######## sequence_generator ########
Fig. 1: sequence_generator, metal 1
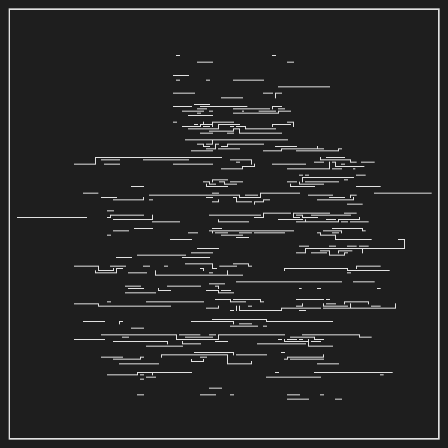

File: config.mk
export PLATFORM = sky130hd
export DESIGN_NAME = sequence_generator
export DESIGN_NICKNAME = d
export VERILOG_FILES = /design/src/rtl/sequence_generator.sv
export SDC_FILE = /design/constraint.sdc
export NUM_CORES = 1
export LEC_CHECK = 0
export CAP_MARGIN = 20
export CELL_PAD_IN_SITES_DETAIL_PLACEMENT = 0
export CELL_PAD_IN_SITES_GLOBAL_PLACEMENT = 2
export CORE_MARGIN = 5
export CORE_UTILIZATION = 36
export CTS_CLUSTER_DIAMETER = 40
export DETAILED_ROUTE_END_ITERATION = 10
export HOLD_SLACK_MARGIN = 0.03
export PLACE_DENSITY = 0.92
export SLEW_MARGIN = 20
export SYNTH_ARGS = -nofsm -noshare
export SYNTH_HDL_FRONTEND = slang
export SYNTH_SLANG_ARGS = --single-unit
File: constraint.sdc
create_clock -name clk -period 3.1 [get_ports clk]
set_input_delay 0.62 -clock clk [delete_from_list [all_inputs] [get_ports clk]]
set_output_delay 0.62 -clock clk [all_outputs]
set_load 0.02 [all_outputs]
File: src/rtl/sequence_generator.sv
// Serial pattern transmitter: accepts a parallel word over valid/ready and
// streams it MSB-first on x, repeating it rpt+1 times back-to-back.
module sequence_generator #(
  parameter int   WIDTH    = 5,
  parameter int   RPT_W    = 4,
  parameter logic IDLE_BIT = 1'b1
) (
  input  logic             clk,
  input  logic             reset_n,
  input  logic [WIDTH-1:0] din,
  input  logic [RPT_W-1:0] rpt,
  input  logic             din_valid,
  output logic             din_ready,
  output logic             x,
  output logic             x_valid,
  output logic             busy,
  output logic             done
);

  localparam int CNT_W = (WIDTH > 1) ? $clog2(WIDTH) : 1;
  localparam logic [CNT_W-1:0] LAST_BIT = CNT_W'(WIDTH - 1);

  typedef enum logic [1:0] {
    ST_IDLE,
    ST_SHIFT,
    ST_DONE
  } state_t;

  state_t             state_q, state_d;
  logic [WIDTH-1:0]   shreg_q, shreg_d;
  logic [WIDTH-1:0]   word_q, word_d;
  logic [RPT_W-1:0]   rep_cnt_q, rep_cnt_d;
  logic [CNT_W-1:0]   bit_cnt_q, bit_cnt_d;
  logic               x_q, x_d;
  logic               x_valid_q, x_valid_d;
  logic               busy_q, busy_d;
  logic               done_q, done_d;
  logic               din_ready_q, din_ready_d;

  // Next-state and next-output logic for the transmit FSM.
  always_comb begin
    // NOTE: every signal gets a default first so no path leaves it unassigned,
    // which would otherwise infer a latch.
    state_d     = state_q;
    shreg_d     = shreg_q;
    word_d      = word_q;
    rep_cnt_d   = rep_cnt_q;
    bit_cnt_d   = bit_cnt_q;
    x_d         = x_q;
    x_valid_d   = x_valid_q;
    busy_d      = busy_q;
    done_d      = 1'b0;
    din_ready_d = din_ready_q;

    unique case (state_q)
      ST_IDLE: begin
        x_d       = IDLE_BIT;
        x_valid_d = 1'b0;
        busy_d    = 1'b0;
        if (din_valid && din_ready_q) begin
          state_d     = ST_SHIFT;
          shreg_d     = din;
          word_d      = din;
          rep_cnt_d   = rpt;
          bit_cnt_d   = '0;
          x_d         = din[WIDTH-1];
          x_valid_d   = 1'b1;
          busy_d      = 1'b1;
          din_ready_d = 1'b0;
        end
      end

      ST_SHIFT: begin
        if (bit_cnt_q != LAST_BIT) begin
          // Rotate left: the bit now leaving on x wraps into the LSB, so
          // shreg_q[WIDTH-1] always mirrors the bit currently on x.
          shreg_d   = {shreg_q[WIDTH-2:0], shreg_q[WIDTH-1]};
          bit_cnt_d = bit_cnt_q + CNT_W'(1);
          x_d       = shreg_q[WIDTH-2];
        end else if (rep_cnt_q != '0) begin
          // Reload without a gap so repetitions form one continuous stream.
          shreg_d   = word_q;
          rep_cnt_d = rep_cnt_q - RPT_W'(1);
          bit_cnt_d = '0;
          x_d       = word_q[WIDTH-1];
        end else begin
          state_d   = ST_DONE;
          bit_cnt_d = '0;
          x_d       = IDLE_BIT;
          x_valid_d = 1'b0;
          busy_d    = 1'b0;
          done_d    = 1'b1;
        end
      end

      ST_DONE: begin
        state_d     = ST_IDLE;
        din_ready_d = 1'b1;
      end

      default: begin
        state_d     = ST_IDLE;
        x_d         = IDLE_BIT;
        x_valid_d   = 1'b0;
        busy_d      = 1'b0;
        din_ready_d = 1'b1;
      end
    endcase
  end

  // State and output registers; reset aborts any job in flight.
  always_ff @(posedge clk or negedge reset_n) begin
    if (!reset_n) begin
      state_q     <= ST_IDLE;
      shreg_q     <= '0;
      word_q      <= '0;
      rep_cnt_q   <= '0;
      bit_cnt_q   <= '0;
      x_q         <= IDLE_BIT;
      x_valid_q   <= 1'b0;
      busy_q      <= 1'b0;
      done_q      <= 1'b0;
      din_ready_q <= 1'b1;
    end else begin
      // NOTE: non-blocking assignments so every register samples the values
      // from before this edge, independent of statement order.
      state_q     <= state_d;
      shreg_q     <= shreg_d;
      word_q      <= word_d;
      rep_cnt_q   <= rep_cnt_d;
      bit_cnt_q   <= bit_cnt_d;
      x_q         <= x_d;
      x_valid_q   <= x_valid_d;
      busy_q      <= busy_d;
      done_q      <= done_d;
      din_ready_q <= din_ready_d;
    end
  end

  assign x         = x_q;
  assign x_valid   = x_valid_q;
  assign busy      = busy_q;
  assign done      = done_q;
  assign din_ready = din_ready_q;

endmodule

######## interrupt_dispatch ########
===== src/rtl/interrupt_dispatch_pkg.sv =====
// interrupt_dispatch_pkg: state encoding and interrupt control register field layout
package interrupt_dispatch_pkg;
  typedef enum logic [2:0] {S_IDLE, S_DRAIN, S_VECTOR, S_ACK, S_ISR, S_RETURN} state_t;
  localparam int IC_PD_BIT = 15;
  localparam int IC_IR_LSB = 8;
  localparam int IC_EN_LSB = 0;
  localparam int IC_NIRQ = 4;
  localparam logic [31:0] VECTOR_BASE_DEF = 32'h0000_0180;
  localparam int VECTOR_SHIFT_DEF = 4;
endpackage


===== src/rtl/interrupt_dispatch_prio_enc.sv =====
// irq_prio_enc: fixed-priority encoder, highest index wins
module irq_prio_enc (
  input  logic [3:0] req,
  output logic       valid,
  output logic [1:0] id
);
  assign valid = |req;
  assign id = req[3] ? 2'd3 : req[2] ? 2'd2 : req[1] ? 2'd1 : 2'd0;
endmodule


===== src/rtl/interrupt_dispatch.sv =====
// interrupt_dispatch: drains the pipeline, vectors to the winning IRQ, acknowledges it and handles eret
module interrupt_dispatch
  import interrupt_dispatch_pkg::*;
#(
  parameter int                    DATA_WIDTH   = 32,
  parameter logic [DATA_WIDTH-1:0] VECTOR_BASE  = DATA_WIDTH'(VECTOR_BASE_DEF),
  parameter int                    VECTOR_SHIFT = VECTOR_SHIFT_DEF
) (
  input  logic                  i_clk,
  input  logic                  i_nrst,
  input  logic [DATA_WIDTH-1:0] i_ic_data,
  output logic                  o_ic_we,
  output logic [DATA_WIDTH-1:0] o_ic_data,
  input  logic [DATA_WIDTH-1:0] i_pc,
  input  logic                  i_pipe_empty,
  input  logic                  i_eret,
  output logic                  o_stall,
  output logic                  o_pc_load,
  output logic [DATA_WIDTH-1:0] o_pc_target,
  output logic [DATA_WIDTH-1:0] o_epc,
  output logic [1:0]            o_irq_id,
  output logic                  o_in_isr
);
  state_t state, next;
  logic [IC_NIRQ-1:0] ir, en;
  logic req_v;
  logic [1:0] req_id;
  logic [15:0] ack_lo, clr;
  logic [DATA_WIDTH-1:0] vec;
  logic unused_ic;
  assign ir = i_ic_data[IC_IR_LSB +: IC_NIRQ];
  assign en = i_ic_data[IC_EN_LSB +: IC_NIRQ];
  assign unused_ic = ^(i_ic_data >> 16);
  irq_prio_enc u_enc (.req(ir & en), .valid(req_v), .id(req_id));
  always_ff @(posedge i_clk or negedge i_nrst) begin
    if (!i_nrst) begin
      state <= S_IDLE;
      o_epc <= '0;
      o_irq_id <= '0;
    end else begin
      state <= next;
      if (state == S_DRAIN && req_v && i_pipe_empty) begin
        o_epc <= i_pc;
        o_irq_id <= req_id;
      end
    end
  end
  always_comb begin
    next = state;
    unique case (state)
      S_IDLE:   next = req_v ? S_DRAIN : S_IDLE;
      S_DRAIN:  next = !req_v ? S_IDLE : i_pipe_empty ? S_VECTOR : S_DRAIN;
      S_VECTOR: next = S_ACK;
      S_ACK:    next = S_ISR;
      S_ISR:    next = i_eret ? S_RETURN : S_ISR;
      S_RETURN: next = S_IDLE;
      default:  next = S_IDLE;
    endcase
  end
  // PD survives the acknowledge only while another IR bit is still pending
  always_comb begin
    clr = 16'b1 << (4'(IC_IR_LSB) + {2'b0, o_irq_id});
    ack_lo = i_ic_data[15:0] & ~clr;
    ack_lo[IC_PD_BIT] = ack_lo[IC_PD_BIT] & |ack_lo[IC_IR_LSB +: IC_NIRQ];
  end
  assign vec = VECTOR_BASE + (DATA_WIDTH'(o_irq_id) << VECTOR_SHIFT);
  assign o_stall = state == S_DRAIN || state == S_VECTOR || state == S_ACK;
  assign o_pc_load = state == S_VECTOR || state == S_RETURN;
  assign o_pc_target = state == S_VECTOR ? vec : state == S_RETURN ? o_epc : '0;
  assign o_ic_we = state == S_ACK;
  assign o_ic_data = state == S_ACK ? DATA_WIDTH'(ack_lo) : '0;
  assign o_in_isr = state == S_ISR || state == S_RETURN;
endmodule


===== config.mk =====
export PLATFORM = sky130hd
export DESIGN_NAME = interrupt_dispatch
export DESIGN_NICKNAME = d
export VERILOG_FILES = /design/src/rtl/interrupt_dispatch_pkg.sv /design/src/rtl/interrupt_dispatch_prio_enc.sv /design/src/rtl/interrupt_dispatch.sv
export SDC_FILE = /design/constraint.sdc
export NUM_CORES = 1
export LEC_CHECK = 0
export ABC_AREA = 1
export CORE_ASPECT_RATIO = 1.25
export CORE_MARGIN = 2
export CORE_UTILIZATION = 30
export DETAILED_ROUTE_END_ITERATION = 8
export PLACE_DENSITY_LB_ADDON = 0.2
export REMOVE_ABC_BUFFERS = 1
export SETUP_SLACK_MARGIN = 0.4
export SYNTH_ARGS = -nofsm -noshare
export SYNTH_HDL_FRONTEND = slang
export SYNTH_SLANG_ARGS = --single-unit

===== constraint.sdc =====
create_clock -name i_clk -period 1.3 [get_ports i_clk]
set_input_delay 0.325 -clock i_clk [delete_from_list [all_inputs] [get_ports i_clk]]
set_output_delay 0.325 -clock i_clk [all_outputs]
set_load 0.005 [all_outputs]

######## sr_bank_ctrl ########
--- src/rtl/sr_bank_pkg.sv ---
// rtl/sr_bank_pkg.sv - shared types and helpers for the SR flop bank sequencer
package sr_bank_pkg;

    typedef enum logic [1:0] {
        IDLE   = 2'd0,
        DRIVE  = 2'd1,
        SETTLE = 2'd2,
        REPORT = 2'd3
    } state_t;

    localparam logic OP_SET = 1'b1;
    localparam logic OP_RST = 1'b0;

    // Bits needed to address NBITS flops; never less than one.
    function automatic int idx_width(input int nbits);
        return (nbits > 1) ? $clog2(nbits) : 1;
    endfunction

endpackage

--- src/rtl/rr_arbiter.sv ---
// rtl/rr_arbiter.sv - combinational round-robin pick starting at ptr
module rr_arbiter #(
    parameter int NREQ = 4,
    parameter int IW   = $clog2(NREQ)
) (
    input  logic [NREQ-1:0] req,
    input  logic [IW-1:0]   ptr,
    output logic [NREQ-1:0] gnt_oh,
    output logic [IW-1:0]   gnt_id,
    output logic            gnt_any
);

    // Two passes: requesters at or above ptr first, then the wrapped ones.
    always_comb begin
        gnt_oh  = '0;
        gnt_id  = '0;
        gnt_any = 1'b0;
        for (int k = 0; k < NREQ; k++) begin
            if (!gnt_any && req[k] && (k >= int'(ptr))) begin
                gnt_any   = 1'b1;
                gnt_oh[k] = 1'b1;
                gnt_id    = IW'(k);
            end
        end
        for (int k = 0; k < NREQ; k++) begin
            if (!gnt_any && req[k] && (k < int'(ptr))) begin
                gnt_any   = 1'b1;
                gnt_oh[k] = 1'b1;
                gnt_id    = IW'(k);
            end
        end
    end

endmodule

--- src/rtl/sr_bank_ctrl.sv ---
// rtl/sr_bank_ctrl.sv - arbitrated set/reset sequencer for a bank of SR flops
module sr_bank_ctrl
    import sr_bank_pkg::*;
#(
    parameter int NREQ  = 4,
    parameter int NBITS = 8,
    parameter int IDXW  = 4
) (
    input  logic                     clk,
    input  logic                     rst,
    input  logic [NREQ-1:0]          req,
    input  logic [NREQ-1:0]          req_op,
    input  logic [NREQ*IDXW-1:0]     req_idx,
    output logic [NREQ-1:0]          gnt,
    output logic [NBITS-1:0]         s_out,
    output logic [NBITS-1:0]         r_out,
    input  logic [NBITS-1:0]         q_in,
    output logic                     busy,
    output logic                     done,
    output logic [$clog2(NREQ)-1:0]  done_id,
    output logic                     err
);

    localparam int PW = $clog2(NREQ);
    localparam int BW = idx_width(NBITS);

    state_t            state, state_n;
    logic [PW-1:0]     ptr, ptr_n, cur_id, id_n;
    logic              cur_op, op_n;
    logic [BW-1:0]     cur_idx, idx_n;
    logic [NREQ-1:0]   gnt_n;
    logic [NBITS-1:0]  s_n, r_n;
    logic              busy_n, done_n, err_n;
    logic [PW-1:0]     done_id_n;

    logic [NREQ-1:0]   win_oh;
    logic [PW-1:0]     win_id;
    logic              win_any;
    logic              win_op;
    logic [IDXW-1:0]   win_idx;

    rr_arbiter #(.NREQ(NREQ), .IW(PW)) u_arb (
        .req     (req),
        .ptr     (ptr),
        .gnt_oh  (win_oh),
        .gnt_id  (win_id),
        .gnt_any (win_any)
    );

    always_comb begin
        win_op  = OP_RST;
        win_idx = '0;
        for (int k = 0; k < NREQ; k++) begin
            if (win_oh[k]) begin
                win_op  = req_op[k];
                win_idx = req_idx[k*IDXW +: IDXW];
            end
        end
    end

    always_comb begin
        state_n   = state;
        ptr_n     = ptr;
        op_n      = cur_op;
        idx_n     = cur_idx;
        id_n      = cur_id;
        gnt_n     = '0;
        s_n       = '0;
        r_n       = '0;
        done_n    = 1'b0;
        done_id_n = done_id;
        err_n     = err;
        case (state)
            IDLE: begin
                if (win_any) begin
                    gnt_n = win_oh;
                    op_n  = win_op;
                    idx_n = win_idx[BW-1:0];
                    id_n  = win_id;
                    if (int'(win_idx) < NBITS) begin
                        // Pulse is registered here so it coincides with DRIVE.
                        state_n = DRIVE;
                        err_n   = 1'b0;
                        if (win_op == OP_SET) s_n[win_idx[BW-1:0]] = 1'b1;
                        else                  r_n[win_idx[BW-1:0]] = 1'b1;
                    end else begin
                        state_n = REPORT;
                        err_n   = 1'b1;
                    end
                end
            end
            DRIVE: state_n = SETTLE;
            SETTLE: begin
                err_n     = (q_in[cur_idx] != cur_op);
                done_n    = 1'b1;
                done_id_n = cur_id;
                state_n   = REPORT;
            end
            REPORT: begin
                // Out-of-range entries arrive with done low and spend one extra cycle here.
                if (done) begin
                    state_n = IDLE;
                    ptr_n   = (cur_id == PW'(NREQ - 1)) ? '0 : cur_id + PW'(1);
                end else begin
                    done_n    = 1'b1;
                    done_id_n = cur_id;
                end
            end
            default: state_n = IDLE;
        endcase
        busy_n = (state_n != IDLE);
    end

    always_ff @(posedge clk or posedge rst) begin
        if (rst) begin
            state   <= IDLE;
            ptr     <= '0;
            cur_op  <= OP_RST;
            cur_idx <= '0;
            cur_id  <= '0;
            gnt     <= '0;
            s_out   <= '0;
            r_out   <= '0;
            busy    <= 1'b0;
            done    <= 1'b0;
            done_id <= '0;
            err     <= 1'b0;
        end else begin
            state   <= state_n;
            ptr     <= ptr_n;
            cur_op  <= op_n;
            cur_idx <= idx_n;
            cur_id  <= id_n;
            gnt     <= gnt_n;
            s_out   <= s_n;
            r_out   <= r_n;
            busy    <= busy_n;
            done    <= done_n;
            done_id <= done_id_n;
            err     <= err_n;
        end
    end

endmodule
--- config.mk ---
export PLATFORM = sky130hd
export DESIGN_NAME = sr_bank_ctrl
export DESIGN_NICKNAME = d
export VERILOG_FILES = /design/src/rtl/sr_bank_pkg.sv /design/src/rtl/rr_arbiter.sv /design/src/rtl/sr_bank_ctrl.sv
export SDC_FILE = /design/constraint.sdc
export NUM_CORES = 1
export LEC_CHECK = 0
export ABC_CLOCK_PERIOD_IN_PS = 2000
export CAP_MARGIN = 25
export CORE_UTILIZATION = 35
export CTS_BUF_LIST = sky130_fd_sc_hd__clkbuf_16
export CTS_CLUSTER_DIAMETER = 100
export DETAILED_ROUTE_END_ITERATION = 7
export GPL_TIMING_DRIVEN = 0
export PLACE_DENSITY = 0.67
export SLEW_MARGIN = 0
export SYNTH_ARGS = -nofsm -noshare
export SYNTH_HDL_FRONTEND = slang
export SYNTH_SLANG_ARGS = --single-unit
--- constraint.sdc ---
create_clock -name clk -period 2 [get_ports clk]
set_input_delay 0.6 -clock clk [delete_from_list [all_inputs] [get_ports clk]]
set_output_delay 0.6 -clock clk [all_outputs]
set_load 0.005 [all_outputs]
Fig. 2: sequence_generator, metal 2
Cells faint in the background.
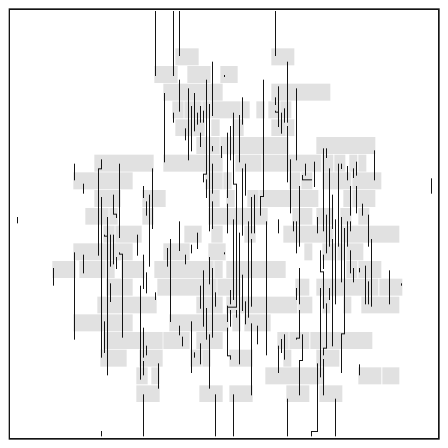
wire length on this layer: 1010 um
share of all routed wire: 47%
main direction: vertical
routing usage on met2: 18.0%
Total Routed Length: 2120 um

About Fig. 1:
share of all routed wire: 47%
longest straight run: 19.3 um
wire length on this layer: 1010 um
GR Util met1: 14.4%
via count: 790

==> results.cfg, sequence_generator <==
; generated from flow reports
[run_status]
status = finished clean

[worst_setup_path]
r2r_cells = 5
cp.depth = 1
cp_max_fo = 4
cp_top_family = buffers and inverters
crit_start = din_ready
cp-start-kind = register

[hold_path]
holdCritStartpoint = din_ready
min_to = din_ready

[clock_network]
clkSinkCount = 23

[sta]
fin_setup_tns_ns = 0
final.setup.worst_slack_ns = 1.01
timing.final.hold_violations = 0
max-slew-margin-rel_pct = 50.1
fin_crit_ns = 2.09

[placement]
placed_cells = 150

[drt]
highest_layer = met4

[synthesis]
dominantRegCellSynth = dfrtp_1
yosys_area_um2 = 1110
aoi_share_pct = 13.6
yosys.cell_count.top_type = dfrtp_1
yosysUniqueCellTypes = 26
avgSynthCellArea_um2 = 10.8
adder_share_pct = 3.37
ys_warn_count = 0
synthTopCellsByCount = dfrtp_1, o21ai_0, mux2_2

[global_route]
grt_pass1_vias = 816

[die]
placementRows = 20
==> sequence_generator: area by class of cell <==
type / count / area, um^2
multi-input cells: 71 / 502
flip-flops and latches: 23 / 578
clock buffers: 4 / 26.3
repair buffers: 18 / 175
fillers: 291 / 1660
well taps: 33 / 41.3
inverters: 5 / 18.8
==> sequence_generator: registers in the layout, indices dropped and copies added (netlist names) <==
register,flops
bit_cnt_q,3
x,1
shreg_q,5
busy,1
rep_cnt_q,4
state_q,2
done,1
word_q,5
din_ready,1
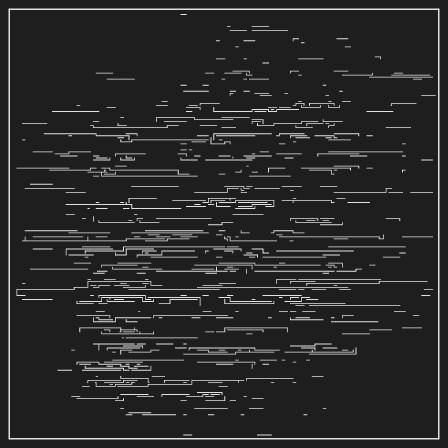
Fig. 3. Metal 1 (sr_bank_ctrl).
longest straight run: 25.3 um
nets with wire on the layer: 245
via count: 1483
Total Routed Length: 4230 um
GR Util met1: 21.6%

==> results.cfg, sr_bank_ctrl <==
; generated from flow reports
[run_status]
status = complete, but fails checks
violations = setup timing

[worst_setup_path]
slowest_delay_ns = 0.59
r2r_cells = 6
crit_slowest_cell = or4b_4
reg2reg_to = r_out[5]
critPathArrivalTime_ns = 2.25
worstSetupPathType = in -> reg
cp_top_family = AND-OR/OR-AND gates

[synthesis]
yosys_area_um2 = 1710
adder_share_pct = 0.730
avgSynthCellArea_um2 = 10.6
aoi_share_pct = 20.9
async_reset_ff_share_pct = 100
top_cells_by_area = dfrtp_1, nor2_1, nand2_1
yosysUniqueCellTypes = 48
ys_ff = 35
fp_nets = 197
netlist.area_leader.share_pct = 51.1

[drt]
detail_route.wl_per_cell_um = 13.9
ant_nets = 0
drc = 0
drtIter0Drc = 69

[final_layout]
comb_share_pct = 32.1
final_nets = 272
areaGrowthSynthToFinish_pct = 60.3
clkbuf_count = 5
buf_share_pct = 26.6
logic_gate_count = 114
finish.utilization_pct = 58.2
n_all_inverters = 7
final_area_um2 = 2750
layout_top_cells = clkdlybuf4s50_1, dfrtp_1, nor2_1, nand2_1, buf_4

[hold_path]
min_to = done_id[0]
whs_path_depth = 1
holdCritStartpoint = done_id[0]

[pwr]
irDropWorstVdd_v = 0.000792
p_clk_share_pct = 22.9
netSwitchingFraction_pct = 34.5
total_power_mw = 3.24
power.density_nw_per_um2 = 1180

[die]
placementRows = 25
core_um2 = 4720
die_area_um2 = 5180
n_tap_cell = 67
die_w_um = 72.0

[global_route]
grt_max_degree = 23
antenna_found_initial = 0
overflow = 0
grt_pass1_vias = 1524

[placement]
dp_slack_ns = -1.03
post-dp-hpwl_um = 3150
io_buffers = 55

[sta]
max-slew-margin-rel_pct = 61.9
setup_viol = 8
clock_skew_ns = 0.00491
period_used_pct = 102
final.setup.worst_slack_ns = -0.0470

[clock_network]
post_cts_resize_count = 22
cts_root_buf = clkbuf_16
htree_levels = 2
cts_setup_buffers = 9
[sr_bank_ctrl: worst reg2reg max path, stage by stage, from the launching register on]
cell	delay, ns
dfrtp_2	0.44
buf_6	0.15
o211a_1	0.28
o21bai_1	0.22
o221ai_4	0.16
or4b_4	0.59
nor2_1	0.11
[sr_bank_ctrl: synth_stat cells, drive strengths merged, types with 2 or more instances]
master,instances
a21boi,2
a21oi,8
a22o,4
buf,5
dfrtp,35
inv,7
mux2,3
mux4,2
nand2,17
nand2b,3
nand3,2
nand4,2
nor2,26
nor2b,2
nor3,2
o211a,2
o21ai,9
o21bai,3
o221ai,3
or2,4
or4b,2
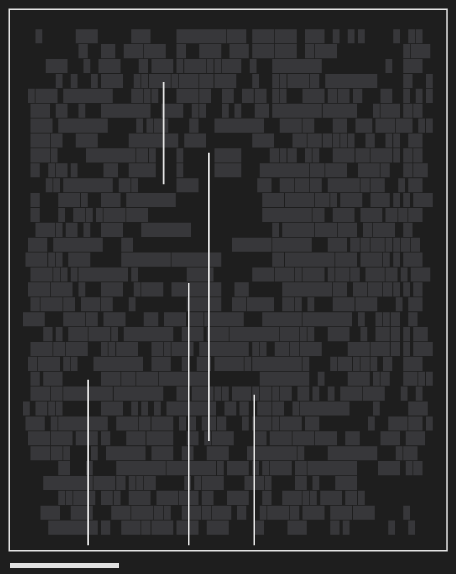
Fig. 4. Metal 4 (interrupt_dispatch).
Bar = 20 um. Cells faint in the background.
share of all routed wire: 1.9%
main direction: vertical
via count: 2861
Total Routed Length: 9040 um

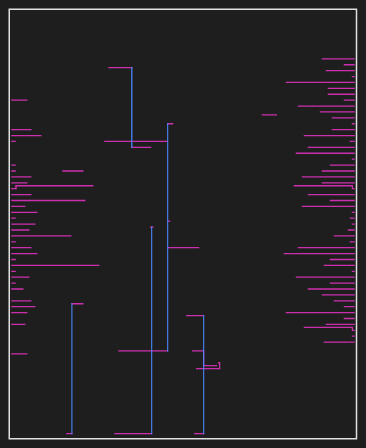
Fig. 5. Routed metal, one color a layer (interrupt_dispatch).
Two of the layers only.
legend:
  blue:
    layer: M4
    wire_length: 175 um
  magenta:
    layer: M3
    wire_length: 567 um
gr usage total: 20.7%
per-cell routed wire length: 14.3 um

==> results.cfg, interrupt_dispatch <==
; generated from flow reports
[run_status]
status = complete, but fails checks
violations = setup timing

[synthesis]
yosys_area_um2 = 2150
adder_share_pct = 0
yosysCellCount = 307
dominantRegCellSynth = dfrtp_1
ys_ff = 37
yosysUniqueCellTypes = 18
synthCells = 307
xor_share_pct = 0

[worst_setup_path]
slowest_delay_ns = 0.36
endpoint_kind = output pin
cp.depth = 7
cp-start-kind = register
crit_end = o_ic_data[8]
cp.required_ns = 0.98
reg2reg_to = o_epc[21]
r2r_cells = 6
path_buffers = 5

[hold_path]
worstHoldPathType = reg -> reg
holdCritStartpoint = o_epc[28]

[clock_network]
clkLatencyLatePin_ns = 0.29
cts_root_buf = clkbuf_8
clkTransAtPathRegs_ns = 0.07
cts_buffer_depth = 2
cts_buffers = 5

[global_route]
grt_util_met3_pct = 4.12
overflow = 0
grt_pass1_vias = 2827

[drt]
m1WireLength_um = 3300
routed_via_density = 4.54
ant_nets = 0
first_pass_iters = 4
wl_met3_um = 567

[pwr]
p_clk_uw = 816
pg_seq_mw = 2.12
pwr-share-comb_pct = 69.0
leakage_nw = 2.55
pg_comb_mw = 6.55
power_leader = combinational logic
p_clk_share_pct = 8.6

[placement]
dp_slack_ns = -0.697
post-dp-hpwl_um = 5620

[sta]
clock.fmax_ghz = 0.514
period_used_pct = 150
setup_viol = 89
final.setup.worst_slack_ns = -0.646

[final_layout]
n_all_inverters = 48
lay_top_count = buf_6
clock_area_share_pct = 1.82

[die]
initial_core_util_pct = 31.0
n_tap_cell = 90
placementRows = 34

[flow_run]
warning_count = 43
cap_violations = 0
==> interrupt_dispatch: timing repair <==
item                       CTS  global route
hold buffers                 1             0
gates cloned                 1             7
hold endpoints to repair    22             0
setup endpoints to repair  123           123
buffers inserted            23            16
gates resized              414            62
pin swaps                    3            12
==> interrupt_dispatch: state kept, by name, summed over array words and instances, names as in the netlist <==
| signal | cells |
|---|---|
| state | 3 |
| o_irq_id | 2 |
| o_epc | 32 |

==> gallery <==
Sizing map.
Bar = 20 um.
shot_01.png
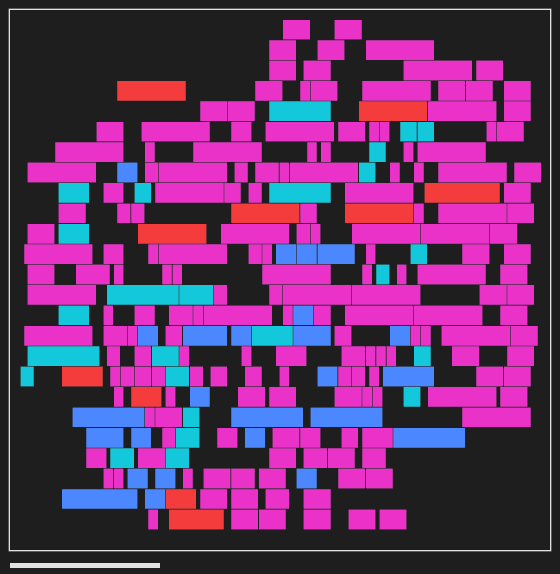
shot_02.png
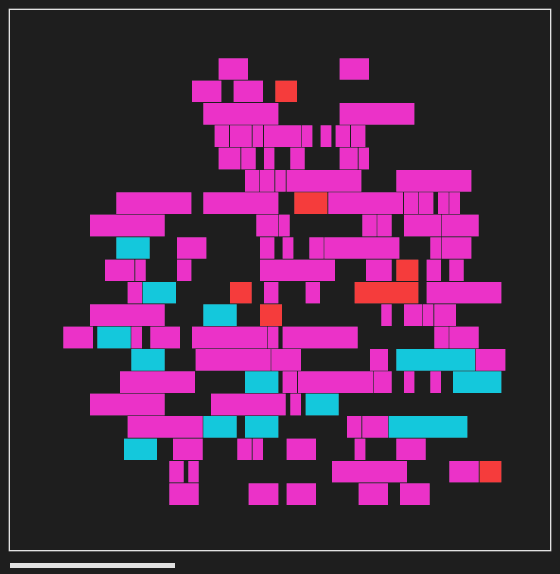
shot_03.png
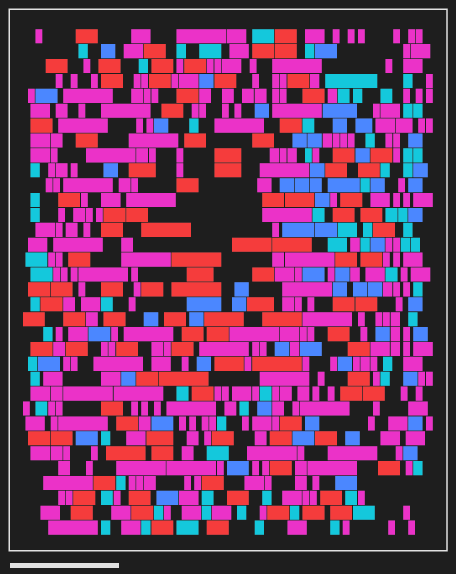
shot_01.png comes from sr_bank_ctrl.
shot_02.png comes from sequence_generator.
shot_03.png comes from interrupt_dispatch.


######## bus_dev_port ########
Fig. 6: bus_dev_port, the clock network
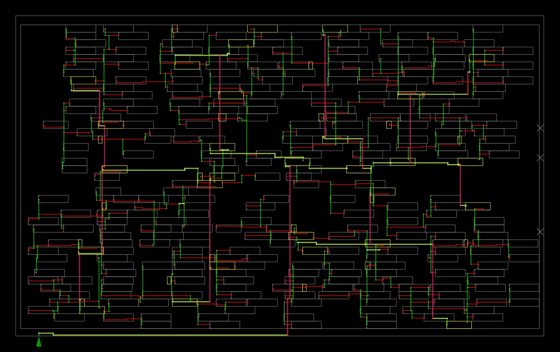

<file path="config.mk">
export PLATFORM = sky130hd
export DESIGN_NAME = bus_dev_port
export DESIGN_NICKNAME = d
export VERILOG_FILES = /design/src/rtl/bus_dev_pkg.sv /design/src/rtl/fifo_fwft.sv /design/src/rtl/bus_dev_port.sv
export SDC_FILE = /design/constraint.sdc
export NUM_CORES = 1
export LEC_CHECK = 0
export ABC_AREA = 1
export CORE_ASPECT_RATIO = 0.6
export CORE_MARGIN = 1.5
export CORE_UTILIZATION = 55
export DETAILED_ROUTE_END_ITERATION = 12
export PLACE_DENSITY = 0.76
export SYNTH_ARGS = -nofsm -noshare
export SYNTH_HDL_FRONTEND = slang
export SYNTH_HIERARCHICAL = 1
export SYNTH_SLANG_ARGS = --single-unit
</file>
<file path="constraint.sdc">
create_clock -name clk -period 3.53 [get_ports clk]
set_input_delay 0.5295 -clock clk [delete_from_list [all_inputs] [get_ports clk]]
set_output_delay 0.5295 -clock clk [all_outputs]
set_load 0.03 [all_outputs]
</file>
<file path="src/rtl/bus_dev_pkg.sv">
// Shared types for the bus device port: packet id extraction and sticky error bit positions.
package bus_dev_pkg;

   localparam int ID_W      = 8;
   localparam int PKT_MAX_W = 256;

   typedef logic [ID_W-1:0] id_t;

   typedef enum logic [1:0] {
      ERR_TX_OVF = 2'd0,
      ERR_TX_UDF = 2'd1,
      ERR_RX_UDF = 2'd2
   } err_e;

   // Packet arrives zero-extended to PKT_MAX_W; the id is the top ID_W bits of the real width.
   function automatic id_t pkt_id(input logic [PKT_MAX_W-1:0] pkt, input int unsigned pkt_w);
      return id_t'(pkt >> (pkt_w - ID_W));
   endfunction

endpackage

</file>
<file path="src/rtl/fifo_fwft.sv">
// First-word-fall-through FIFO; a push into a full queue succeeds only when a pop frees a slot in the same cycle.
module fifo_fwft #(
   parameter int width = 16,
   parameter int depth = 8
) (
   input  logic                     clk,
   input  logic                     reset,
   input  logic                     push,
   input  logic                     pop,
   input  logic [width-1:0]         din,
   output logic [width-1:0]         dout,
   output logic                     full,
   output logic                     empty,
   output logic [$clog2(depth):0]   count
);

   localparam int PW = $clog2(depth);
   localparam int CW = PW + 1;

   logic [width-1:0] mem_q [depth];
   logic [PW-1:0]    wr_ptr_q, wr_ptr_d;
   logic [PW-1:0]    rd_ptr_q, rd_ptr_d;
   logic [CW-1:0]    count_q, count_d;
   logic             do_push, do_pop;

   assign full    = (count_q == CW'(depth));
   assign empty   = (count_q == '0);
   assign count   = count_q;
   assign dout    = mem_q[rd_ptr_q];
   assign do_pop  = pop && !empty;
   assign do_push = push && (!full || do_pop);

   always_comb begin
      // NOTE: every output of this block is defaulted first so no path leaves a latch behind.
      wr_ptr_d = wr_ptr_q;
      rd_ptr_d = rd_ptr_q;
      count_d  = count_q;
      if (do_push) wr_ptr_d = wr_ptr_q + PW'(1);
      if (do_pop)  rd_ptr_d = rd_ptr_q + PW'(1);
      case ({do_push, do_pop})
         2'b10:   count_d = count_q + CW'(1);
         2'b01:   count_d = count_q - CW'(1);
         default: count_d = count_q;
      endcase
   end

   // NOTE: non-blocking assignments keep every register sampling pre-edge values regardless of statement order.
   always_ff @(posedge clk or posedge reset) begin
      if (reset) begin
         wr_ptr_q <= '0;
         rd_ptr_q <= '0;
         count_q  <= '0;
      end else begin
         wr_ptr_q <= wr_ptr_d;
         rd_ptr_q <= rd_ptr_d;
         count_q  <= count_d;
      end
   end

   // NOTE: storage has no reset; the count alone decides what is valid, so memories map to plain RAM.
   always_ff @(posedge clk) begin
      if (do_push) mem_q[wr_ptr_q] <= din;
   end

endmodule

</file>
<file path="src/rtl/bus_dev_port.sv">
// Device-side bus endpoint: TX queue drained by the bus, RX queue filled by the bus with id filtering.
module bus_dev_port
   import bus_dev_pkg::*;
#(
   parameter int         pckg_sz   = 16,
   parameter int         depth     = 8,
   parameter logic [7:0] my_id     = 8'h00,
   parameter logic [7:0] broadcast = 8'hFF
) (
   input  logic                   clk,
   input  logic                   reset,
   output logic                   pndng,
   input  logic                   pop,
   output logic [pckg_sz-1:0]     D_pop,
   input  logic                   push,
   input  logic [pckg_sz-1:0]     D_push,
   input  logic                   wr_en,
   input  logic [pckg_sz-1:0]     wr_data,
   output logic                   tx_full,
   input  logic                   rd_en,
   output logic [pckg_sz-1:0]     rd_data,
   output logic                   rx_empty,
   output logic [$clog2(depth):0] rx_cnt,
   output logic [7:0]             drop_cnt,
   output logic [2:0]             err
);

   logic                   tx_empty, rx_full;
   logic [$clog2(depth):0] tx_cnt_unused;
   id_t                    rx_id;
   logic                   id_match, rx_accept, rx_drop;
   logic [7:0]             drop_cnt_q, drop_cnt_d;
   logic [2:0]             err_q, err_d;

   assign rx_id     = pkt_id(PKT_MAX_W'(D_push), pckg_sz);
   assign id_match  = (rx_id == my_id) || (rx_id == broadcast);
   assign rx_accept = push && id_match;
   // A full RX queue still takes the packet when the device reads in the same cycle.
   assign rx_drop   = push && !(id_match && (!rx_full || rd_en));

   fifo_fwft #(.width(pckg_sz), .depth(depth)) u_tx (
      .clk   (clk),
      .reset (reset),
      .push  (wr_en),
      .pop   (pop),
      .din   (wr_data),
      .dout  (D_pop),
      .full  (tx_full),
      .empty (tx_empty),
      .count (tx_cnt_unused)
   );

   fifo_fwft #(.width(pckg_sz), .depth(depth)) u_rx (
      .clk   (clk),
      .reset (reset),
      .push  (rx_accept),
      .pop   (rd_en),
      .din   (D_push),
      .dout  (rd_data),
      .full  (rx_full),
      .empty (rx_empty),
      .count (rx_cnt)
   );

   always_comb begin
      drop_cnt_d = drop_cnt_q;
      err_d      = err_q;
      if (rx_drop && drop_cnt_q != 8'hFF) drop_cnt_d = drop_cnt_q + 8'd1;
      if (wr_en && tx_full && !pop)       err_d[ERR_TX_OVF] = 1'b1;
      if (pop && tx_empty)                err_d[ERR_TX_UDF] = 1'b1;
      if (rd_en && rx_empty)              err_d[ERR_RX_UDF] = 1'b1;
   end

   always_ff @(posedge clk or posedge reset) begin
      if (reset) begin
         drop_cnt_q <= '0;
         err_q      <= '0;
      end else begin
         drop_cnt_q <= drop_cnt_d;
         err_q      <= err_d;
      end
   end

   assign pndng    = !tx_empty;
   assign drop_cnt = drop_cnt_q;
   assign err      = err_q;

endmodule

</file>
######## brick_sequencer ########
--- src/rtl/brick_sequencer.sv ---
// Game-flow sequencer for the brick-breaker: serve/play/clear/over sequencing,
// score, lives and level bookkeeping, all advanced on pixel-rate enables.
module brick_sequencer #(
    parameter int NUM_BLOCKS   = 8,
    parameter int START_LIVES  = 3,
    parameter int FRAME_LINE   = 480,
    parameter int SERVE_FRAMES = 30,
    parameter int CLEAR_FRAMES = 60
) (
    input  logic                  clk,
    input  logic                  rst,
    input  logic                  pixpulse,
    input  logic [9:0]            hcount,
    input  logic [9:0]            vcount,
    input  logic                  start,
    input  logic                  ball_lost,
    input  logic [NUM_BLOCKS-1:0] broken,
    output logic                  move,
    output logic                  unbreak,
    output logic                  launch,
    output logic [9:0]            score,
    output logic [1:0]            lives,
    output logic [3:0]            level,
    output logic [2:0]            state
);

    localparam int MAX_FRAMES = (SERVE_FRAMES > CLEAR_FRAMES) ? SERVE_FRAMES : CLEAR_FRAMES;
    localparam int CNT_W      = ($clog2(MAX_FRAMES + 1) > 8) ? $clog2(MAX_FRAMES + 1) : 8;

    typedef enum logic [2:0] {
        IDLE  = 3'd0,
        SERVE = 3'd1,
        PLAY  = 3'd2,
        CLEAR = 3'd3,
        OVER  = 3'd4
    } state_t;

    state_t                  state_q, state_d;
    logic                    move_q, move_d;
    logic                    unbreak_q, unbreak_d;
    logic                    launch_q, launch_d;
    logic [9:0]              score_q, score_d;
    logic [1:0]              lives_q, lives_d;
    logic [3:0]              level_q, level_d;
    logic [CNT_W-1:0]        frames_q, frames_d;
    logic [NUM_BLOCKS-1:0]   prev_q;

    logic                    frame_tick;
    logic                    all_broken;
    logic                    serve_done;
    logic                    clear_done;
    logic [NUM_BLOCKS-1:0]   new_bits;
    logic [4:0]              rise_cnt;
    logic [10:0]             score_sum;
    logic [9:0]              score_sat;

    assign frame_tick = pixpulse && (hcount == 10'd0) && (vcount == 10'(FRAME_LINE));
    assign all_broken = &broken;
    assign serve_done = frame_tick && (frames_q == CNT_W'(SERVE_FRAMES - 1));
    assign clear_done = frame_tick && (frames_q == CNT_W'(CLEAR_FRAMES - 1));

    // Only rising broken bits score; respawn (1->0) contributes nothing.
    assign new_bits = broken & ~prev_q;

    always_comb begin
        rise_cnt = '0;
        for (int unsigned i = 0; i < NUM_BLOCKS; i++) begin
            rise_cnt = rise_cnt + {4'd0, new_bits[i]};
        end
    end

    assign score_sum = {1'b0, score_q} + {6'd0, rise_cnt};
    assign score_sat = (score_sum > 11'd1023) ? 10'd1023 : score_sum[9:0];

    always_ff @(posedge clk or posedge rst) begin
        if (rst) begin
            state_q <= IDLE;
        end else if (pixpulse) begin
            state_q <= state_d;
        end
    end

    always_comb begin
        state_d = state_q;
        case (state_q)
            IDLE, OVER: if (start) state_d = SERVE;
            SERVE:      if (serve_done) state_d = PLAY;
            PLAY: begin
                // Clearing the wall takes priority over a simultaneous lost ball.
                if (all_broken) begin
                    state_d = CLEAR;
                end else if (ball_lost) begin
                    state_d = (lives_q <= 2'd1) ? OVER : SERVE;
                end
            end
            CLEAR:      if (clear_done) state_d = SERVE;
            default:    state_d = IDLE;
        endcase
    end

    always_comb begin
        move_d    = 1'b0;
        unbreak_d = 1'b0;
        launch_d  = 1'b0;
        score_d   = score_q;
        lives_d   = lives_q;
        level_d   = level_q;
        frames_d  = frames_q;
        case (state_q)
            IDLE, OVER: begin
                if (start) begin
                    unbreak_d = 1'b1;
                    score_d   = '0;
                    lives_d   = 2'(START_LIVES);
                    level_d   = 4'd1;
                    frames_d  = '0;
                end
            end
            SERVE: begin
                if (frame_tick) frames_d = frames_q + CNT_W'(1);
                if (serve_done) launch_d = 1'b1;
            end
            PLAY: begin
                score_d = score_sat;
                if (all_broken) begin
                    frames_d = '0;
                end else if (ball_lost) begin
                    lives_d  = (lives_q == 2'd0) ? 2'd0 : lives_q - 2'd1;
                    frames_d = '0;
                end else begin
                    move_d = frame_tick;
                end
            end
            CLEAR: begin
                if (frame_tick) frames_d = frames_q + CNT_W'(1);
                if (clear_done) begin
                    unbreak_d = 1'b1;
                    level_d   = (level_q == 4'd15) ? 4'd15 : level_q + 4'd1;
                    frames_d  = '0;
                end
            end
            default: ;
        endcase
    end

    always_ff @(posedge clk or posedge rst) begin
        if (rst) begin
            move_q    <= 1'b0;
            unbreak_q <= 1'b0;
            launch_q  <= 1'b0;
            score_q   <= '0;
            lives_q   <= '0;
            level_q   <= '0;
            frames_q  <= '0;
            prev_q    <= '0;
        end else if (pixpulse) begin
            move_q    <= move_d;
            unbreak_q <= unbreak_d;
            launch_q  <= launch_d;
            score_q   <= score_d;
            lives_q   <= lives_d;
            level_q   <= level_d;
            frames_q  <= frames_d;
            prev_q    <= broken;
        end
    end

    assign move    = move_q;
    assign unbreak = unbreak_q;
    assign launch  = launch_q;
    assign score   = score_q;
    assign lives   = lives_q;
    assign level   = level_q;
    assign state   = state_q;

endmodule

--- config.mk ---
export PLATFORM = sky130hd
export DESIGN_NAME = brick_sequencer
export DESIGN_NICKNAME = d
export VERILOG_FILES = /design/src/rtl/brick_sequencer.sv
export SDC_FILE = /design/constraint.sdc
export NUM_CORES = 1
export LEC_CHECK = 0
export ABC_AREA = 1
export CAP_MARGIN = 20
export CORE_MARGIN = 8
export CORE_UTILIZATION = 52
export CTS_BUF_LIST = sky130_fd_sc_hd__clkbuf_8 sky130_fd_sc_hd__clkbuf_16
export CTS_CLUSTER_SIZE = 25
export DETAILED_ROUTE_END_ITERATION = 16
export MAX_ROUTING_LAYER = met4
export PLACE_DENSITY = 0.84
export SLEW_MARGIN = 20
export SYNTH_ARGS = -nofsm -noshare
export SYNTH_HDL_FRONTEND = slang
export SYNTH_SLANG_ARGS = --single-unit
--- constraint.sdc ---
create_clock -name clk -period 4.2 [get_ports clk]
set_input_delay 0.42 -clock clk [delete_from_list [all_inputs] [get_ports clk]]
set_output_delay 0.42 -clock clk [all_outputs]
set_load 0.005 [all_outputs]
######## pwm_deadtime ########
--- src/rtl/pwm_deadtime.sv ---
// Complementary gate-drive generator with programmable dead time between the high and low sides.
// Optional fault latch and ports are built only when PWM_DEADTIME_FAULT_EN is defined.
module pwm_deadtime #(
  parameter int DT_WIDTH = 8
) (
  input  logic                clk_i,
  input  logic                reset_ni,
  input  logic                enable_ni,
  input  logic                pwm_i,
  input  logic [DT_WIDTH-1:0] deadtime_i,
  output logic                pwm_hi_o,
  output logic                pwm_lo_o,
  output logic [2:0]          state_o
`ifdef PWM_DEADTIME_FAULT_EN
  ,
  input  logic                fault_i,
  input  logic                fault_clr_i,
  output logic                fault_o
`endif
);

  typedef enum logic [2:0] {
    IDLE    = 3'd0,
    LO_ON   = 3'd1,
    DT_RISE = 3'd2,
    HI_ON   = 3'd3,
    DT_FALL = 3'd4,
    FAULT   = 3'd5
  } state_e;

  state_e              state_q, state_d, state_nxt;
  logic [DT_WIDTH-1:0] cnt_q, cnt_d, cnt_nxt;
  logic [DT_WIDTH-1:0] dt_load;
  logic                hi_q, hi_d;
  logic                lo_q, lo_d;
`ifdef PWM_DEADTIME_FAULT_EN
  logic                fault_q, fault_d;
`endif

  // A requested dead time of 0 behaves as 1, so the count loaded is max(dt,1)-1.
  assign dt_load = (deadtime_i == {DT_WIDTH{1'b0}}) ? {DT_WIDTH{1'b0}} : (deadtime_i - DT_WIDTH'(1));

  // Normal switching sequence, ignoring enable and fault overrides.
  always_comb begin
    state_nxt = state_q;
    cnt_nxt   = cnt_q;
    case (state_q)
      IDLE: begin
        if (pwm_i) begin
          state_nxt = DT_RISE;
        end else begin
          state_nxt = DT_FALL;
        end
        cnt_nxt = dt_load;
      end
      LO_ON: begin
        if (pwm_i) begin
          state_nxt = DT_RISE;
          cnt_nxt   = dt_load;
        end else begin
          state_nxt = LO_ON;
        end
      end
      DT_RISE: begin
        if (!pwm_i) begin
          state_nxt = LO_ON;
        end else if (cnt_q == {DT_WIDTH{1'b0}}) begin
          state_nxt = HI_ON;
        end else begin
          cnt_nxt = cnt_q - DT_WIDTH'(1);
        end
      end
      HI_ON: begin
        if (!pwm_i) begin
          state_nxt = DT_FALL;
          cnt_nxt   = dt_load;
        end else begin
          state_nxt = HI_ON;
        end
      end
      DT_FALL: begin
        if (pwm_i) begin
          state_nxt = HI_ON;
        end else if (cnt_q == {DT_WIDTH{1'b0}}) begin
          state_nxt = LO_ON;
        end else begin
          cnt_nxt = cnt_q - DT_WIDTH'(1);
        end
      end
`ifdef PWM_DEADTIME_FAULT_EN
      FAULT: begin
        if (fault_clr_i && !fault_i) begin
          state_nxt = IDLE;
        end else begin
          state_nxt = FAULT;
        end
      end
`endif
      default: begin
        state_nxt = IDLE;
        cnt_nxt   = {DT_WIDTH{1'b0}};
      end
    endcase
  end

  // Overrides: fault beats disable, disable beats normal switching; outputs decoded from next state.
  always_comb begin
    state_d = state_nxt;
    cnt_d   = cnt_nxt;
`ifdef PWM_DEADTIME_FAULT_EN
    if (fault_i) begin
      state_d = FAULT;
      cnt_d   = {DT_WIDTH{1'b0}};
    end else if (enable_ni && (state_q != FAULT)) begin
      state_d = IDLE;
      cnt_d   = {DT_WIDTH{1'b0}};
    end else begin
      state_d = state_nxt;
      cnt_d   = cnt_nxt;
    end
    fault_d = (state_d == FAULT);
`else
    if (enable_ni) begin
      state_d = IDLE;
      cnt_d   = {DT_WIDTH{1'b0}};
    end else begin
      state_d = state_nxt;
      cnt_d   = cnt_nxt;
    end
`endif
    hi_d = (state_d == HI_ON);
    lo_d = (state_d == LO_ON);
  end

  // State, counter and gate-drive registers share one edge so outputs never lag the state.
  always_ff @(posedge clk_i or negedge reset_ni) begin
    if (!reset_ni) begin
      state_q <= IDLE;
      cnt_q   <= {DT_WIDTH{1'b0}};
      hi_q    <= 1'b0;
      lo_q    <= 1'b0;
`ifdef PWM_DEADTIME_FAULT_EN
      fault_q <= 1'b0;
`endif
    end else begin
      state_q <= state_d;
      cnt_q   <= cnt_d;
      hi_q    <= hi_d;
      lo_q    <= lo_d;
`ifdef PWM_DEADTIME_FAULT_EN
      fault_q <= fault_d;
`endif
    end
  end

  assign pwm_hi_o = hi_q;
  assign pwm_lo_o = lo_q;
  assign state_o  = state_q;
`ifdef PWM_DEADTIME_FAULT_EN
  assign fault_o  = fault_q;
`endif

endmodule

--- config.mk ---
export PLATFORM = sky130hd
export DESIGN_NAME = pwm_deadtime
export DESIGN_NICKNAME = d
export VERILOG_FILES = /design/src/rtl/pwm_deadtime.sv
export SDC_FILE = /design/constraint.sdc
export NUM_CORES = 1
export LEC_CHECK = 0
export ABC_CLOCK_PERIOD_IN_PS = 1700
export CELL_PAD_IN_SITES_DETAIL_PLACEMENT = 1
export CELL_PAD_IN_SITES_GLOBAL_PLACEMENT = 2
export CORE_MARGIN = 2
export CORE_UTILIZATION = 28
export CTS_BUF_LIST = sky130_fd_sc_hd__clkbuf_16
export DETAILED_ROUTE_END_ITERATION = 8
export PLACE_DENSITY = 0.71
export SKIP_LAST_GASP = 1
export SLEW_MARGIN = 20
export SYNTH_ARGS = -nofsm -noshare
export SYNTH_HDL_FRONTEND = slang
export SYNTH_SLANG_ARGS = --single-unit
--- constraint.sdc ---
create_clock -name clk_i -period 1.7 [get_ports clk_i]
set_input_delay 0.34 -clock clk_i [delete_from_list [all_inputs] [get_ports clk_i]]
set_output_delay 0.34 -clock clk_i [all_outputs]
set_load 0.005 [all_outputs]
Fig. 7: pwm_deadtime, sizing map
Bar = 20 um.
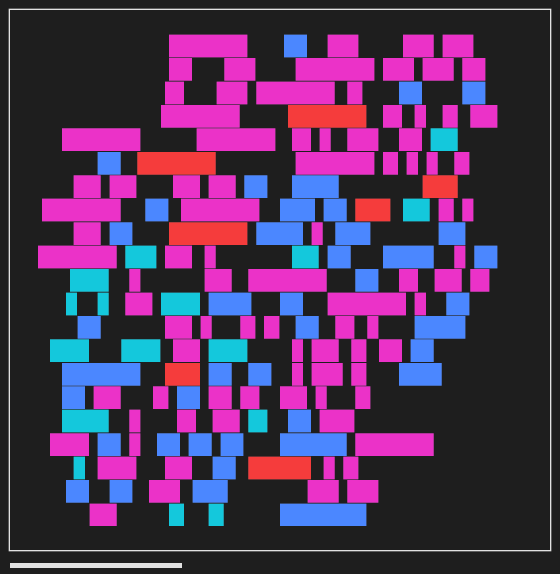
legend:
  magenta:
    size: x1 and smaller
    cells: 89
  blue:
    size: x3 and x4
    cells: 41
  cyan:
    size: x2
    cells: 16
  red:
    size: x6 and larger
    cells: 7
setup ws final: -0.0760 ns
P&R area growth vs syn: 66.0%

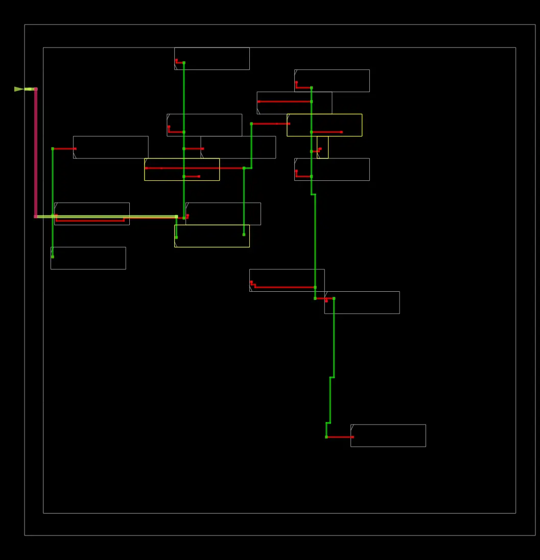
Fig. 8. The clock network (pwm_deadtime).
Clock Skews: 0.00416 ns
clock latency on the worst-skew pair: 0.24 ns
clock buffer count: 3

==> results.cfg, pwm_deadtime <==
; generated from flow reports
[final_layout]
final_area_um2 = 1600
n_all_inverters = 10
clock_area_share_pct = 4.93
lay_top_count = buf_4
drive_above_1_share_pct = 41.8
comb_share_pct = 43.7
insertedDiodeCount = 0
regArea_um2 = 325

[run_status]
status = complete, but fails checks
violations = setup timing

[pwr]
irDropWorstVdd_v = 0.000599
p_seq_share_pct = 23.8
leakage_nw = 0.710

[synthesis]
yosys.cell_count.top_type = dfrtp_1
synthTopCellsByCount = dfrtp_1, inv_1, a21oi_1
syn-cell-area_um2 = 963
ys_warn_count = 0
ys_seq_share_pct = 33.8
edf_count = 0
top_cells_by_area = dfrtp_1, xnor2_1, ha_1
fp_nets = 120

[sta]
final.setup.worst_slack_ns = -0.0760
setup_viol = 8
fin_crit_ns = 1.78
hold_ws_ns = 0.419
fin_setup_tns_ns = -0.446

[clock_network]
cts_root_buf = clkbuf_16
cts_tree = yes
htree_levels = 1
cts_hold_buf = 0
cts_buffer_depth = 2
post_cts_resize_count = 34
clkSinkCount = 13
cts_buffers = 3

[drt]
detail_route.wl_per_cell_um = 15.1
ant_nets = 0

[worst_setup_path]
cp_max_fo = 2
r2r_cells = 6
endpoint_kind = register
r2r_start = cnt_q[3]
cp.required_ns = 1.82

[placement]
gp_congestion = 0.765
io_buffers = 16

[die]
initial_core_util_pct = 29.1
core_um2 = 3310
die_y_um = 62.7

[global_route]
grt_pass1_vias = 1097
-- pwm_deadtime: per-layer routing --
metal  up-vias  GRT usage [%]  part of all wire, %
met3         6           2.70                  2.1
met2        12           30.0                   53
met1       469           18.3                   43
li1        476              -                    -
met5         -              0                    0
met4         0           5.56                  1.8
-- pwm_deadtime: sequential cells by signal, summed over array words and instances, names as in the netlist --
| signal | cells |
|---|---|
| state_o | 3 |
| cnt_q | 8 |
| pwm_lo_o | 1 |
| pwm_hi_o | 1 |
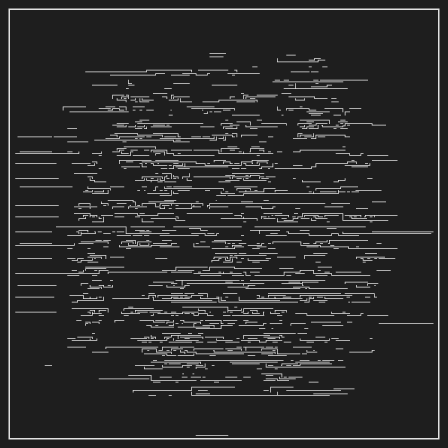
Fig. 9. Metal 1 (brick_sequencer).
share of all routed wire: 43%
main direction: horizontal
nets with wire on the layer: 439
GR Util met1: 23.7%
Total Routed Length: 6880 um
via count: 2726

==> results.cfg, brick_sequencer <==
; generated from flow reports
[global_route]
global_route.peak_usage_layer = met2
antenna_found_initial = 0
grt_max_degree = 26

[clock_network]
cts_hold_buf = 0
cts_root_buf = clkbuf_8
cts_tree = yes
clkLatencyLatePin_ns = 0.29

[synthesis]
avgSynthCellArea_um2 = 6.94
yosys_area_um2 = 2640
top_cells_by_area = dfrtp_1, nand2_1, nor2_1
top_logic_kind = simple AND/OR/NAND/NOR gates
yosysTopAreaCell = dfrtp_1
yosysCellCount = 380

[pwr]
total_power_mw = 1.41
p_sw_uw = 543

[placement]
post-dp-hpwl_um = 5540
placed_cells = 503

[die]
ios = 55

[drt]
m1WireLength_um = 2940
wl_met2_um = 3360
wl_met3_um = 475

[worst_setup_path]
critPathArrivalTime_ns = 4.11
cp_max_fo = 4
crit_end = score[6]
r2r_cells = 16
worstSetupPathType = in -> reg
reg2reg_to = score[6]
cp-start-kind = input pin
endpoint_kind = register

[hold_path]
whs_path_depth = 2

[final_layout]
final-comb-area_um2 = 1460
fin_cells = 511
final_nets = 487
drive_above_1_share_pct = 5.67
logic_gate_count = 285
signal_buffers = 56
lay_top_count = nand2_1
comb_share_pct = 43.4

[sta]
tightest_slew_ns = 0.912

[run_status]
status = finished clean
-- brick_sequencer: Yosys cell counts, types with 4 or more instances --
library cell / number
a21oi_1: 12
dfrtp_1: 38
fa_1: 5
ha_1: 9
inv_1: 51
nand2_1: 103
nand3_1: 20
nand4_1: 8
nor2_1: 61
nor2_2: 4
nor3_1: 9
o21ai_0: 28
o21ai_1: 5
-- brick_sequencer: worst max-delay path: cells and delay by family --
kind	cells	cell delay [ns]
adders and majority gates	5	2.21
AOI/OAI and AO/OA	2	0.18
buffers and inverters	7	0.87
and+or+nand+nor	5	0.44
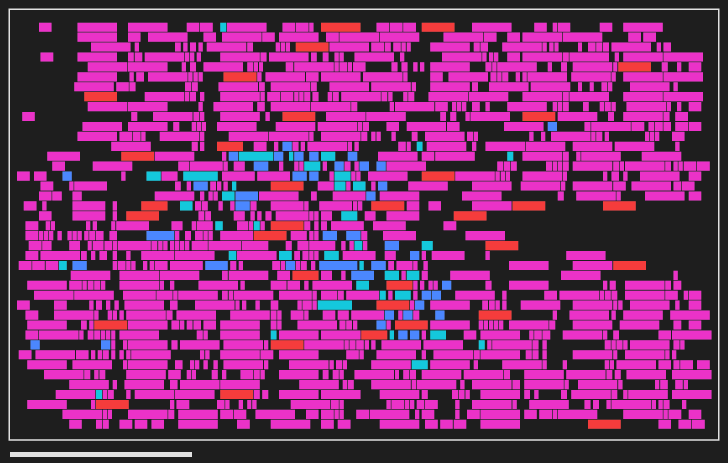
Fig. 10. Sizing map (bus_dev_port).
Bar = 50 um.
legend:
  cyan:
    size: x2
    cells: 37
  blue:
    size: x3 and x4
    cells: 42
  red:
    size: x6 and larger
    cells: 33
  magenta:
    size: x1 and smaller
    cells: 964
Signal buffers: 117
setup ws final: 0.188 ns
Design Area, Final: 14100 um^2
P&R area growth vs syn: 16.9%

Notes on Fig. 6 above:
Clock Skews: 0.00899 ns
clock latency on the worst-skew pair: 0.52 ns
clock buffer count: 32

==> results.cfg, bus_dev_port <==
; generated from flow reports
[die]
die_y_um = 118
die_area_um2 = 22800
core_um2 = 21200
die_w_um = 194

[clock_network]
cts_tree = yes
cts_setup_buffers = 0
cts_hold_buf = 0
cts_buffer_depth = 3
post_cts_resize_count = 0

[final_layout]
finish.utilization_pct = 66.3
n_all_inverters = 35
lay_top_count = edfxtp_1
fin_cells = 1355

[run_status]
status = complete, but fails checks
violations = DRC

[global_route]
grt.total_usage_pct = 22.8
use_met2_pct = 34.1
antenna_found_initial = 0
global_route.peak_usage_layer = met1
grt_use_met1_pct = 35.4

[sta]
grt_setup_unrepaired = false
clock.fmax_ghz = 0.299
fin_setup_tns_ns = 0

[placement]
post-dp-hpwl_um = 15300
place_area_um2 = 13300

[worst_setup_path]
cp_top_family = buffers and inverters
crit_start = u_rx/rd_ptr_q[0]
slowest_delay_ns = 0.67
reg2reg_slack_ns = 1.46
worstPathCellList = inv_2 > buf_4 > nor2_1 > o22ai_1 > nand2_1 > nand2_1 > clkdlybuf4s50_1

[synthesis]
yosys_area_um2 = 12000
ys_warn_count = 6
syn-cell-area_um2 = 12000
top_logic_kind = simple AND/OR/NAND/NOR gates

[drt]
drc = 3
wl_met3_um = 1700
detail_route.wl_per_cell_um = 19.0

[pwr]
irDropWorstVdd_v = 0.000471

[flow_run]
warning_count = 26
==> bus_dev_port: Yosys cell counts, drive strengths merged <==
cell,count
mux2,2
nand3,24
nand4,8
clkinv,2
dfrtp,31
nor3,2
a21o,2
nand3b,3
nand2,161
fa,2
o22ai,32
o21bai,1
xnor2,5
mux2i,32
edfxtp,256
inv,33
xor2,8
o21ai,132
a21oi,6
and2,1
clkbuf,7
nor2,155
buf,38
nor3b,6
ha,9

==> notes/layouts.md <==
Pictures saved along the way, in no particular order.

Metal 2.
Cells faint in the background.
panel A
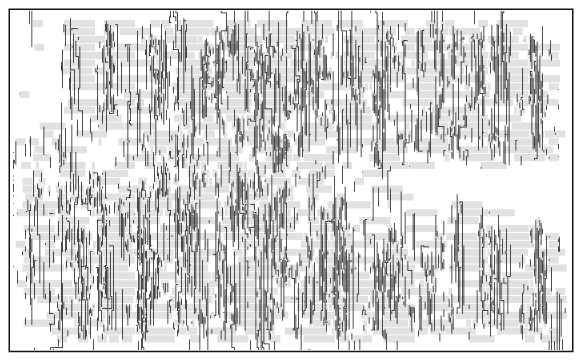
panel B
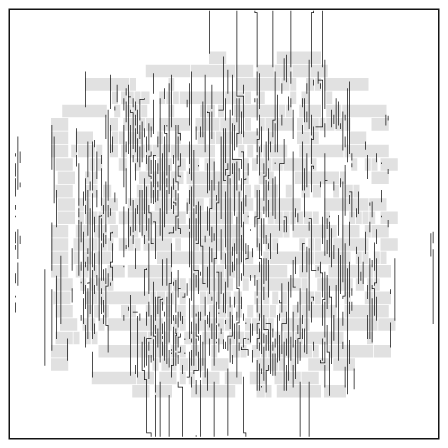
panel C
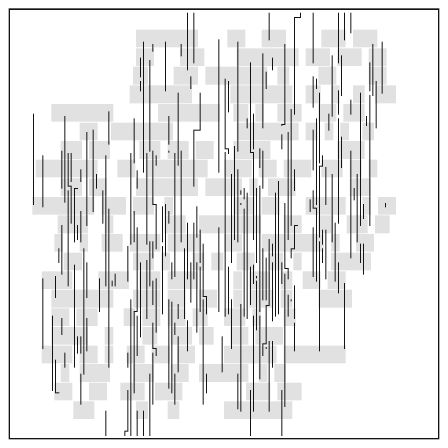
panel A: bus_dev_port
panel C: pwm_deadtime
panel B: brick_sequencer


######## alu_ctrl_stage_flat ########
Fig. 11: alu_ctrl_stage_flat, metal 2
Cells faint in the background.
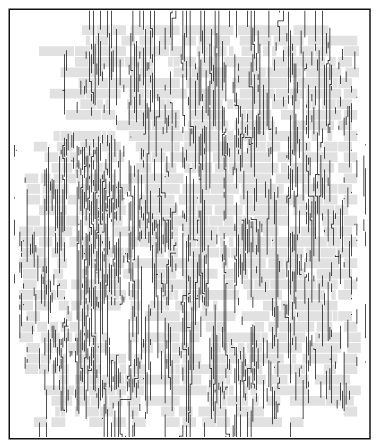

[src/rtl/alu_ctrl_stage_if.sv]
// Handshake bundle between the ID-side producer and the alu_ctrl_stage.
// The master side offers instructions and accepts decoded entries; the slave
// side is the stage itself.
//
// Valid/ready contract, both directions: a transfer happens on a rising clock
// edge where valid and ready are both 1. Once valid is raised, its payload
// stays stable until that transfer. Ready may be given without a pending
// valid. in_ready comes straight from a register and never depends
// combinationally on out_ready.
interface alu_ctrl_stage_if #(
    parameter int CTRL_W = 8,
    parameter int TAG_W  = 32
);
    logic              in_valid;
    logic              in_ready;
    logic [31:0]       in_instr;
    logic [TAG_W-1:0]  in_tag;
    logic              out_valid;
    logic              out_ready;
    logic [CTRL_W-1:0] out_alucontrol;
    logic              out_ri;
    logic              out_is_branch;
    logic              out_is_mem;
    logic [TAG_W-1:0]  out_tag;

    modport master (
        output in_valid, in_instr, in_tag, out_ready,
        input  in_ready, out_valid, out_alucontrol, out_ri,
               out_is_branch, out_is_mem, out_tag
    );

    modport slave (
        input  in_valid, in_instr, in_tag, out_ready,
        output in_ready, out_valid, out_alucontrol, out_ri,
               out_is_branch, out_is_mem, out_tag
    );
endinterface

[src/rtl/alu_ctrl_stage.sv]
// Registered ALU-control decode stage between ID and EXE.
// Decodes a 32-bit MIPS word into an EXE operation code plus reserved and
// class flags, then hands it to EXE through a 2-entry skid buffer
// (main register M drives the outputs, skid register S catches the one
// entry that arrives after EXE stalls). in_ready is purely registered.
module alu_ctrl_stage #(
    parameter int CTRL_W        = 8,
    parameter int TAG_W         = 32,
    parameter bit DECODE_REGIMM = 1'b1,
    parameter bit DECODE_COP0   = 1'b1
) (
    input  logic            clk,
    input  logic            resetn,
    input  logic            flush,
    alu_ctrl_stage_if.slave bus,
    output logic [1:0]      o_dbg_state
);

    // EXE operation codes (8-bit encodings shared with the EXE stage)
    localparam logic [7:0] EXE_NOP_OP     = 8'b00000000;
    localparam logic [7:0] EXE_AND_OP     = 8'b00100100;
    localparam logic [7:0] EXE_OR_OP      = 8'b00100101;
    localparam logic [7:0] EXE_XOR_OP     = 8'b00100110;
    localparam logic [7:0] EXE_NOR_OP     = 8'b00100111;
    localparam logic [7:0] EXE_ANDI_OP    = 8'b01011001;
    localparam logic [7:0] EXE_ORI_OP     = 8'b01011010;
    localparam logic [7:0] EXE_XORI_OP    = 8'b01011011;
    localparam logic [7:0] EXE_LUI_OP     = 8'b01011100;
    localparam logic [7:0] EXE_SLL_OP     = 8'b01111100;
    localparam logic [7:0] EXE_SLLV_OP    = 8'b00000100;
    localparam logic [7:0] EXE_SRL_OP     = 8'b00000010;
    localparam logic [7:0] EXE_SRLV_OP    = 8'b00000110;
    localparam logic [7:0] EXE_SRA_OP     = 8'b00000011;
    localparam logic [7:0] EXE_SRAV_OP    = 8'b00000111;
    localparam logic [7:0] EXE_MFHI_OP    = 8'b00010000;
    localparam logic [7:0] EXE_MTHI_OP    = 8'b00010001;
    localparam logic [7:0] EXE_MFLO_OP    = 8'b00010010;
    localparam logic [7:0] EXE_MTLO_OP    = 8'b00010011;
    localparam logic [7:0] EXE_SLT_OP     = 8'b00101010;
    localparam logic [7:0] EXE_SLTU_OP    = 8'b00101011;
    localparam logic [7:0] EXE_SLTI_OP    = 8'b01010111;
    localparam logic [7:0] EXE_SLTIU_OP   = 8'b01011000;
    localparam logic [7:0] EXE_ADD_OP     = 8'b00100000;
    localparam logic [7:0] EXE_ADDU_OP    = 8'b00100001;
    localparam logic [7:0] EXE_SUB_OP     = 8'b00100010;
    localparam logic [7:0] EXE_SUBU_OP    = 8'b00100011;
    localparam logic [7:0] EXE_ADDI_OP    = 8'b01010101;
    localparam logic [7:0] EXE_ADDIU_OP   = 8'b01010110;
    localparam logic [7:0] EXE_MULT_OP    = 8'b00011000;
    localparam logic [7:0] EXE_MULTU_OP   = 8'b00011001;
    localparam logic [7:0] EXE_DIV_OP     = 8'b00011010;
    localparam logic [7:0] EXE_DIVU_OP    = 8'b00011011;
    localparam logic [7:0] EXE_J_OP       = 8'b01001111;
    localparam logic [7:0] EXE_JAL_OP     = 8'b01010000;
    localparam logic [7:0] EXE_JALR_OP    = 8'b00001001;
    localparam logic [7:0] EXE_JR_OP      = 8'b00001000;
    localparam logic [7:0] EXE_BEQ_OP     = 8'b01010001;
    localparam logic [7:0] EXE_BGEZ_OP    = 8'b01000001;
    localparam logic [7:0] EXE_BGEZAL_OP  = 8'b01001011;
    localparam logic [7:0] EXE_BGTZ_OP    = 8'b01010100;
    localparam logic [7:0] EXE_BLEZ_OP    = 8'b01010011;
    localparam logic [7:0] EXE_BLTZ_OP    = 8'b01000000;
    localparam logic [7:0] EXE_BLTZAL_OP  = 8'b01001010;
    localparam logic [7:0] EXE_BNE_OP     = 8'b01010010;
    localparam logic [7:0] EXE_LB_OP      = 8'b11100000;
    localparam logic [7:0] EXE_LBU_OP     = 8'b11100100;
    localparam logic [7:0] EXE_LH_OP      = 8'b11100001;
    localparam logic [7:0] EXE_LHU_OP     = 8'b11100101;
    localparam logic [7:0] EXE_LW_OP      = 8'b11100011;
    localparam logic [7:0] EXE_SB_OP      = 8'b11101000;
    localparam logic [7:0] EXE_SH_OP      = 8'b11101001;
    localparam logic [7:0] EXE_SW_OP      = 8'b11101011;
    localparam logic [7:0] EXE_SYSCALL_OP = 8'b00001100;
    localparam logic [7:0] EXE_BREAK_OP   = 8'b00001101;
    localparam logic [7:0] EXE_MFC0_OP    = 8'b01011101;
    localparam logic [7:0] EXE_MTC0_OP    = 8'b01100000;
    localparam logic [7:0] EXE_ERET_OP    = 8'b01101011;

    localparam logic [31:0] ERET_WORD = 32'h42000018;

    typedef enum logic [1:0] {
        EMPTY = 2'd0,
        ONE   = 2'd1,
        FULL  = 2'd2
    } state_t;

    typedef struct packed {
        logic [CTRL_W-1:0] ctrl;
        logic              ri;
        logic              br;
        logic              mem;
        logic [TAG_W-1:0]  tag;
    } entry_t;

    logic [5:0] w_op;
    logic [4:0] w_rs;
    logic [4:0] w_rt;
    logic [5:0] w_funct;
    logic [7:0] w_code;
    logic       w_ri;
    logic       w_br;
    logic       w_mem;
    entry_t     w_dec;
    logic       w_accept;
    logic       w_drain;

    state_t     r_state;
    logic       r_m_valid;
    logic       r_s_valid;
    entry_t     r_m;
    entry_t     r_s;

    assign w_op    = bus.in_instr[31:26];
    assign w_rs    = bus.in_instr[25:21];
    assign w_rt    = bus.in_instr[20:16];
    assign w_funct = bus.in_instr[5:0];

    // Pure decode of the offered word; everything unrecognised becomes a reserved NOP
    always_comb begin
        w_code = EXE_NOP_OP;
        w_ri   = 1'b0;
        w_br   = 1'b0;
        w_mem  = 1'b0;
        if (bus.in_instr != 32'h0) begin
            case (w_op)
                6'b000000: begin
                    case (w_funct)
                        6'b000000: w_code = EXE_SLL_OP;
                        6'b000010: w_code = EXE_SRL_OP;
                        6'b000011: w_code = EXE_SRA_OP;
                        6'b000100: w_code = EXE_SLLV_OP;
                        6'b000110: w_code = EXE_SRLV_OP;
                        6'b000111: w_code = EXE_SRAV_OP;
                        6'b001000: begin w_code = EXE_JR_OP;   w_br = 1'b1; end
                        6'b001001: begin w_code = EXE_JALR_OP; w_br = 1'b1; end
                        6'b001100: w_code = EXE_SYSCALL_OP;
                        6'b001101: w_code = EXE_BREAK_OP;
                        6'b010000: w_code = EXE_MFHI_OP;
                        6'b010001: w_code = EXE_MTHI_OP;
                        6'b010010: w_code = EXE_MFLO_OP;
                        6'b010011: w_code = EXE_MTLO_OP;
                        6'b011000: w_code = EXE_MULT_OP;
                        6'b011001: w_code = EXE_MULTU_OP;
                        6'b011010: w_code = EXE_DIV_OP;
                        6'b011011: w_code = EXE_DIVU_OP;
                        6'b100000: w_code = EXE_ADD_OP;
                        6'b100001: w_code = EXE_ADDU_OP;
                        6'b100010: w_code = EXE_SUB_OP;
                        6'b100011: w_code = EXE_SUBU_OP;
                        6'b100100: w_code = EXE_AND_OP;
                        6'b100101: w_code = EXE_OR_OP;
                        6'b100110: w_code = EXE_XOR_OP;
                        6'b100111: w_code = EXE_NOR_OP;
                        6'b101010: w_code = EXE_SLT_OP;
                        6'b101011: w_code = EXE_SLTU_OP;
                        default:   w_ri   = 1'b1;
                    endcase
                end
                6'b000001: begin
                    if (DECODE_REGIMM) begin
                        case (w_rt)
                            5'b00000: begin w_code = EXE_BLTZ_OP;   w_br = 1'b1; end
                            5'b00001: begin w_code = EXE_BGEZ_OP;   w_br = 1'b1; end
                            5'b10000: begin w_code = EXE_BLTZAL_OP; w_br = 1'b1; end
                            5'b10001: begin w_code = EXE_BGEZAL_OP; w_br = 1'b1; end
                            default:  w_ri = 1'b1;
                        endcase
                    end else begin
                        w_ri = 1'b1;
                    end
                end
                6'b000010: begin w_code = EXE_J_OP;    w_br = 1'b1; end
                6'b000011: begin w_code = EXE_JAL_OP;  w_br = 1'b1; end
                6'b000100: begin w_code = EXE_BEQ_OP;  w_br = 1'b1; end
                6'b000101: begin w_code = EXE_BNE_OP;  w_br = 1'b1; end
                6'b000110: begin w_code = EXE_BLEZ_OP; w_br = 1'b1; end
                6'b000111: begin w_code = EXE_BGTZ_OP; w_br = 1'b1; end
                6'b001000: w_code = EXE_ADDI_OP;
                6'b001001: w_code = EXE_ADDIU_OP;
                6'b001010: w_code = EXE_SLTI_OP;
                6'b001011: w_code = EXE_SLTIU_OP;
                6'b001100: w_code = EXE_ANDI_OP;
                6'b001101: w_code = EXE_ORI_OP;
                6'b001110: w_code = EXE_XORI_OP;
                6'b001111: w_code = EXE_LUI_OP;
                6'b010000: begin
                    if (DECODE_COP0) begin
                        if (bus.in_instr == ERET_WORD) begin
                            w_code = EXE_ERET_OP;
                        end else if (w_rs == 5'b00000) begin
                            w_code = EXE_MFC0_OP;
                        end else if (w_rs == 5'b00100) begin
                            w_code = EXE_MTC0_OP;
                        end else begin
                            w_ri = 1'b1;
                        end
                    end else begin
                        w_ri = 1'b1;
                    end
                end
                6'b100000: begin w_code = EXE_LB_OP;  w_mem = 1'b1; end
                6'b100001: begin w_code = EXE_LH_OP;  w_mem = 1'b1; end
                6'b100011: begin w_code = EXE_LW_OP;  w_mem = 1'b1; end
                6'b100100: begin w_code = EXE_LBU_OP; w_mem = 1'b1; end
                6'b100101: begin w_code = EXE_LHU_OP; w_mem = 1'b1; end
                6'b101000: begin w_code = EXE_SB_OP;  w_mem = 1'b1; end
                6'b101001: begin w_code = EXE_SH_OP;  w_mem = 1'b1; end
                6'b101011: begin w_code = EXE_SW_OP;  w_mem = 1'b1; end
                default:   w_ri = 1'b1;
            endcase
        end
    end

    assign w_dec.ctrl = CTRL_W'(w_code);
    assign w_dec.ri   = w_ri;
    assign w_dec.br   = w_br;
    assign w_dec.mem  = w_mem;
    assign w_dec.tag  = bus.in_tag;

    assign w_accept = bus.in_valid & ~r_s_valid;
    assign w_drain  = r_m_valid & bus.out_ready;

    // Skid-buffer control: flush outranks every event, S always drains into M first
    always_ff @(posedge clk or negedge resetn) begin
        if (!resetn) begin
            r_state   <= EMPTY;
            r_m_valid <= 1'b0;
            r_s_valid <= 1'b0;
            r_m       <= '0;
            r_s       <= '0;
        end else if (flush) begin
            r_state   <= EMPTY;
            r_m_valid <= 1'b0;
            r_s_valid <= 1'b0;
        end else begin
            case (r_state)
                EMPTY: begin
                    if (w_accept) begin
                        r_m       <= w_dec;
                        r_m_valid <= 1'b1;
                        r_state   <= ONE;
                    end
                end
                ONE: begin
                    if (w_accept && w_drain) begin
                        r_m <= w_dec;
                    end else if (w_accept) begin
                        // EXE stalled: M must stay stable, park the newcomer in S
                        r_s       <= w_dec;
                        r_s_valid <= 1'b1;
                        r_state   <= FULL;
                    end else if (w_drain) begin
                        r_m_valid <= 1'b0;
                        r_state   <= EMPTY;
                    end
                end
                FULL: begin
                    if (w_drain) begin
                        r_m       <= r_s;
                        r_s_valid <= 1'b0;
                        r_state   <= ONE;
                    end
                end
                default: begin
                    r_state   <= EMPTY;
                    r_m_valid <= 1'b0;
                    r_s_valid <= 1'b0;
                end
            endcase
        end
    end

    assign bus.in_ready       = ~r_s_valid;
    assign bus.out_valid      = r_m_valid;
    assign bus.out_alucontrol = r_m.ctrl;
    assign bus.out_ri         = r_m.ri;
    assign bus.out_is_branch  = r_m.br;
    assign bus.out_is_mem     = r_m.mem;
    assign bus.out_tag        = r_m.tag;
    assign o_dbg_state        = r_state;

endmodule

[src/flat_wrapper.sv]
// flat-port wrapper written by rule: the top's interface ports become plain ports
module alu_ctrl_stage_flat 
#(
    parameter int CTRL_W        = 8,
    parameter int TAG_W         = 32,
    parameter bit DECODE_REGIMM = 1'b1,
    parameter bit DECODE_COP0   = 1'b1
)
  (clk, resetn, flush, o_dbg_state, bus_in_valid, bus_in_instr, bus_in_tag, bus_out_ready, bus_in_ready, bus_out_valid, bus_out_alucontrol, bus_out_ri, bus_out_is_branch, bus_out_is_mem, bus_out_tag);
  alu_ctrl_stage_if #(.CTRL_W(CTRL_W), .TAG_W(TAG_W)) bus_i ();
  input  logic clk;
  input  logic resetn;
  input  logic flush;
  output logic [1:0] o_dbg_state;
  input wire logic [$bits(bus_i.in_valid)-1:0] bus_in_valid;
  input wire logic [$bits(bus_i.in_instr)-1:0] bus_in_instr;
  input wire logic [$bits(bus_i.in_tag)-1:0] bus_in_tag;
  input wire logic [$bits(bus_i.out_ready)-1:0] bus_out_ready;
  output wire logic [$bits(bus_i.in_ready)-1:0] bus_in_ready;
  output wire logic [$bits(bus_i.out_valid)-1:0] bus_out_valid;
  output wire logic [$bits(bus_i.out_alucontrol)-1:0] bus_out_alucontrol;
  output wire logic [$bits(bus_i.out_ri)-1:0] bus_out_ri;
  output wire logic [$bits(bus_i.out_is_branch)-1:0] bus_out_is_branch;
  output wire logic [$bits(bus_i.out_is_mem)-1:0] bus_out_is_mem;
  output wire logic [$bits(bus_i.out_tag)-1:0] bus_out_tag;
  assign bus_i.in_valid = bus_in_valid;
  assign bus_i.in_instr = bus_in_instr;
  assign bus_i.in_tag = bus_in_tag;
  assign bus_i.out_ready = bus_out_ready;
  assign bus_in_ready = bus_i.in_ready;
  assign bus_out_valid = bus_i.out_valid;
  assign bus_out_alucontrol = bus_i.out_alucontrol;
  assign bus_out_ri = bus_i.out_ri;
  assign bus_out_is_branch = bus_i.out_is_branch;
  assign bus_out_is_mem = bus_i.out_is_mem;
  assign bus_out_tag = bus_i.out_tag;
  alu_ctrl_stage #(.CTRL_W(CTRL_W), .TAG_W(TAG_W), .DECODE_REGIMM(DECODE_REGIMM), .DECODE_COP0(DECODE_COP0)) u_core (.clk(clk), .resetn(resetn), .flush(flush), .bus(bus_i), .o_dbg_state(o_dbg_state));
endmodule
[config.mk]
export PLATFORM = sky130hd
export DESIGN_NAME = alu_ctrl_stage_flat
export DESIGN_NICKNAME = d
export VERILOG_FILES = /design/src/rtl/alu_ctrl_stage_if.sv /design/src/rtl/alu_ctrl_stage.sv /design/src/flat_wrapper.sv
export SDC_FILE = /design/constraint.sdc
export NUM_CORES = 1
export LEC_CHECK = 0
export CORE_ASPECT_RATIO = 1.2
export CORE_MARGIN = 2
export CORE_UTILIZATION = 50
export DETAILED_ROUTE_END_ITERATION = 16
export PLACE_DENSITY_LB_ADDON = 0.15
export SYNTH_ARGS = -nofsm -noshare
export SYNTH_HDL_FRONTEND = slang
export SYNTH_SLANG_ARGS = --single-unit
[constraint.sdc]
create_clock -name clk -period 2.2 [get_ports clk]
set_input_delay 0.33 -clock clk [delete_from_list [all_inputs] [get_ports clk]]
set_output_delay 0.33 -clock clk [all_outputs]
set_load 0.02 [all_outputs]
######## regfile_cmd_master_flat ########
===== config.mk =====
export PLATFORM = sky130hd
export DESIGN_NAME = regfile_cmd_master_flat
export DESIGN_NICKNAME = d
export VERILOG_FILES = /design/src/rtl/regfile_cmd_master_if.sv /design/src/rtl/regfile_cmd_master.sv /design/src/flat_wrapper.sv
export SDC_FILE = /design/constraint.sdc
export NUM_CORES = 1
export LEC_CHECK = 0
export ABC_AREA = 1
export CAP_MARGIN = 25
export CELL_PAD_IN_SITES_DETAIL_PLACEMENT = 0
export CELL_PAD_IN_SITES_GLOBAL_PLACEMENT = 1
export CORE_MARGIN = 1
export CORE_UTILIZATION = 28
export CTS_BUF_LIST = sky130_fd_sc_hd__clkbuf_2
export CTS_CLUSTER_SIZE = 16
export DETAILED_ROUTE_END_ITERATION = 8
export PLACE_DENSITY = 0.81
export SYNTH_ARGS = -nofsm -noshare
export SYNTH_HDL_FRONTEND = slang
export SYNTH_SLANG_ARGS = --single-unit

===== constraint.sdc =====
create_clock -name clk -period 1.2 [get_ports clk]
set_input_delay 0.24 -clock clk [delete_from_list [all_inputs] [get_ports clk]]
set_output_delay 0.24 -clock clk [all_outputs]
set_load 0.02 [all_outputs]

===== src/rtl/regfile_cmd_master_if.sv =====
// Command, register-file pin and response bundle of regfile_cmd_master.
// The master modport is the engine side; the slave modport is the host plus register file.
`timescale 1ns/1ps
interface regfile_cmd_master_if #(
    parameter int WIDTH  = 4,
    parameter int ADDR_W = 3
);
    logic              cmd_valid;
    logic              cmd_ready;
    logic [1:0]        cmd_op;
    logic [ADDR_W-1:0] cmd_waddr;
    logic [WIDTH-1:0]  cmd_wdata;
    logic [ADDR_W-1:0] cmd_raddr1;
    logic [ADDR_W-1:0] cmd_raddr2;

    logic              rf_we;
    logic [ADDR_W-1:0] rf_waddr;
    logic [WIDTH-1:0]  rf_wdata;
    logic [ADDR_W-1:0] rf_raddr1;
    logic [ADDR_W-1:0] rf_raddr2;
    logic [WIDTH-1:0]  rf_rdata1;
    logic [WIDTH-1:0]  rf_rdata2;

    logic              rsp_valid;
    logic              rsp_ready;
    logic [WIDTH-1:0]  rsp_data1;
    logic [WIDTH-1:0]  rsp_data2;
    logic              rsp_err;

    logic              busy;
    logic [7:0]        err_count;

    modport master (
        input  cmd_valid, cmd_op, cmd_waddr, cmd_wdata, cmd_raddr1, cmd_raddr2,
        output cmd_ready,
        output rf_we, rf_waddr, rf_wdata, rf_raddr1, rf_raddr2,
        input  rf_rdata1, rf_rdata2,
        output rsp_valid, rsp_data1, rsp_data2, rsp_err,
        input  rsp_ready,
        output busy, err_count
    );

    modport slave (
        output cmd_valid, cmd_op, cmd_waddr, cmd_wdata, cmd_raddr1, cmd_raddr2,
        input  cmd_ready,
        input  rf_we, rf_waddr, rf_wdata, rf_raddr1, rf_raddr2,
        output rf_rdata1, rf_rdata2,
        input  rsp_valid, rsp_data1, rsp_data2, rsp_err,
        output rsp_ready,
        input  busy, err_count
    );
endinterface


===== src/rtl/regfile_cmd_master.sv =====
// Initiator engine sequencing writes, reads and write-readbacks on the 8-entry register file.
// Optional mismatch counter on err_count is enabled by defining REGSEQ_ERRCNT_EN.
`timescale 1ns/1ps
module regfile_cmd_master #(
    parameter int WIDTH  = 4,
    parameter int ADDR_W = 3
) (
    input logic                 clk,
    input logic                 rst_n,
    regfile_cmd_master_if.master bus
);
    localparam logic [1:0] OP_NOP   = 2'b00;
    localparam logic [1:0] OP_WRITE = 2'b01;
    localparam logic [1:0] OP_READ  = 2'b10;
    localparam logic [1:0] OP_WRB   = 2'b11;

    typedef enum logic [1:0] {IDLE, WR, RD, RSP} state_t;

    state_t            state;
    logic              wrb_q;
    logic [ADDR_W-1:0] rb_raddr2;
    logic              rb_mismatch;

    // Entry 0 ignores writes, so a readback of it must return zero.
    function automatic logic [WIDTH-1:0] readback_expect(
        input logic [ADDR_W-1:0] addr,
        input logic [WIDTH-1:0]  data
    );
        return (addr == '0) ? '0 : data;
    endfunction

    assign rb_mismatch = (bus.rf_rdata1 != readback_expect(bus.rf_waddr, bus.rf_wdata));

    always_ff @(posedge clk or negedge rst_n) begin
        if (!rst_n) begin
            state         <= IDLE;
            wrb_q         <= 1'b0;
            rb_raddr2     <= '0;
            bus.cmd_ready <= 1'b0;
            bus.rf_we     <= 1'b0;
            bus.rf_waddr  <= '0;
            bus.rf_wdata  <= '0;
            bus.rf_raddr1 <= '0;
            bus.rf_raddr2 <= '0;
            bus.rsp_valid <= 1'b0;
            bus.rsp_data1 <= '0;
            bus.rsp_data2 <= '0;
            bus.rsp_err   <= 1'b0;
            bus.busy      <= 1'b0;
        end else begin
            case (state)
                IDLE: begin
                    bus.cmd_ready <= 1'b1;
                    if (bus.cmd_valid && bus.cmd_ready) begin
                        case (bus.cmd_op)
                            OP_WRITE, OP_WRB: begin
                                state         <= WR;
                                wrb_q         <= (bus.cmd_op == OP_WRB);
                                rb_raddr2     <= bus.cmd_raddr2;
                                bus.rf_we     <= 1'b1;
                                bus.rf_waddr  <= bus.cmd_waddr;
                                bus.rf_wdata  <= bus.cmd_wdata;
                                bus.cmd_ready <= 1'b0;
                                bus.busy      <= 1'b1;
                            end
                            OP_READ: begin
                                state         <= RD;
                                wrb_q         <= 1'b0;
                                bus.rf_raddr1 <= bus.cmd_raddr1;
                                bus.rf_raddr2 <= bus.cmd_raddr2;
                                bus.cmd_ready <= 1'b0;
                                bus.busy      <= 1'b1;
                            end
                            default: ;
                        endcase
                    end
                end
                WR: begin
                    bus.rf_we <= 1'b0;
                    if (wrb_q) begin
                        state         <= RD;
                        bus.rf_raddr1 <= bus.rf_waddr;
                        bus.rf_raddr2 <= rb_raddr2;
                    end else begin
                        state         <= IDLE;
                        bus.cmd_ready <= 1'b1;
                        bus.busy      <= 1'b0;
                    end
                end
                RD: begin
                    state         <= RSP;
                    bus.rsp_valid <= 1'b1;
                    bus.rsp_data1 <= bus.rf_rdata1;
                    bus.rsp_data2 <= bus.rf_rdata2;
                    bus.rsp_err   <= wrb_q && rb_mismatch;
                end
                RSP: begin
                    // The handshake cycle keeps cmd_ready low; accepting resumes next cycle.
                    if (bus.rsp_valid && bus.rsp_ready) begin
                        state         <= IDLE;
                        bus.rsp_valid <= 1'b0;
                        bus.cmd_ready <= 1'b1;
                        bus.busy      <= 1'b0;
                    end
                end
                default: begin
                    state <= IDLE;
                end
            endcase
        end
    end

`ifdef REGSEQ_ERRCNT_EN
    logic [7:0] err_cnt;

    always_ff @(posedge clk or negedge rst_n) begin
        if (!rst_n) begin
            err_cnt <= 8'd0;
        end else if (state == RD && wrb_q && rb_mismatch && err_cnt != 8'hFF) begin
            err_cnt <= err_cnt + 8'd1;
        end
    end

    assign bus.err_count = err_cnt;
`else
    assign bus.err_count = 8'd0;
`endif

endmodule


===== src/flat_wrapper.sv =====
// flat-port wrapper written by rule: the top's interface ports become plain ports
module regfile_cmd_master_flat 
#(
    parameter int WIDTH  = 4,
    parameter int ADDR_W = 3
)
  (clk, rst_n, bus_cmd_valid, bus_cmd_op, bus_cmd_waddr, bus_cmd_wdata, bus_cmd_raddr1, bus_cmd_raddr2, bus_cmd_ready, bus_rf_we, bus_rf_waddr, bus_rf_wdata, bus_rf_raddr1, bus_rf_raddr2, bus_rf_rdata1, bus_rf_rdata2, bus_rsp_valid, bus_rsp_data1, bus_rsp_data2, bus_rsp_err, bus_rsp_ready, bus_busy, bus_err_count);
  regfile_cmd_master_if #(.WIDTH(WIDTH), .ADDR_W(ADDR_W)) bus_i ();
  input logic clk;
  input logic rst_n;
  input wire logic [$bits(bus_i.cmd_valid)-1:0] bus_cmd_valid;
  input wire logic [$bits(bus_i.cmd_op)-1:0] bus_cmd_op;
  input wire logic [$bits(bus_i.cmd_waddr)-1:0] bus_cmd_waddr;
  input wire logic [$bits(bus_i.cmd_wdata)-1:0] bus_cmd_wdata;
  input wire logic [$bits(bus_i.cmd_raddr1)-1:0] bus_cmd_raddr1;
  input wire logic [$bits(bus_i.cmd_raddr2)-1:0] bus_cmd_raddr2;
  output wire logic [$bits(bus_i.cmd_ready)-1:0] bus_cmd_ready;
  output wire logic [$bits(bus_i.rf_we)-1:0] bus_rf_we;
  output wire logic [$bits(bus_i.rf_waddr)-1:0] bus_rf_waddr;
  output wire logic [$bits(bus_i.rf_wdata)-1:0] bus_rf_wdata;
  output wire logic [$bits(bus_i.rf_raddr1)-1:0] bus_rf_raddr1;
  output wire logic [$bits(bus_i.rf_raddr2)-1:0] bus_rf_raddr2;
  input wire logic [$bits(bus_i.rf_rdata1)-1:0] bus_rf_rdata1;
  input wire logic [$bits(bus_i.rf_rdata2)-1:0] bus_rf_rdata2;
  output wire logic [$bits(bus_i.rsp_valid)-1:0] bus_rsp_valid;
  output wire logic [$bits(bus_i.rsp_data1)-1:0] bus_rsp_data1;
  output wire logic [$bits(bus_i.rsp_data2)-1:0] bus_rsp_data2;
  output wire logic [$bits(bus_i.rsp_err)-1:0] bus_rsp_err;
  input wire logic [$bits(bus_i.rsp_ready)-1:0] bus_rsp_ready;
  output wire logic [$bits(bus_i.busy)-1:0] bus_busy;
  output wire logic [$bits(bus_i.err_count)-1:0] bus_err_count;
  assign bus_i.cmd_valid = bus_cmd_valid;
  assign bus_i.cmd_op = bus_cmd_op;
  assign bus_i.cmd_waddr = bus_cmd_waddr;
  assign bus_i.cmd_wdata = bus_cmd_wdata;
  assign bus_i.cmd_raddr1 = bus_cmd_raddr1;
  assign bus_i.cmd_raddr2 = bus_cmd_raddr2;
  assign bus_cmd_ready = bus_i.cmd_ready;
  assign bus_rf_we = bus_i.rf_we;
  assign bus_rf_waddr = bus_i.rf_waddr;
  assign bus_rf_wdata = bus_i.rf_wdata;
  assign bus_rf_raddr1 = bus_i.rf_raddr1;
  assign bus_rf_raddr2 = bus_i.rf_raddr2;
  assign bus_i.rf_rdata1 = bus_rf_rdata1;
  assign bus_i.rf_rdata2 = bus_rf_rdata2;
  assign bus_rsp_valid = bus_i.rsp_valid;
  assign bus_rsp_data1 = bus_i.rsp_data1;
  assign bus_rsp_data2 = bus_i.rsp_data2;
  assign bus_rsp_err = bus_i.rsp_err;
  assign bus_i.rsp_ready = bus_rsp_ready;
  assign bus_busy = bus_i.busy;
  assign bus_err_count = bus_i.err_count;
  regfile_cmd_master #(.WIDTH(WIDTH), .ADDR_W(ADDR_W)) u_core (.clk(clk), .rst_n(rst_n), .bus(bus_i));
endmodule

Fig. 12: regfile_cmd_master_flat, metal 1
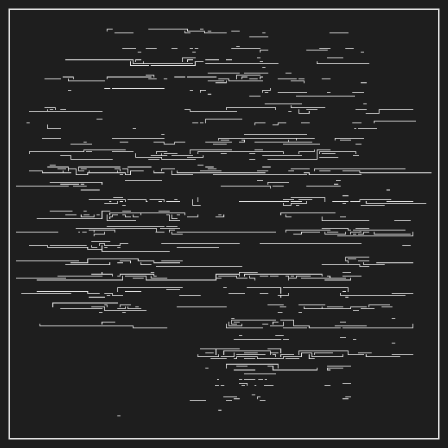
longest straight run: 17.9 um
wire length on this layer: 1790 um
via count: 1432
GR Util met1: 18.5%
Total Routed Length: 3770 um

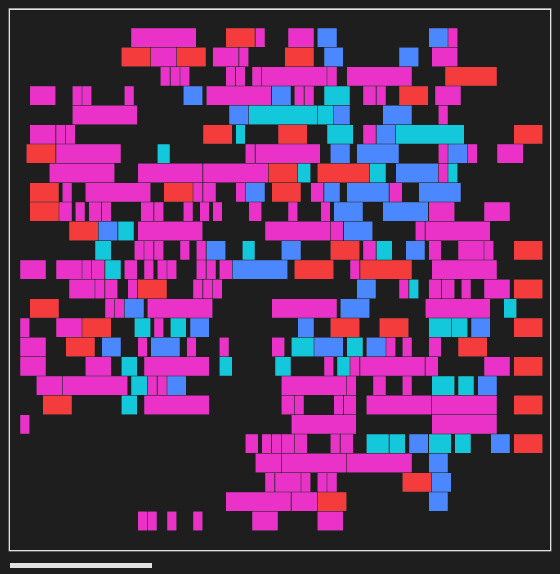
Fig. 13. Sizing map (regfile_cmd_master_flat).
Bar = 20 um.
legend:
  red:
    size: x6 and larger
    cells: 36
  magenta:
    size: x1 and smaller
    cells: 168
  cyan:
    size: x2
    cells: 35
  blue:
    size: x3 and x4
    cells: 43
P&R area growth vs syn: 73.1%
Signal buffers: 90
Design Area, Final: 2650 um^2
setup ws final: -0.0815 ns

==> results.cfg, regfile_cmd_master_flat <==
; generated from flow reports
[run_status]
status = complete, but fails checks
violations = setup timing

[pwr]
p_seq_share_pct = 29.4
irDropWorstVdd_v = 0.00115
power.internal_mw = 3.97
pg_seq_mw = 2.03
pg_comb_mw = 4.41
p_clk_uw = 479
total_power_mw = 6.92

[clock_network]
clkTransAtPathRegs_ns = 0.17
cts_buffers = 5
post_cts_resize_count = 135
cts_tree = yes
clkSinkCount = 32
clkLatencyLatePin_ns = 0.36
cts_root_buf = clkbuf_2

[sta]
clock.fmax_ghz = 0.780
setup_viol = 12
clock_skew_ns = 0.0108
timing.final.hold_violations = 0
final.setup.worst_slack_ns = -0.0815

[global_route]
grt_max_degree = 33
antenna_found_initial = 0
grt_first_pass_wirelength_um = 6380

[drt]
first_pass_iters = 7
drc = 0
drtIter0Drc = 69
ant_nets = 0

[die]
core_um2 = 5200
n_tap_cell = 70
die_area_um2 = 5770
initial_core_util_pct = 29.4
die_w_um = 76.0

[final_layout]
buf_share_pct = 33.6
sh_seq_area_pct = 30.3
logic_gate_count = 131
n_all_inverters = 22
drive_above_1_share_pct = 40.4
finish.utilization_pct = 51.0
seq_cell_count = 32
lay_top_count = nand2_1

[placement]
placed_cells = 332
place_area_um2 = 2330
gp_congestion = 0.800

[worst_setup_path]
cp.required_ns = 0.96
slowest_delay_ns = 0.44
worstPathCellList = buf_6 > buf_6
r2r_cells = 7
cp_max_fo = 3
crit_top_cell = buf_6

[synthesis]
edf_count = 0
syn-cell-area_um2 = 1530
top_cells_by_area = dfrtp_1, nand2_1, o21ai_0
ys_seq_share_pct = 52.2
yosys_area_um2 = 1530
yosys.cell_count.top_type = nand2_1
synthCells = 189
netlist.area_leader.share_pct = 52.2

[flow_run]
warning_count = 29
regfile_cmd_master_flat: logic make-up (layout without fill, tap and decap cells):
family | after synthesis | in the layout | share of synthesized area, %
DFF | 32 | 32 | 52.2
AOI/OAI and AO/OA | 32 | 32 | 12.6
and+or+nand+nor | 91 | 91 | 24.2
other | 1 | 8 | 0.245
buffers and inverters | 33 | 119 | 10.7
regfile_cmd_master_flat: critical path, delay by kind of cell, from the launching register on:
kind                   cells  cell delay (ns)
buffers and inverters      2             0.25
flip-flops                 1             0.44
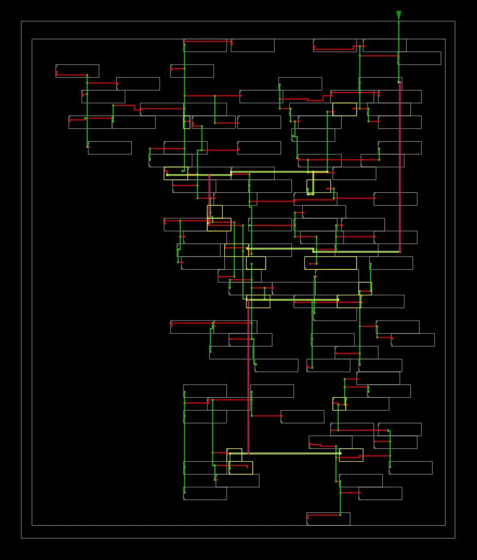
Fig. 14. The clock network (alu_ctrl_stage_flat).
seq_cells: 90
Clock Skews: 0.0133 ns
P_clk: 1.14 mW
# clock sinks: 90

## Picture notes: Fig. 11
share of all routed wire: 52%
wire length on this layer: 5860 um
main direction: vertical
Total Routed Length: 11300 um
via count: 4122
routing usage on met2: 41.4%

==> results.cfg, alu_ctrl_stage_flat <==
; generated from flow reports
[final_layout]
drive_above_1_share_pct = 20.3
insertedDiodeCount = 0
clock_area_share_pct = 3.06
largest_reg_flops = 43
fin_cells = 752
final-comb-area_um2 = 2220
finish.utilization_pct = 72.4
final_nets = 696
areaGrowthSynthToFinish_pct = 40.8
sh_seq_area_pct = 34.2
n_all_inverters = 8
layout_top_cells = clkdlybuf4s50_1, dfrtp_1, buf_4, nor2_1, a21oi_1
signal_buffers = 181
buf_share_pct = 26.2

[placement]
io_buffers = 115
place_area_um2 = 6350
placed_cells = 735
dp_slack_ns = -0.252

[worst_setup_path]
slowest_delay_ns = 0.81
reg2reg_slack_ns = 0.15
cp_max_fo = 32
crit_start = u_core.o_dbg_state[1]
critPathArrivalTime_ns = 2.30
reg2reg_to = u_core.bus.out_alucontrol[6]
crit_slowest_cell = o41ai_4
worstSetupPathType = reg -> reg
cp-start-kind = register

[synthesis]
edf_count = 0
top_cells_by_area = dfrtp_1, mux2_2, mux2i_1
ys_ff = 90
fp_nets = 536
syn-cell-area_um2 = 4670
avgSynthCellArea_um2 = 10.0
yosys_area_um2 = 4670
synthTopCellsByCount = dfrtp_1, nor2_1, a21oi_1
async_reset_ff_share_pct = 100
yosys.cell_count.top_type = dfrtp_1
netlist.area_leader.share_pct = 48.2

[pwr]
netSwitchingFraction_pct = 33.7
p_seq_share_pct = 43.2
power.internal_mw = 4.13
p_sw_mw = 2.10
power_leader = registers

[clock_network]
post_cts_resize_count = 0
cts_tree = yes
cts_hold_buf = 1
cts_root_buf = clkbuf_8
htree_levels = 3
cts_setup_buffers = 0
clkTransAtPathRegs_ns = 0.09
clkLatencyLatePin_ns = 0.36

[die]
ios = 116
die_area_um2 = 10100
die_w_um = 92.2
die_y_um = 110

[flow_run]
warning_count = 27

[drt]
detail_route.wl_per_cell_um = 15.0
drc = 0

[hold_path]
min_to = u_core.r_s[35]
whs_path_depth = 2

[global_route]
grt_pass1_vias = 4055
grt.total_usage_pct = 23.2
antenna_found_initial = 0

[sta]
max-slew-margin-rel_pct = 46.7
fin_setup_tns_ns = 0
maxSlewViolCount = 0

[run_status]
status = finished clean
alu_ctrl_stage_flat: routing by layer:
layer  up-vias  part of all wire (%)  global-route usage, %
li1       2004                     -                      -
met1      1984                    42                   28.3
met2       118                    52                   41.4
met3        16                   4.5                   4.46
met4         0                   1.5                   7.78
met5         -                     0                      0
alu_ctrl_stage_flat: cell families after synthesis:
group / Yosys count / synth area share (%)
mux: 65 / 14.8
compound gates: 118 / 15.5
flops: 90 / 48.2
buf+inv: 40 / 4.69
simple gates: 154 / 16.7

==> notes/layouts.md <==
Pictures saved along the way, in no particular order.

Routed metal, one color a layer.
Two of the layers only.
Plate I
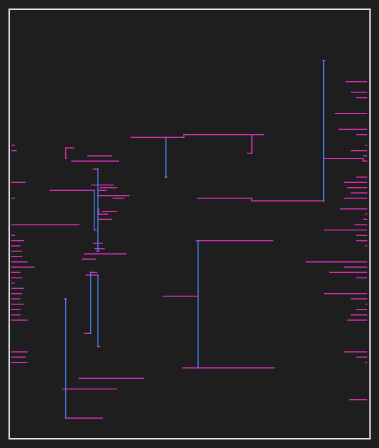
Plate II
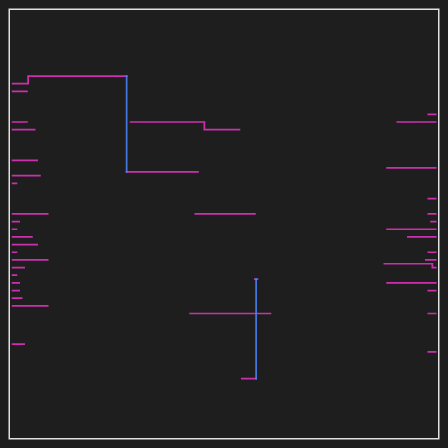
Plate II -> regfile_cmd_master_flat
Plate I -> alu_ctrl_stage_flat
Of these, most wire: Plate I

Key to Plate II:
legend:
  magenta:
    layer: M3
    wire_length: 198 um
  blue:
    layer: M4
    wire_length: 34.7 um


######## reg_file_sb_flat ########
Fig. 15: reg_file_sb_flat, the clock network
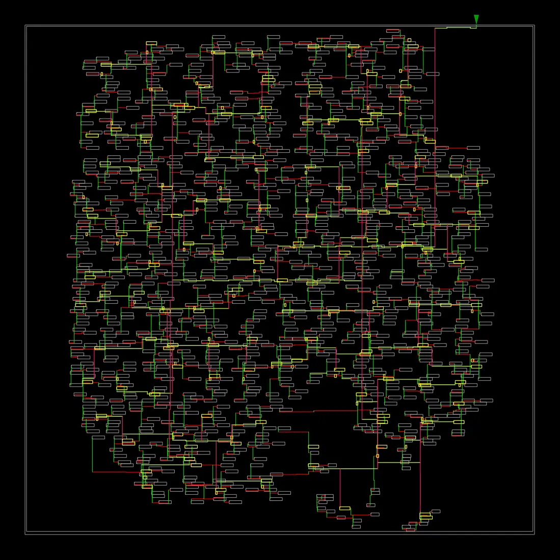

`src/rtl/cpu_pkg.sv`:
```
`default_nettype none
// ============================================================================
// Module      : cpu_pkg
// Description : Shared architectural constants for the integer register file
//               and its load scoreboard.
// Revision    : 1.0 - initial release
// ============================================================================
package cpu_pkg;

  // Architectural register width.
  localparam int XLEN = 32;

  // Number of architectural registers, x0 included.
  localparam int NREG = 32;

  // Register address width, log2(NREG).
  localparam int AW = 5;

  // Address of the hardwired-zero register.
  localparam int REG_ZERO = 0;

endpackage : cpu_pkg
`default_nettype wire

```
`src/rtl/reg_file_sb_if.sv`:
```
`default_nettype none
// ============================================================================
// Module      : reg_file_sb_if
// Description : Bundle between the pipeline (write-back and ID stages) and
//               the register file with load scoreboard.
// Revision    : 1.0 - initial release
// ============================================================================
interface reg_file_sb_if #(
  parameter int XLEN = cpu_pkg::XLEN,
  parameter int AW   = cpu_pkg::AW
);

  // Write-back port
  logic            WB_RegWrite;
  logic            WB_MemtoReg;
  logic [AW-1:0]   WB_rd_addr;
  logic [XLEN-1:0] WB_rd_data;

  // ID read ports
  logic [AW-1:0]   ID_rs1_addr;
  logic [AW-1:0]   ID_rs2_addr;
  logic [XLEN-1:0] ID_rs1_data;
  logic [XLEN-1:0] ID_rs2_data;
  logic            ID_use_rs1;
  logic            ID_use_rs2;

  // ID issue information for the scoreboard
  logic            ID_issue;
  logic            ID_is_load;
  logic [AW-1:0]   ID_rd_addr;
  logic            ID_stall;

  // Debug visibility of the number of in-flight load destinations
  logic [AW:0]     pending_cnt;

  // Pipeline side: drives write-back and decode information.
  modport master (
    output WB_RegWrite, WB_MemtoReg, WB_rd_addr, WB_rd_data,
    output ID_rs1_addr, ID_rs2_addr, ID_use_rs1, ID_use_rs2,
    output ID_issue, ID_is_load, ID_rd_addr,
    input  ID_rs1_data, ID_rs2_data, ID_stall, pending_cnt
  );

  // Register file side.
  modport slave (
    input  WB_RegWrite, WB_MemtoReg, WB_rd_addr, WB_rd_data,
    input  ID_rs1_addr, ID_rs2_addr, ID_use_rs1, ID_use_rs2,
    input  ID_issue, ID_is_load, ID_rd_addr,
    output ID_rs1_data, ID_rs2_data, ID_stall, pending_cnt
  );

endinterface : reg_file_sb_if
`default_nettype wire

```
`src/rtl/rf_scoreboard.sv`:
```
`default_nettype none
// ============================================================================
// Module      : rf_scoreboard
// Description : Per-register pending bits for loads in flight. Sets on load
//               issue, clears on load write-back (set wins on collision),
//               raises the ID stall and keeps a registered pending count.
// Revision    : 1.0 - initial release
// ============================================================================
module rf_scoreboard #(
  parameter int NREG = cpu_pkg::NREG,
  parameter int AW   = cpu_pkg::AW
) (
  input  wire logic          clk,
  input  wire logic          rst_n,
  // ID side
  input  wire logic          issue,
  input  wire logic          is_load,
  input  wire logic [AW-1:0] id_rd_addr,
  input  wire logic [AW-1:0] rs1_addr,
  input  wire logic [AW-1:0] rs2_addr,
  input  wire logic          use_rs1,
  input  wire logic          use_rs2,
  // Write-back side
  input  wire logic          wb_we,
  input  wire logic          wb_memtoreg,
  input  wire logic [AW-1:0] wb_rd_addr,
  // Results
  output logic               stall,
  output logic [AW:0]        pending_cnt
);

  import cpu_pkg::*;

  // One bit per architectural register; x0 can never be pending.
  logic [NREG-1:1] pending;
  logic [NREG-1:1] pending_nxt;
  logic [NREG-1:1] set_vec;
  logic [NREG-1:1] clr_vec;
  logic [NREG-1:1] sel1;
  logic [NREG-1:1] sel2;
  logic            set_en;
  logic            clr_en;
  logic            hit1;
  logic            hit2;
  logic [AW:0]     cnt_nxt;

  // A retiring load result; it releases its register in this very cycle.
  assign clr_en = wb_we & wb_memtoreg & (wb_rd_addr != AW'(REG_ZERO));

  // A new load may only claim its destination when ID actually advances.
  assign set_en = issue & is_load & (id_rd_addr != AW'(REG_ZERO)) & ~stall;

  // Decode the four addresses into one-hot vectors over x1..x(NREG-1).
  always_comb begin
    set_vec = '0;
    clr_vec = '0;
    sel1    = '0;
    sel2    = '0;
    for (int i = 1; i < NREG; i++) begin
      set_vec[i] = set_en & (id_rd_addr == AW'(i));
      clr_vec[i] = clr_en & (wb_rd_addr == AW'(i));
      sel1[i]    = (rs1_addr == AW'(i));
      sel2[i]    = (rs2_addr == AW'(i));
    end
  end

  // A register being cleared now is delivered by the bypass, so it is not a hit.
  assign hit1  = |(pending & sel1 & ~clr_vec);
  assign hit2  = |(pending & sel2 & ~clr_vec);
  assign stall = (use_rs1 & hit1) | (use_rs2 & hit2);

  // Next pending vector: clear first, then set, so a new load wins a collision.
  always_comb begin
    pending_nxt = (pending & ~clr_vec) | set_vec;
    cnt_nxt     = '0;
    for (int i = 1; i < NREG; i++) begin
      cnt_nxt = cnt_nxt + (AW+1)'(pending_nxt[i]);
    end
  end

  // Pending vector and its population count move together on every edge.
  always_ff @(posedge clk) begin
    if (!rst_n) begin
      pending     <= '0;
      pending_cnt <= '0;
    end else begin
      pending     <= pending_nxt;
      pending_cnt <= cnt_nxt;
    end
  end

endmodule : rf_scoreboard
`default_nettype wire

```
`src/rtl/reg_file_sb.sv`:
```
`default_nettype none
// ============================================================================
// Module      : reg_file_sb
// Description : Architectural register file (x0 hardwired to zero) with two
//               combinational read ports, same-cycle write-back bypass and a
//               load scoreboard that stalls ID on use of an in-flight load.
// Revision    : 1.0 - initial release
// ============================================================================
module reg_file_sb #(
  parameter int XLEN = cpu_pkg::XLEN,
  parameter int NREG = cpu_pkg::NREG,
  parameter int AW   = cpu_pkg::AW
) (
  input  wire logic     clk,
  input  wire logic     rst_n,
  reg_file_sb_if.slave  bus
);

  import cpu_pkg::*;

  // x0 has no storage; entries 1..NREG-1 only.
  logic [XLEN-1:0] regs [NREG-1:1];
  logic            wr_en;

  // Writes to x0 are dropped here, so the array never holds an x0 value.
  assign wr_en = bus.WB_RegWrite & (bus.WB_rd_addr != AW'(REG_ZERO));

  // Architectural array: cleared by reset, written by write-back.
  always_ff @(posedge clk) begin
    if (!rst_n) begin
      for (int i = 1; i < NREG; i++) begin
        regs[i] <= '0;
      end
    end else if (wr_en) begin
      regs[bus.WB_rd_addr] <= bus.WB_rd_data;
    end
  end

  // Read port 1: zero register, then write-back bypass, then array.
  always_comb begin
    bus.ID_rs1_data = '0;
    if (bus.ID_rs1_addr == AW'(REG_ZERO)) begin
      bus.ID_rs1_data = '0;
    end else if (bus.WB_RegWrite && (bus.WB_rd_addr == bus.ID_rs1_addr)) begin
      bus.ID_rs1_data = bus.WB_rd_data;
    end else begin
      bus.ID_rs1_data = regs[bus.ID_rs1_addr];
    end
  end

  // Read port 2: same priority as port 1.
  always_comb begin
    bus.ID_rs2_data = '0;
    if (bus.ID_rs2_addr == AW'(REG_ZERO)) begin
      bus.ID_rs2_data = '0;
    end else if (bus.WB_RegWrite && (bus.WB_rd_addr == bus.ID_rs2_addr)) begin
      bus.ID_rs2_data = bus.WB_rd_data;
    end else begin
      bus.ID_rs2_data = regs[bus.ID_rs2_addr];
    end
  end

  rf_scoreboard #(
    .NREG (NREG),
    .AW   (AW)
  ) u_scoreboard (
    .clk         (clk),
    .rst_n       (rst_n),
    .issue       (bus.ID_issue),
    .is_load     (bus.ID_is_load),
    .id_rd_addr  (bus.ID_rd_addr),
    .rs1_addr    (bus.ID_rs1_addr),
    .rs2_addr    (bus.ID_rs2_addr),
    .use_rs1     (bus.ID_use_rs1),
    .use_rs2     (bus.ID_use_rs2),
    .wb_we       (bus.WB_RegWrite),
    .wb_memtoreg (bus.WB_MemtoReg),
    .wb_rd_addr  (bus.WB_rd_addr),
    .stall       (bus.ID_stall),
    .pending_cnt (bus.pending_cnt)
  );

endmodule : reg_file_sb
`default_nettype wire

```
`src/flat_wrapper.sv`:
```
// flat-port wrapper written by rule: the top's interface ports become plain ports
module reg_file_sb_flat import cpu_pkg::*;
#(
  parameter int XLEN = cpu_pkg::XLEN,
  parameter int NREG = cpu_pkg::NREG,
  parameter int AW   = cpu_pkg::AW
)
  (clk, rst_n, bus_WB_RegWrite, bus_WB_MemtoReg, bus_WB_rd_addr, bus_WB_rd_data, bus_ID_rs1_addr, bus_ID_rs2_addr, bus_ID_use_rs1, bus_ID_use_rs2, bus_ID_issue, bus_ID_is_load, bus_ID_rd_addr, bus_ID_rs1_data, bus_ID_rs2_data, bus_ID_stall, bus_pending_cnt);
  reg_file_sb_if #(.XLEN(XLEN), .AW(AW)) bus_i ();
  input  wire logic clk;
  input  wire logic rst_n;
  input wire logic [$bits(bus_i.WB_RegWrite)-1:0] bus_WB_RegWrite;
  input wire logic [$bits(bus_i.WB_MemtoReg)-1:0] bus_WB_MemtoReg;
  input wire logic [$bits(bus_i.WB_rd_addr)-1:0] bus_WB_rd_addr;
  input wire logic [$bits(bus_i.WB_rd_data)-1:0] bus_WB_rd_data;
  input wire logic [$bits(bus_i.ID_rs1_addr)-1:0] bus_ID_rs1_addr;
  input wire logic [$bits(bus_i.ID_rs2_addr)-1:0] bus_ID_rs2_addr;
  input wire logic [$bits(bus_i.ID_use_rs1)-1:0] bus_ID_use_rs1;
  input wire logic [$bits(bus_i.ID_use_rs2)-1:0] bus_ID_use_rs2;
  input wire logic [$bits(bus_i.ID_issue)-1:0] bus_ID_issue;
  input wire logic [$bits(bus_i.ID_is_load)-1:0] bus_ID_is_load;
  input wire logic [$bits(bus_i.ID_rd_addr)-1:0] bus_ID_rd_addr;
  output wire logic [$bits(bus_i.ID_rs1_data)-1:0] bus_ID_rs1_data;
  output wire logic [$bits(bus_i.ID_rs2_data)-1:0] bus_ID_rs2_data;
  output wire logic [$bits(bus_i.ID_stall)-1:0] bus_ID_stall;
  output wire logic [$bits(bus_i.pending_cnt)-1:0] bus_pending_cnt;
  assign bus_i.WB_RegWrite = bus_WB_RegWrite;
  assign bus_i.WB_MemtoReg = bus_WB_MemtoReg;
  assign bus_i.WB_rd_addr = bus_WB_rd_addr;
  assign bus_i.WB_rd_data = bus_WB_rd_data;
  assign bus_i.ID_rs1_addr = bus_ID_rs1_addr;
  assign bus_i.ID_rs2_addr = bus_ID_rs2_addr;
  assign bus_i.ID_use_rs1 = bus_ID_use_rs1;
  assign bus_i.ID_use_rs2 = bus_ID_use_rs2;
  assign bus_i.ID_issue = bus_ID_issue;
  assign bus_i.ID_is_load = bus_ID_is_load;
  assign bus_i.ID_rd_addr = bus_ID_rd_addr;
  assign bus_ID_rs1_data = bus_i.ID_rs1_data;
  assign bus_ID_rs2_data = bus_i.ID_rs2_data;
  assign bus_ID_stall = bus_i.ID_stall;
  assign bus_pending_cnt = bus_i.pending_cnt;
  reg_file_sb #(.XLEN(XLEN), .NREG(NREG), .AW(AW)) u_core (.clk(clk), .rst_n(rst_n), .bus(bus_i));
endmodule
```
`config.mk`:
```
export PLATFORM = sky130hd
export DESIGN_NAME = reg_file_sb_flat
export DESIGN_NICKNAME = d
export VERILOG_FILES = /design/src/rtl/cpu_pkg.sv /design/src/rtl/reg_file_sb_if.sv /design/src/rtl/rf_scoreboard.sv /design/src/rtl/reg_file_sb.sv /design/src/flat_wrapper.sv
export SDC_FILE = /design/constraint.sdc
export NUM_CORES = 2
export LEC_CHECK = 0
export CAP_MARGIN = 25
export CORE_UTILIZATION = 29
export DETAILED_ROUTE_END_ITERATION = 16
export PLACE_DENSITY = 0.44
export SLEW_MARGIN = 20
export SYNTH_ARGS = -nofsm -noshare
export SYNTH_HDL_FRONTEND = slang
export SYNTH_SLANG_ARGS = --single-unit
```
`constraint.sdc`:
```
create_clock -name clk -period 20.6 [get_ports clk]
set_clock_uncertainty 0.1 [all_clocks]
set_input_delay 3.09 -clock clk [delete_from_list [all_inputs] [get_ports clk]]
set_output_delay 3.09 -clock clk [all_outputs]
set_load 0.05 [all_outputs]
```
######## voice_scheduler ########
[config.mk]
export PLATFORM = sky130hd
export DESIGN_NAME = voice_scheduler
export DESIGN_NICKNAME = d
export VERILOG_FILES = /design/src/rtl/voice_scheduler.sv
export SDC_FILE = /design/constraint.sdc
export NUM_CORES = 1
export LEC_CHECK = 0
export CAP_MARGIN = 20
export CORE_AREA = 2 2 442 444
export DETAILED_ROUTE_END_ITERATION = 10
export DIE_AREA = 0 0 444 446
export GPL_ROUTABILITY_DRIVEN = 0
export MAX_ROUTING_LAYER = met4
export PLACE_DENSITY = 0.36
export SYNTH_ARGS = -nofsm -noshare
export SYNTH_HDL_FRONTEND = slang
export SYNTH_SLANG_ARGS = --single-unit
export TNS_END_PERCENT = 5
[constraint.sdc]
create_clock -name clk -period 4.4 [get_ports clk]
set_input_delay 0.44 -clock clk [delete_from_list [all_inputs] [get_ports clk]]
set_output_delay 0.44 -clock clk [all_outputs]
set_load 0.01 [all_outputs]
[src/rtl/voice_scheduler.sv]
// Per-sample voice sequencer: captures note state on a tick, starts each voice in turn,
// routes the active voice onto the shared multiplier/divider buses and mixes the outputs.
module voice_scheduler #(
    parameter int NUM_VOICES = 4
) (
    input  logic                       clk,
    input  logic                       rst,
    input  logic                       sample_tick,
    input  logic [NUM_VOICES-1:0]      gate_in,
    input  logic [NUM_VOICES-1:0]      note_on,
    input  logic [24*NUM_VOICES-1:0]   freq_in,
    output logic [NUM_VOICES-1:0]      voice_start,
    input  logic [NUM_VOICES-1:0]      voice_finish,
    input  logic [24*NUM_VOICES-1:0]   voice_wave,
    output logic [NUM_VOICES-1:0]      voice_gate,
    output logic [NUM_VOICES-1:0]      voice_trigger,
    output logic [24*NUM_VOICES-1:0]   voice_freq,
    input  logic [32*NUM_VOICES-1:0]   voice_mult_a,
    input  logic [32*NUM_VOICES-1:0]   voice_mult_b,
    input  logic [48*NUM_VOICES-1:0]   voice_div_n,
    input  logic [48*NUM_VOICES-1:0]   voice_div_d,
    output logic [31:0]                mult_a,
    output logic [31:0]                mult_b,
    output logic [47:0]                div_n,
    output logic [47:0]                div_d,
    output logic [23:0]                mix_out,
    output logic                       mix_valid,
    output logic                       busy,
    output logic                       overrun,
    output logic [1:0]                 fsm_state
);

    localparam int IW = $clog2(NUM_VOICES);
    localparam int AW = 24 + IW;
    localparam logic signed [AW-1:0] SAT_MAX = {{(AW-23){1'b0}}, {23{1'b1}}};
    localparam logic signed [AW-1:0] SAT_MIN = {{(AW-23){1'b1}}, {23{1'b0}}};

    typedef enum logic [1:0] {
        S_IDLE    = 2'd0,
        S_CAPTURE = 2'd1,
        S_START   = 2'd2,
        S_WAIT    = 2'd3
    } state_t;

    state_t                 state;
    state_t                 state_next;
    logic [IW-1:0]          idx;
    logic signed [AW-1:0]   acc;
    logic signed [AW-1:0]   wave_ext;
    logic signed [AW-1:0]   sum;
    logic [23:0]            sum_sat;
    logic [23:0]            wave_sel;
    logic [NUM_VOICES-1:0]  pending;
    logic                   finish_sel;
    logic                   last_voice;
    logic                   routing;

    // Handshake: voice_start[idx] is a single-cycle pulse in START; the scheduler then waits in
    // WAIT for a single-cycle voice_finish[idx] from that voice only, other finish bits are ignored.
    assign finish_sel = voice_finish[idx];
    assign last_voice = (idx == IW'(NUM_VOICES - 1));
    assign wave_sel   = voice_wave[24*int'(idx) +: 24];
    assign wave_ext   = {{(AW-24){wave_sel[23]}}, wave_sel};
    assign sum        = acc + wave_ext;

    always_comb begin
        sum_sat = sum[23:0];
        if (sum > SAT_MAX) begin
            sum_sat = 24'h7FFFFF;
        end else if (sum < SAT_MIN) begin
            sum_sat = 24'h800000;
        end
    end

    always_ff @(posedge clk) begin
        if (rst) begin
            state <= S_IDLE;
        end else begin
            state <= state_next;
        end
    end

    always_comb begin
        state_next = state;
        case (state)
            S_IDLE:    if (sample_tick) state_next = S_CAPTURE;
            S_CAPTURE: state_next = S_START;
            S_START:   state_next = S_WAIT;
            S_WAIT:    if (finish_sel) state_next = last_voice ? S_IDLE : S_START;
            default:   state_next = S_IDLE;
        endcase
    end

    assign busy      = (state != S_IDLE);
    assign fsm_state = state;
    assign routing   = (state == S_START) || (state == S_WAIT);

    always_comb begin
        voice_start = '0;
        if (state == S_START) begin
            voice_start[idx] = 1'b1;
        end
    end

    // Shared buses follow the registered voice index, so they are glitch-free for the whole slot.
    always_comb begin
        mult_a = '0;
        mult_b = '0;
        div_n  = '0;
        div_d  = '0;
        if (routing) begin
            mult_a = voice_mult_a[32*int'(idx) +: 32];
            mult_b = voice_mult_b[32*int'(idx) +: 32];
            div_n  = voice_div_n[48*int'(idx) +: 48];
            div_d  = voice_div_d[48*int'(idx) +: 48];
        end
    end

    always_ff @(posedge clk) begin
        if (rst) begin
            idx           <= '0;
            acc           <= '0;
            pending       <= '0;
            voice_gate    <= '0;
            voice_trigger <= '0;
            voice_freq    <= '0;
            mix_out       <= '0;
            mix_valid     <= 1'b0;
            overrun       <= 1'b0;
        end else begin
            mix_valid <= 1'b0;
            if (sample_tick && (state != S_IDLE)) begin
                overrun <= 1'b1;
            end
            // A note_on arriving during CAPTURE goes straight into this frame's triggers.
            if (state == S_CAPTURE) begin
                pending <= '0;
            end else begin
                pending <= pending | note_on;
            end
            case (state)
                S_CAPTURE: begin
                    voice_gate    <= gate_in;
                    voice_freq    <= freq_in;
                    voice_trigger <= pending | note_on;
                    acc           <= '0;
                    idx           <= '0;
                end
                S_WAIT: begin
                    if (finish_sel) begin
                        if (last_voice) begin
                            mix_out   <= sum_sat;
                            mix_valid <= 1'b1;
                            acc       <= '0;
                        end else begin
                            acc <= sum;
                            idx <= idx + 1'b1;
                        end
                    end
                end
                default: begin
                end
            endcase
        end
    end

endmodule
Fig. 16: reg_file_sb_flat, metal 4
Bar = 100 um. Cells faint in the background.
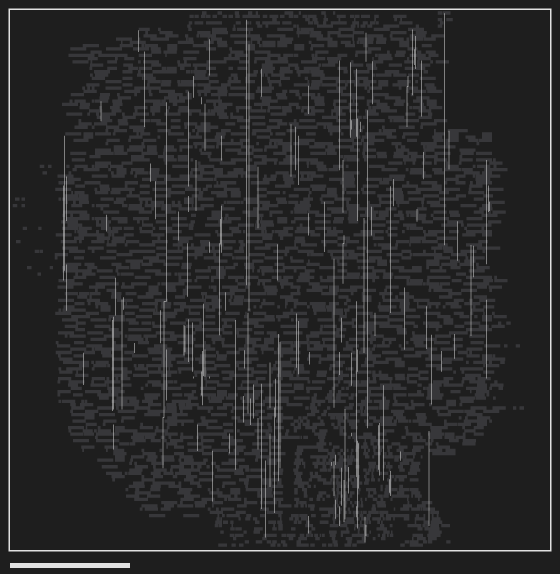
nets with wire on the layer: 77
share of all routed wire: 2.9%
longest straight run: 265 um
Total Routed Length: 227000 um
via count: 35800

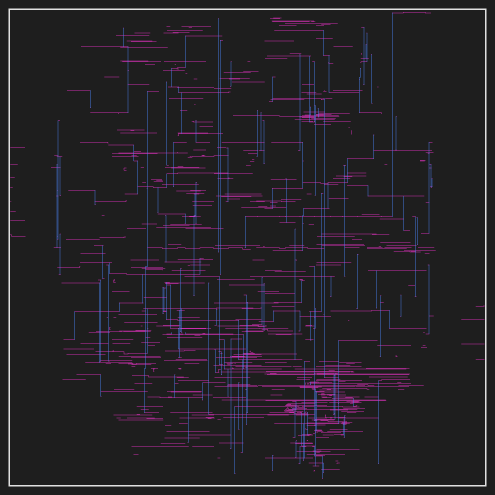
Fig. 17. Routed metal, one color a layer (reg_file_sb_flat).
Two of the layers only.
legend:
  blue:
    layer: M4
    wire_length: 6720 um
  magenta:
    layer: M3
    wire_length: 12800 um
gr usage total: 22.3%
per-cell routed wire length: 34.8 um

About Fig. 15:
# clock sinks: 1061
P_clk: 2.12 mW
CTS Buf Count: 121
clock latency on the worst-skew pair: 0.76 ns
seq_cells: 1061

==> results.cfg, reg_file_sb_flat <==
; generated from flow reports
[run_status]
status = finished clean

[synthesis]
yosys_area_um2 = 58200
top_cells_by_area = edfxtp_1, mux4_2, and2_1
mux_share_pct = 25.9
dominantRegCellSynth = edfxtp_1
ys_ff = 1061

[worst_setup_path]
cp-start-kind = input pin
cp_top_family = buffers and inverters
slowest_delay_ns = 0.98
cp.required_ns = 17.41
crit_slowest_cell = clkdlybuf4s50_1
r2r_start = u_core.u_scoreboard.pending[16]
path_buffers = 5

[clock_network]
cts_root_buf = clkbuf_16
cts_buffer_depth = 3

[final_layout]
signal_buffers = 274
lay_top_count = edfxtp_1
insertedDiodeCount = 15
comb_share_pct = 38.4
n_all_inverters = 32

[pwr]
pg_comb_uw = 834
p_sw_mw = 1.50
p_seq_share_pct = 46.2
power.internal_mw = 3.98

[global_route]
grt_pass1_vias = 36000

[hold_path]
holdCritStartpoint = u_core.u_scoreboard.pending[22]

[sta]
max-slew-margin-rel_pct = 29.0
fin_crit_ns = 11.52
grt_setup_unrepaired = false

[die]
n_tap_cell = 2656
reg_file_sb_flat: per-layer routing:
| metal | up-vias | part of all wire, % | GRT usage (%) |
|---|---|---|---|
| li1 | 14600 | - | - |
| met1 | 19500 | 41 | 29.1 |
| met2 | 1323 | 50 | 38.3 |
| met3 | 335 | 5.6 | 3.05 |
| met4 | 2 | 3.0 | 6.75 |
| met5 | - | 0.0053 | 0 |
reg_file_sb_flat: sequential cells by signal (all words and copies together), names as in the netlist:
signal,flops
u_core.regs,1024
u_core.u_scoreboard.pending,31
u_core.u_scoreboard.pending_cnt,6
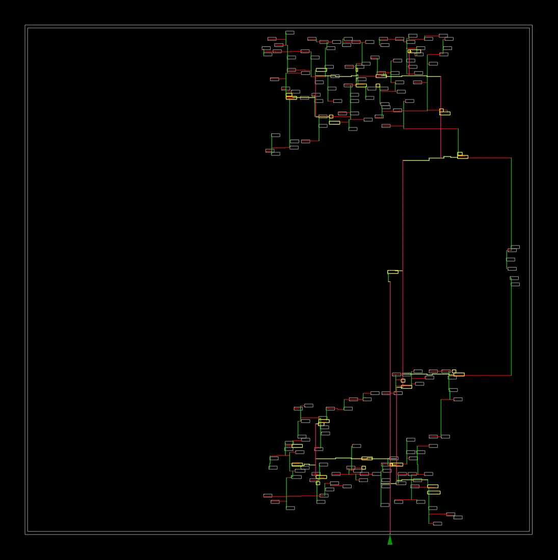
Fig. 18. The clock network (voice_scheduler).
seq_cells: 164
clock latency on the worst-skew pair: 0.51 ns

==> results.cfg, voice_scheduler <==
; generated from flow reports
[sta]
max-slew-margin-rel_pct = 26.7
clock.fmax_ghz = 0.238

[flow_run]
cap_violations = 0
warning_count = 38

[worst_setup_path]
reg2reg_to = mix_out[11]
worstPathCellList = buf_6 > buf_16 > mux4_2 > and2_1 > clkdlybuf4s50_1
r2r_cells = 10
path_buffers = 3

[run_status]
status = finished clean

[synthesis]
ys_ff = 164
yosys.cell_count.top_type = nand2_1
syn-cell-area_um2 = 12700

[hold_path]
worstHoldPathType = reg -> reg

[pwr]
p_seq_share_pct = 30.5
p_clk_share_pct = 31.1
netSwitchingFraction_pct = 32.4
power_leader = combinational logic

[drt]
drc = 0

[global_route]
grt_first_pass_wirelength_um = 182000
## voice_scheduler: timing repair
item / in CTS / in global routing
pin swaps: 0 / 0
endpoints found under the setup margin: 24 / 78
hold buffers: 0 / 0
resized: 0 / 5
## voice_scheduler: final cells by class
type,instances,area (um^2),share of cell area (%)
antenna,63,158,0.564
clock buffer,21,482,1.72
clock inverter,11,113,0.403
inverter,12,45.0,0.161
multi-input combinational,1016,8910,31.9
sequential,164,3290,11.8
tap,2542,3180,11.4
timing repair buffer,1177,11800,42.1


==> gallery <==
Routed metal, one color a layer.
Two of the layers only.
picture 1
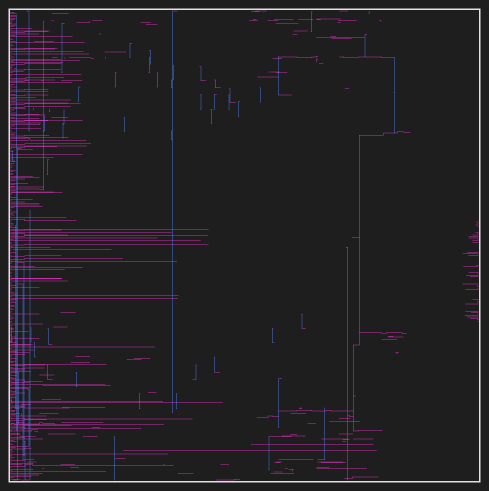
picture 2
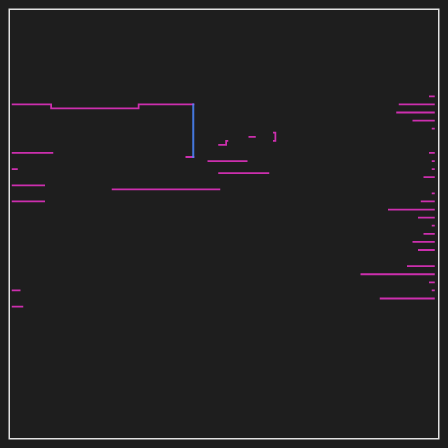
picture 3
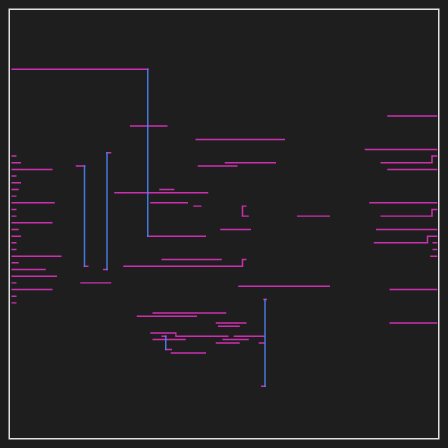
picture 4
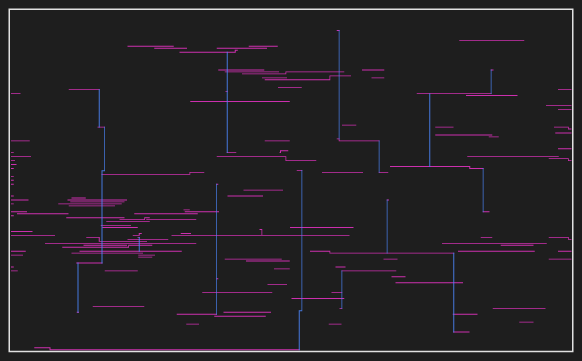
- bus_dev_port = picture 4
- voice_scheduler = picture 1
- sr_bank_ctrl = picture 2
- brick_sequencer = picture 3
Of these, least wire: picture 2

Key to picture 3:
legend:
  blue:
    layer: M4
    wire_length: 98.6 um
  magenta:
    layer: M3
    wire_length: 475 um


==> screenshots <==
Metal 4.
(a)
Bar = 20 um. Cells faint in the background.
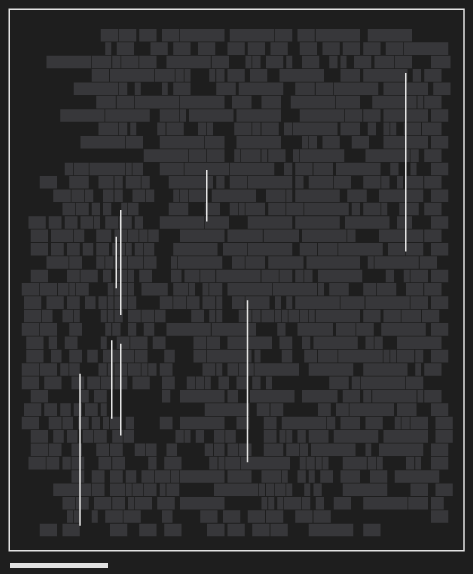
(b)
Bar = 100 um. Cells faint in the background.
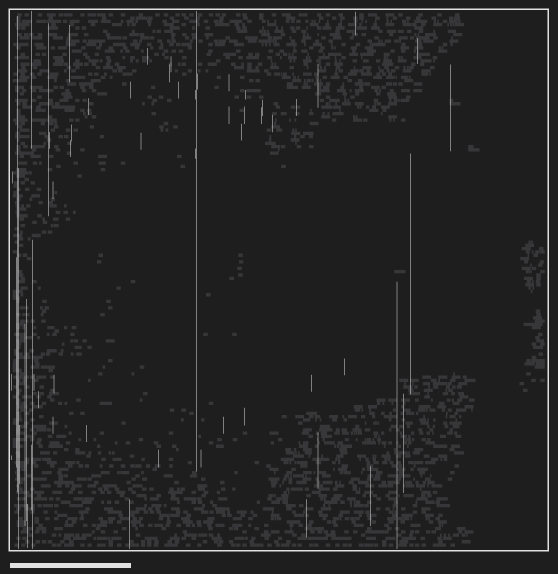
(c)
Bar = 50 um. Cells faint in the background.
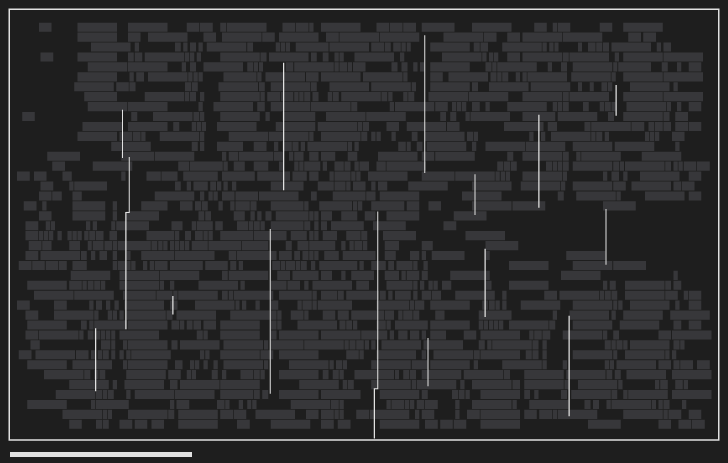
(b) comes from voice_scheduler.
(c) comes from bus_dev_port.
(a) comes from alu_ctrl_stage_flat.
The one with the largest die is (b).

No activity file was given, so power comes from the tool's default toggle rates.
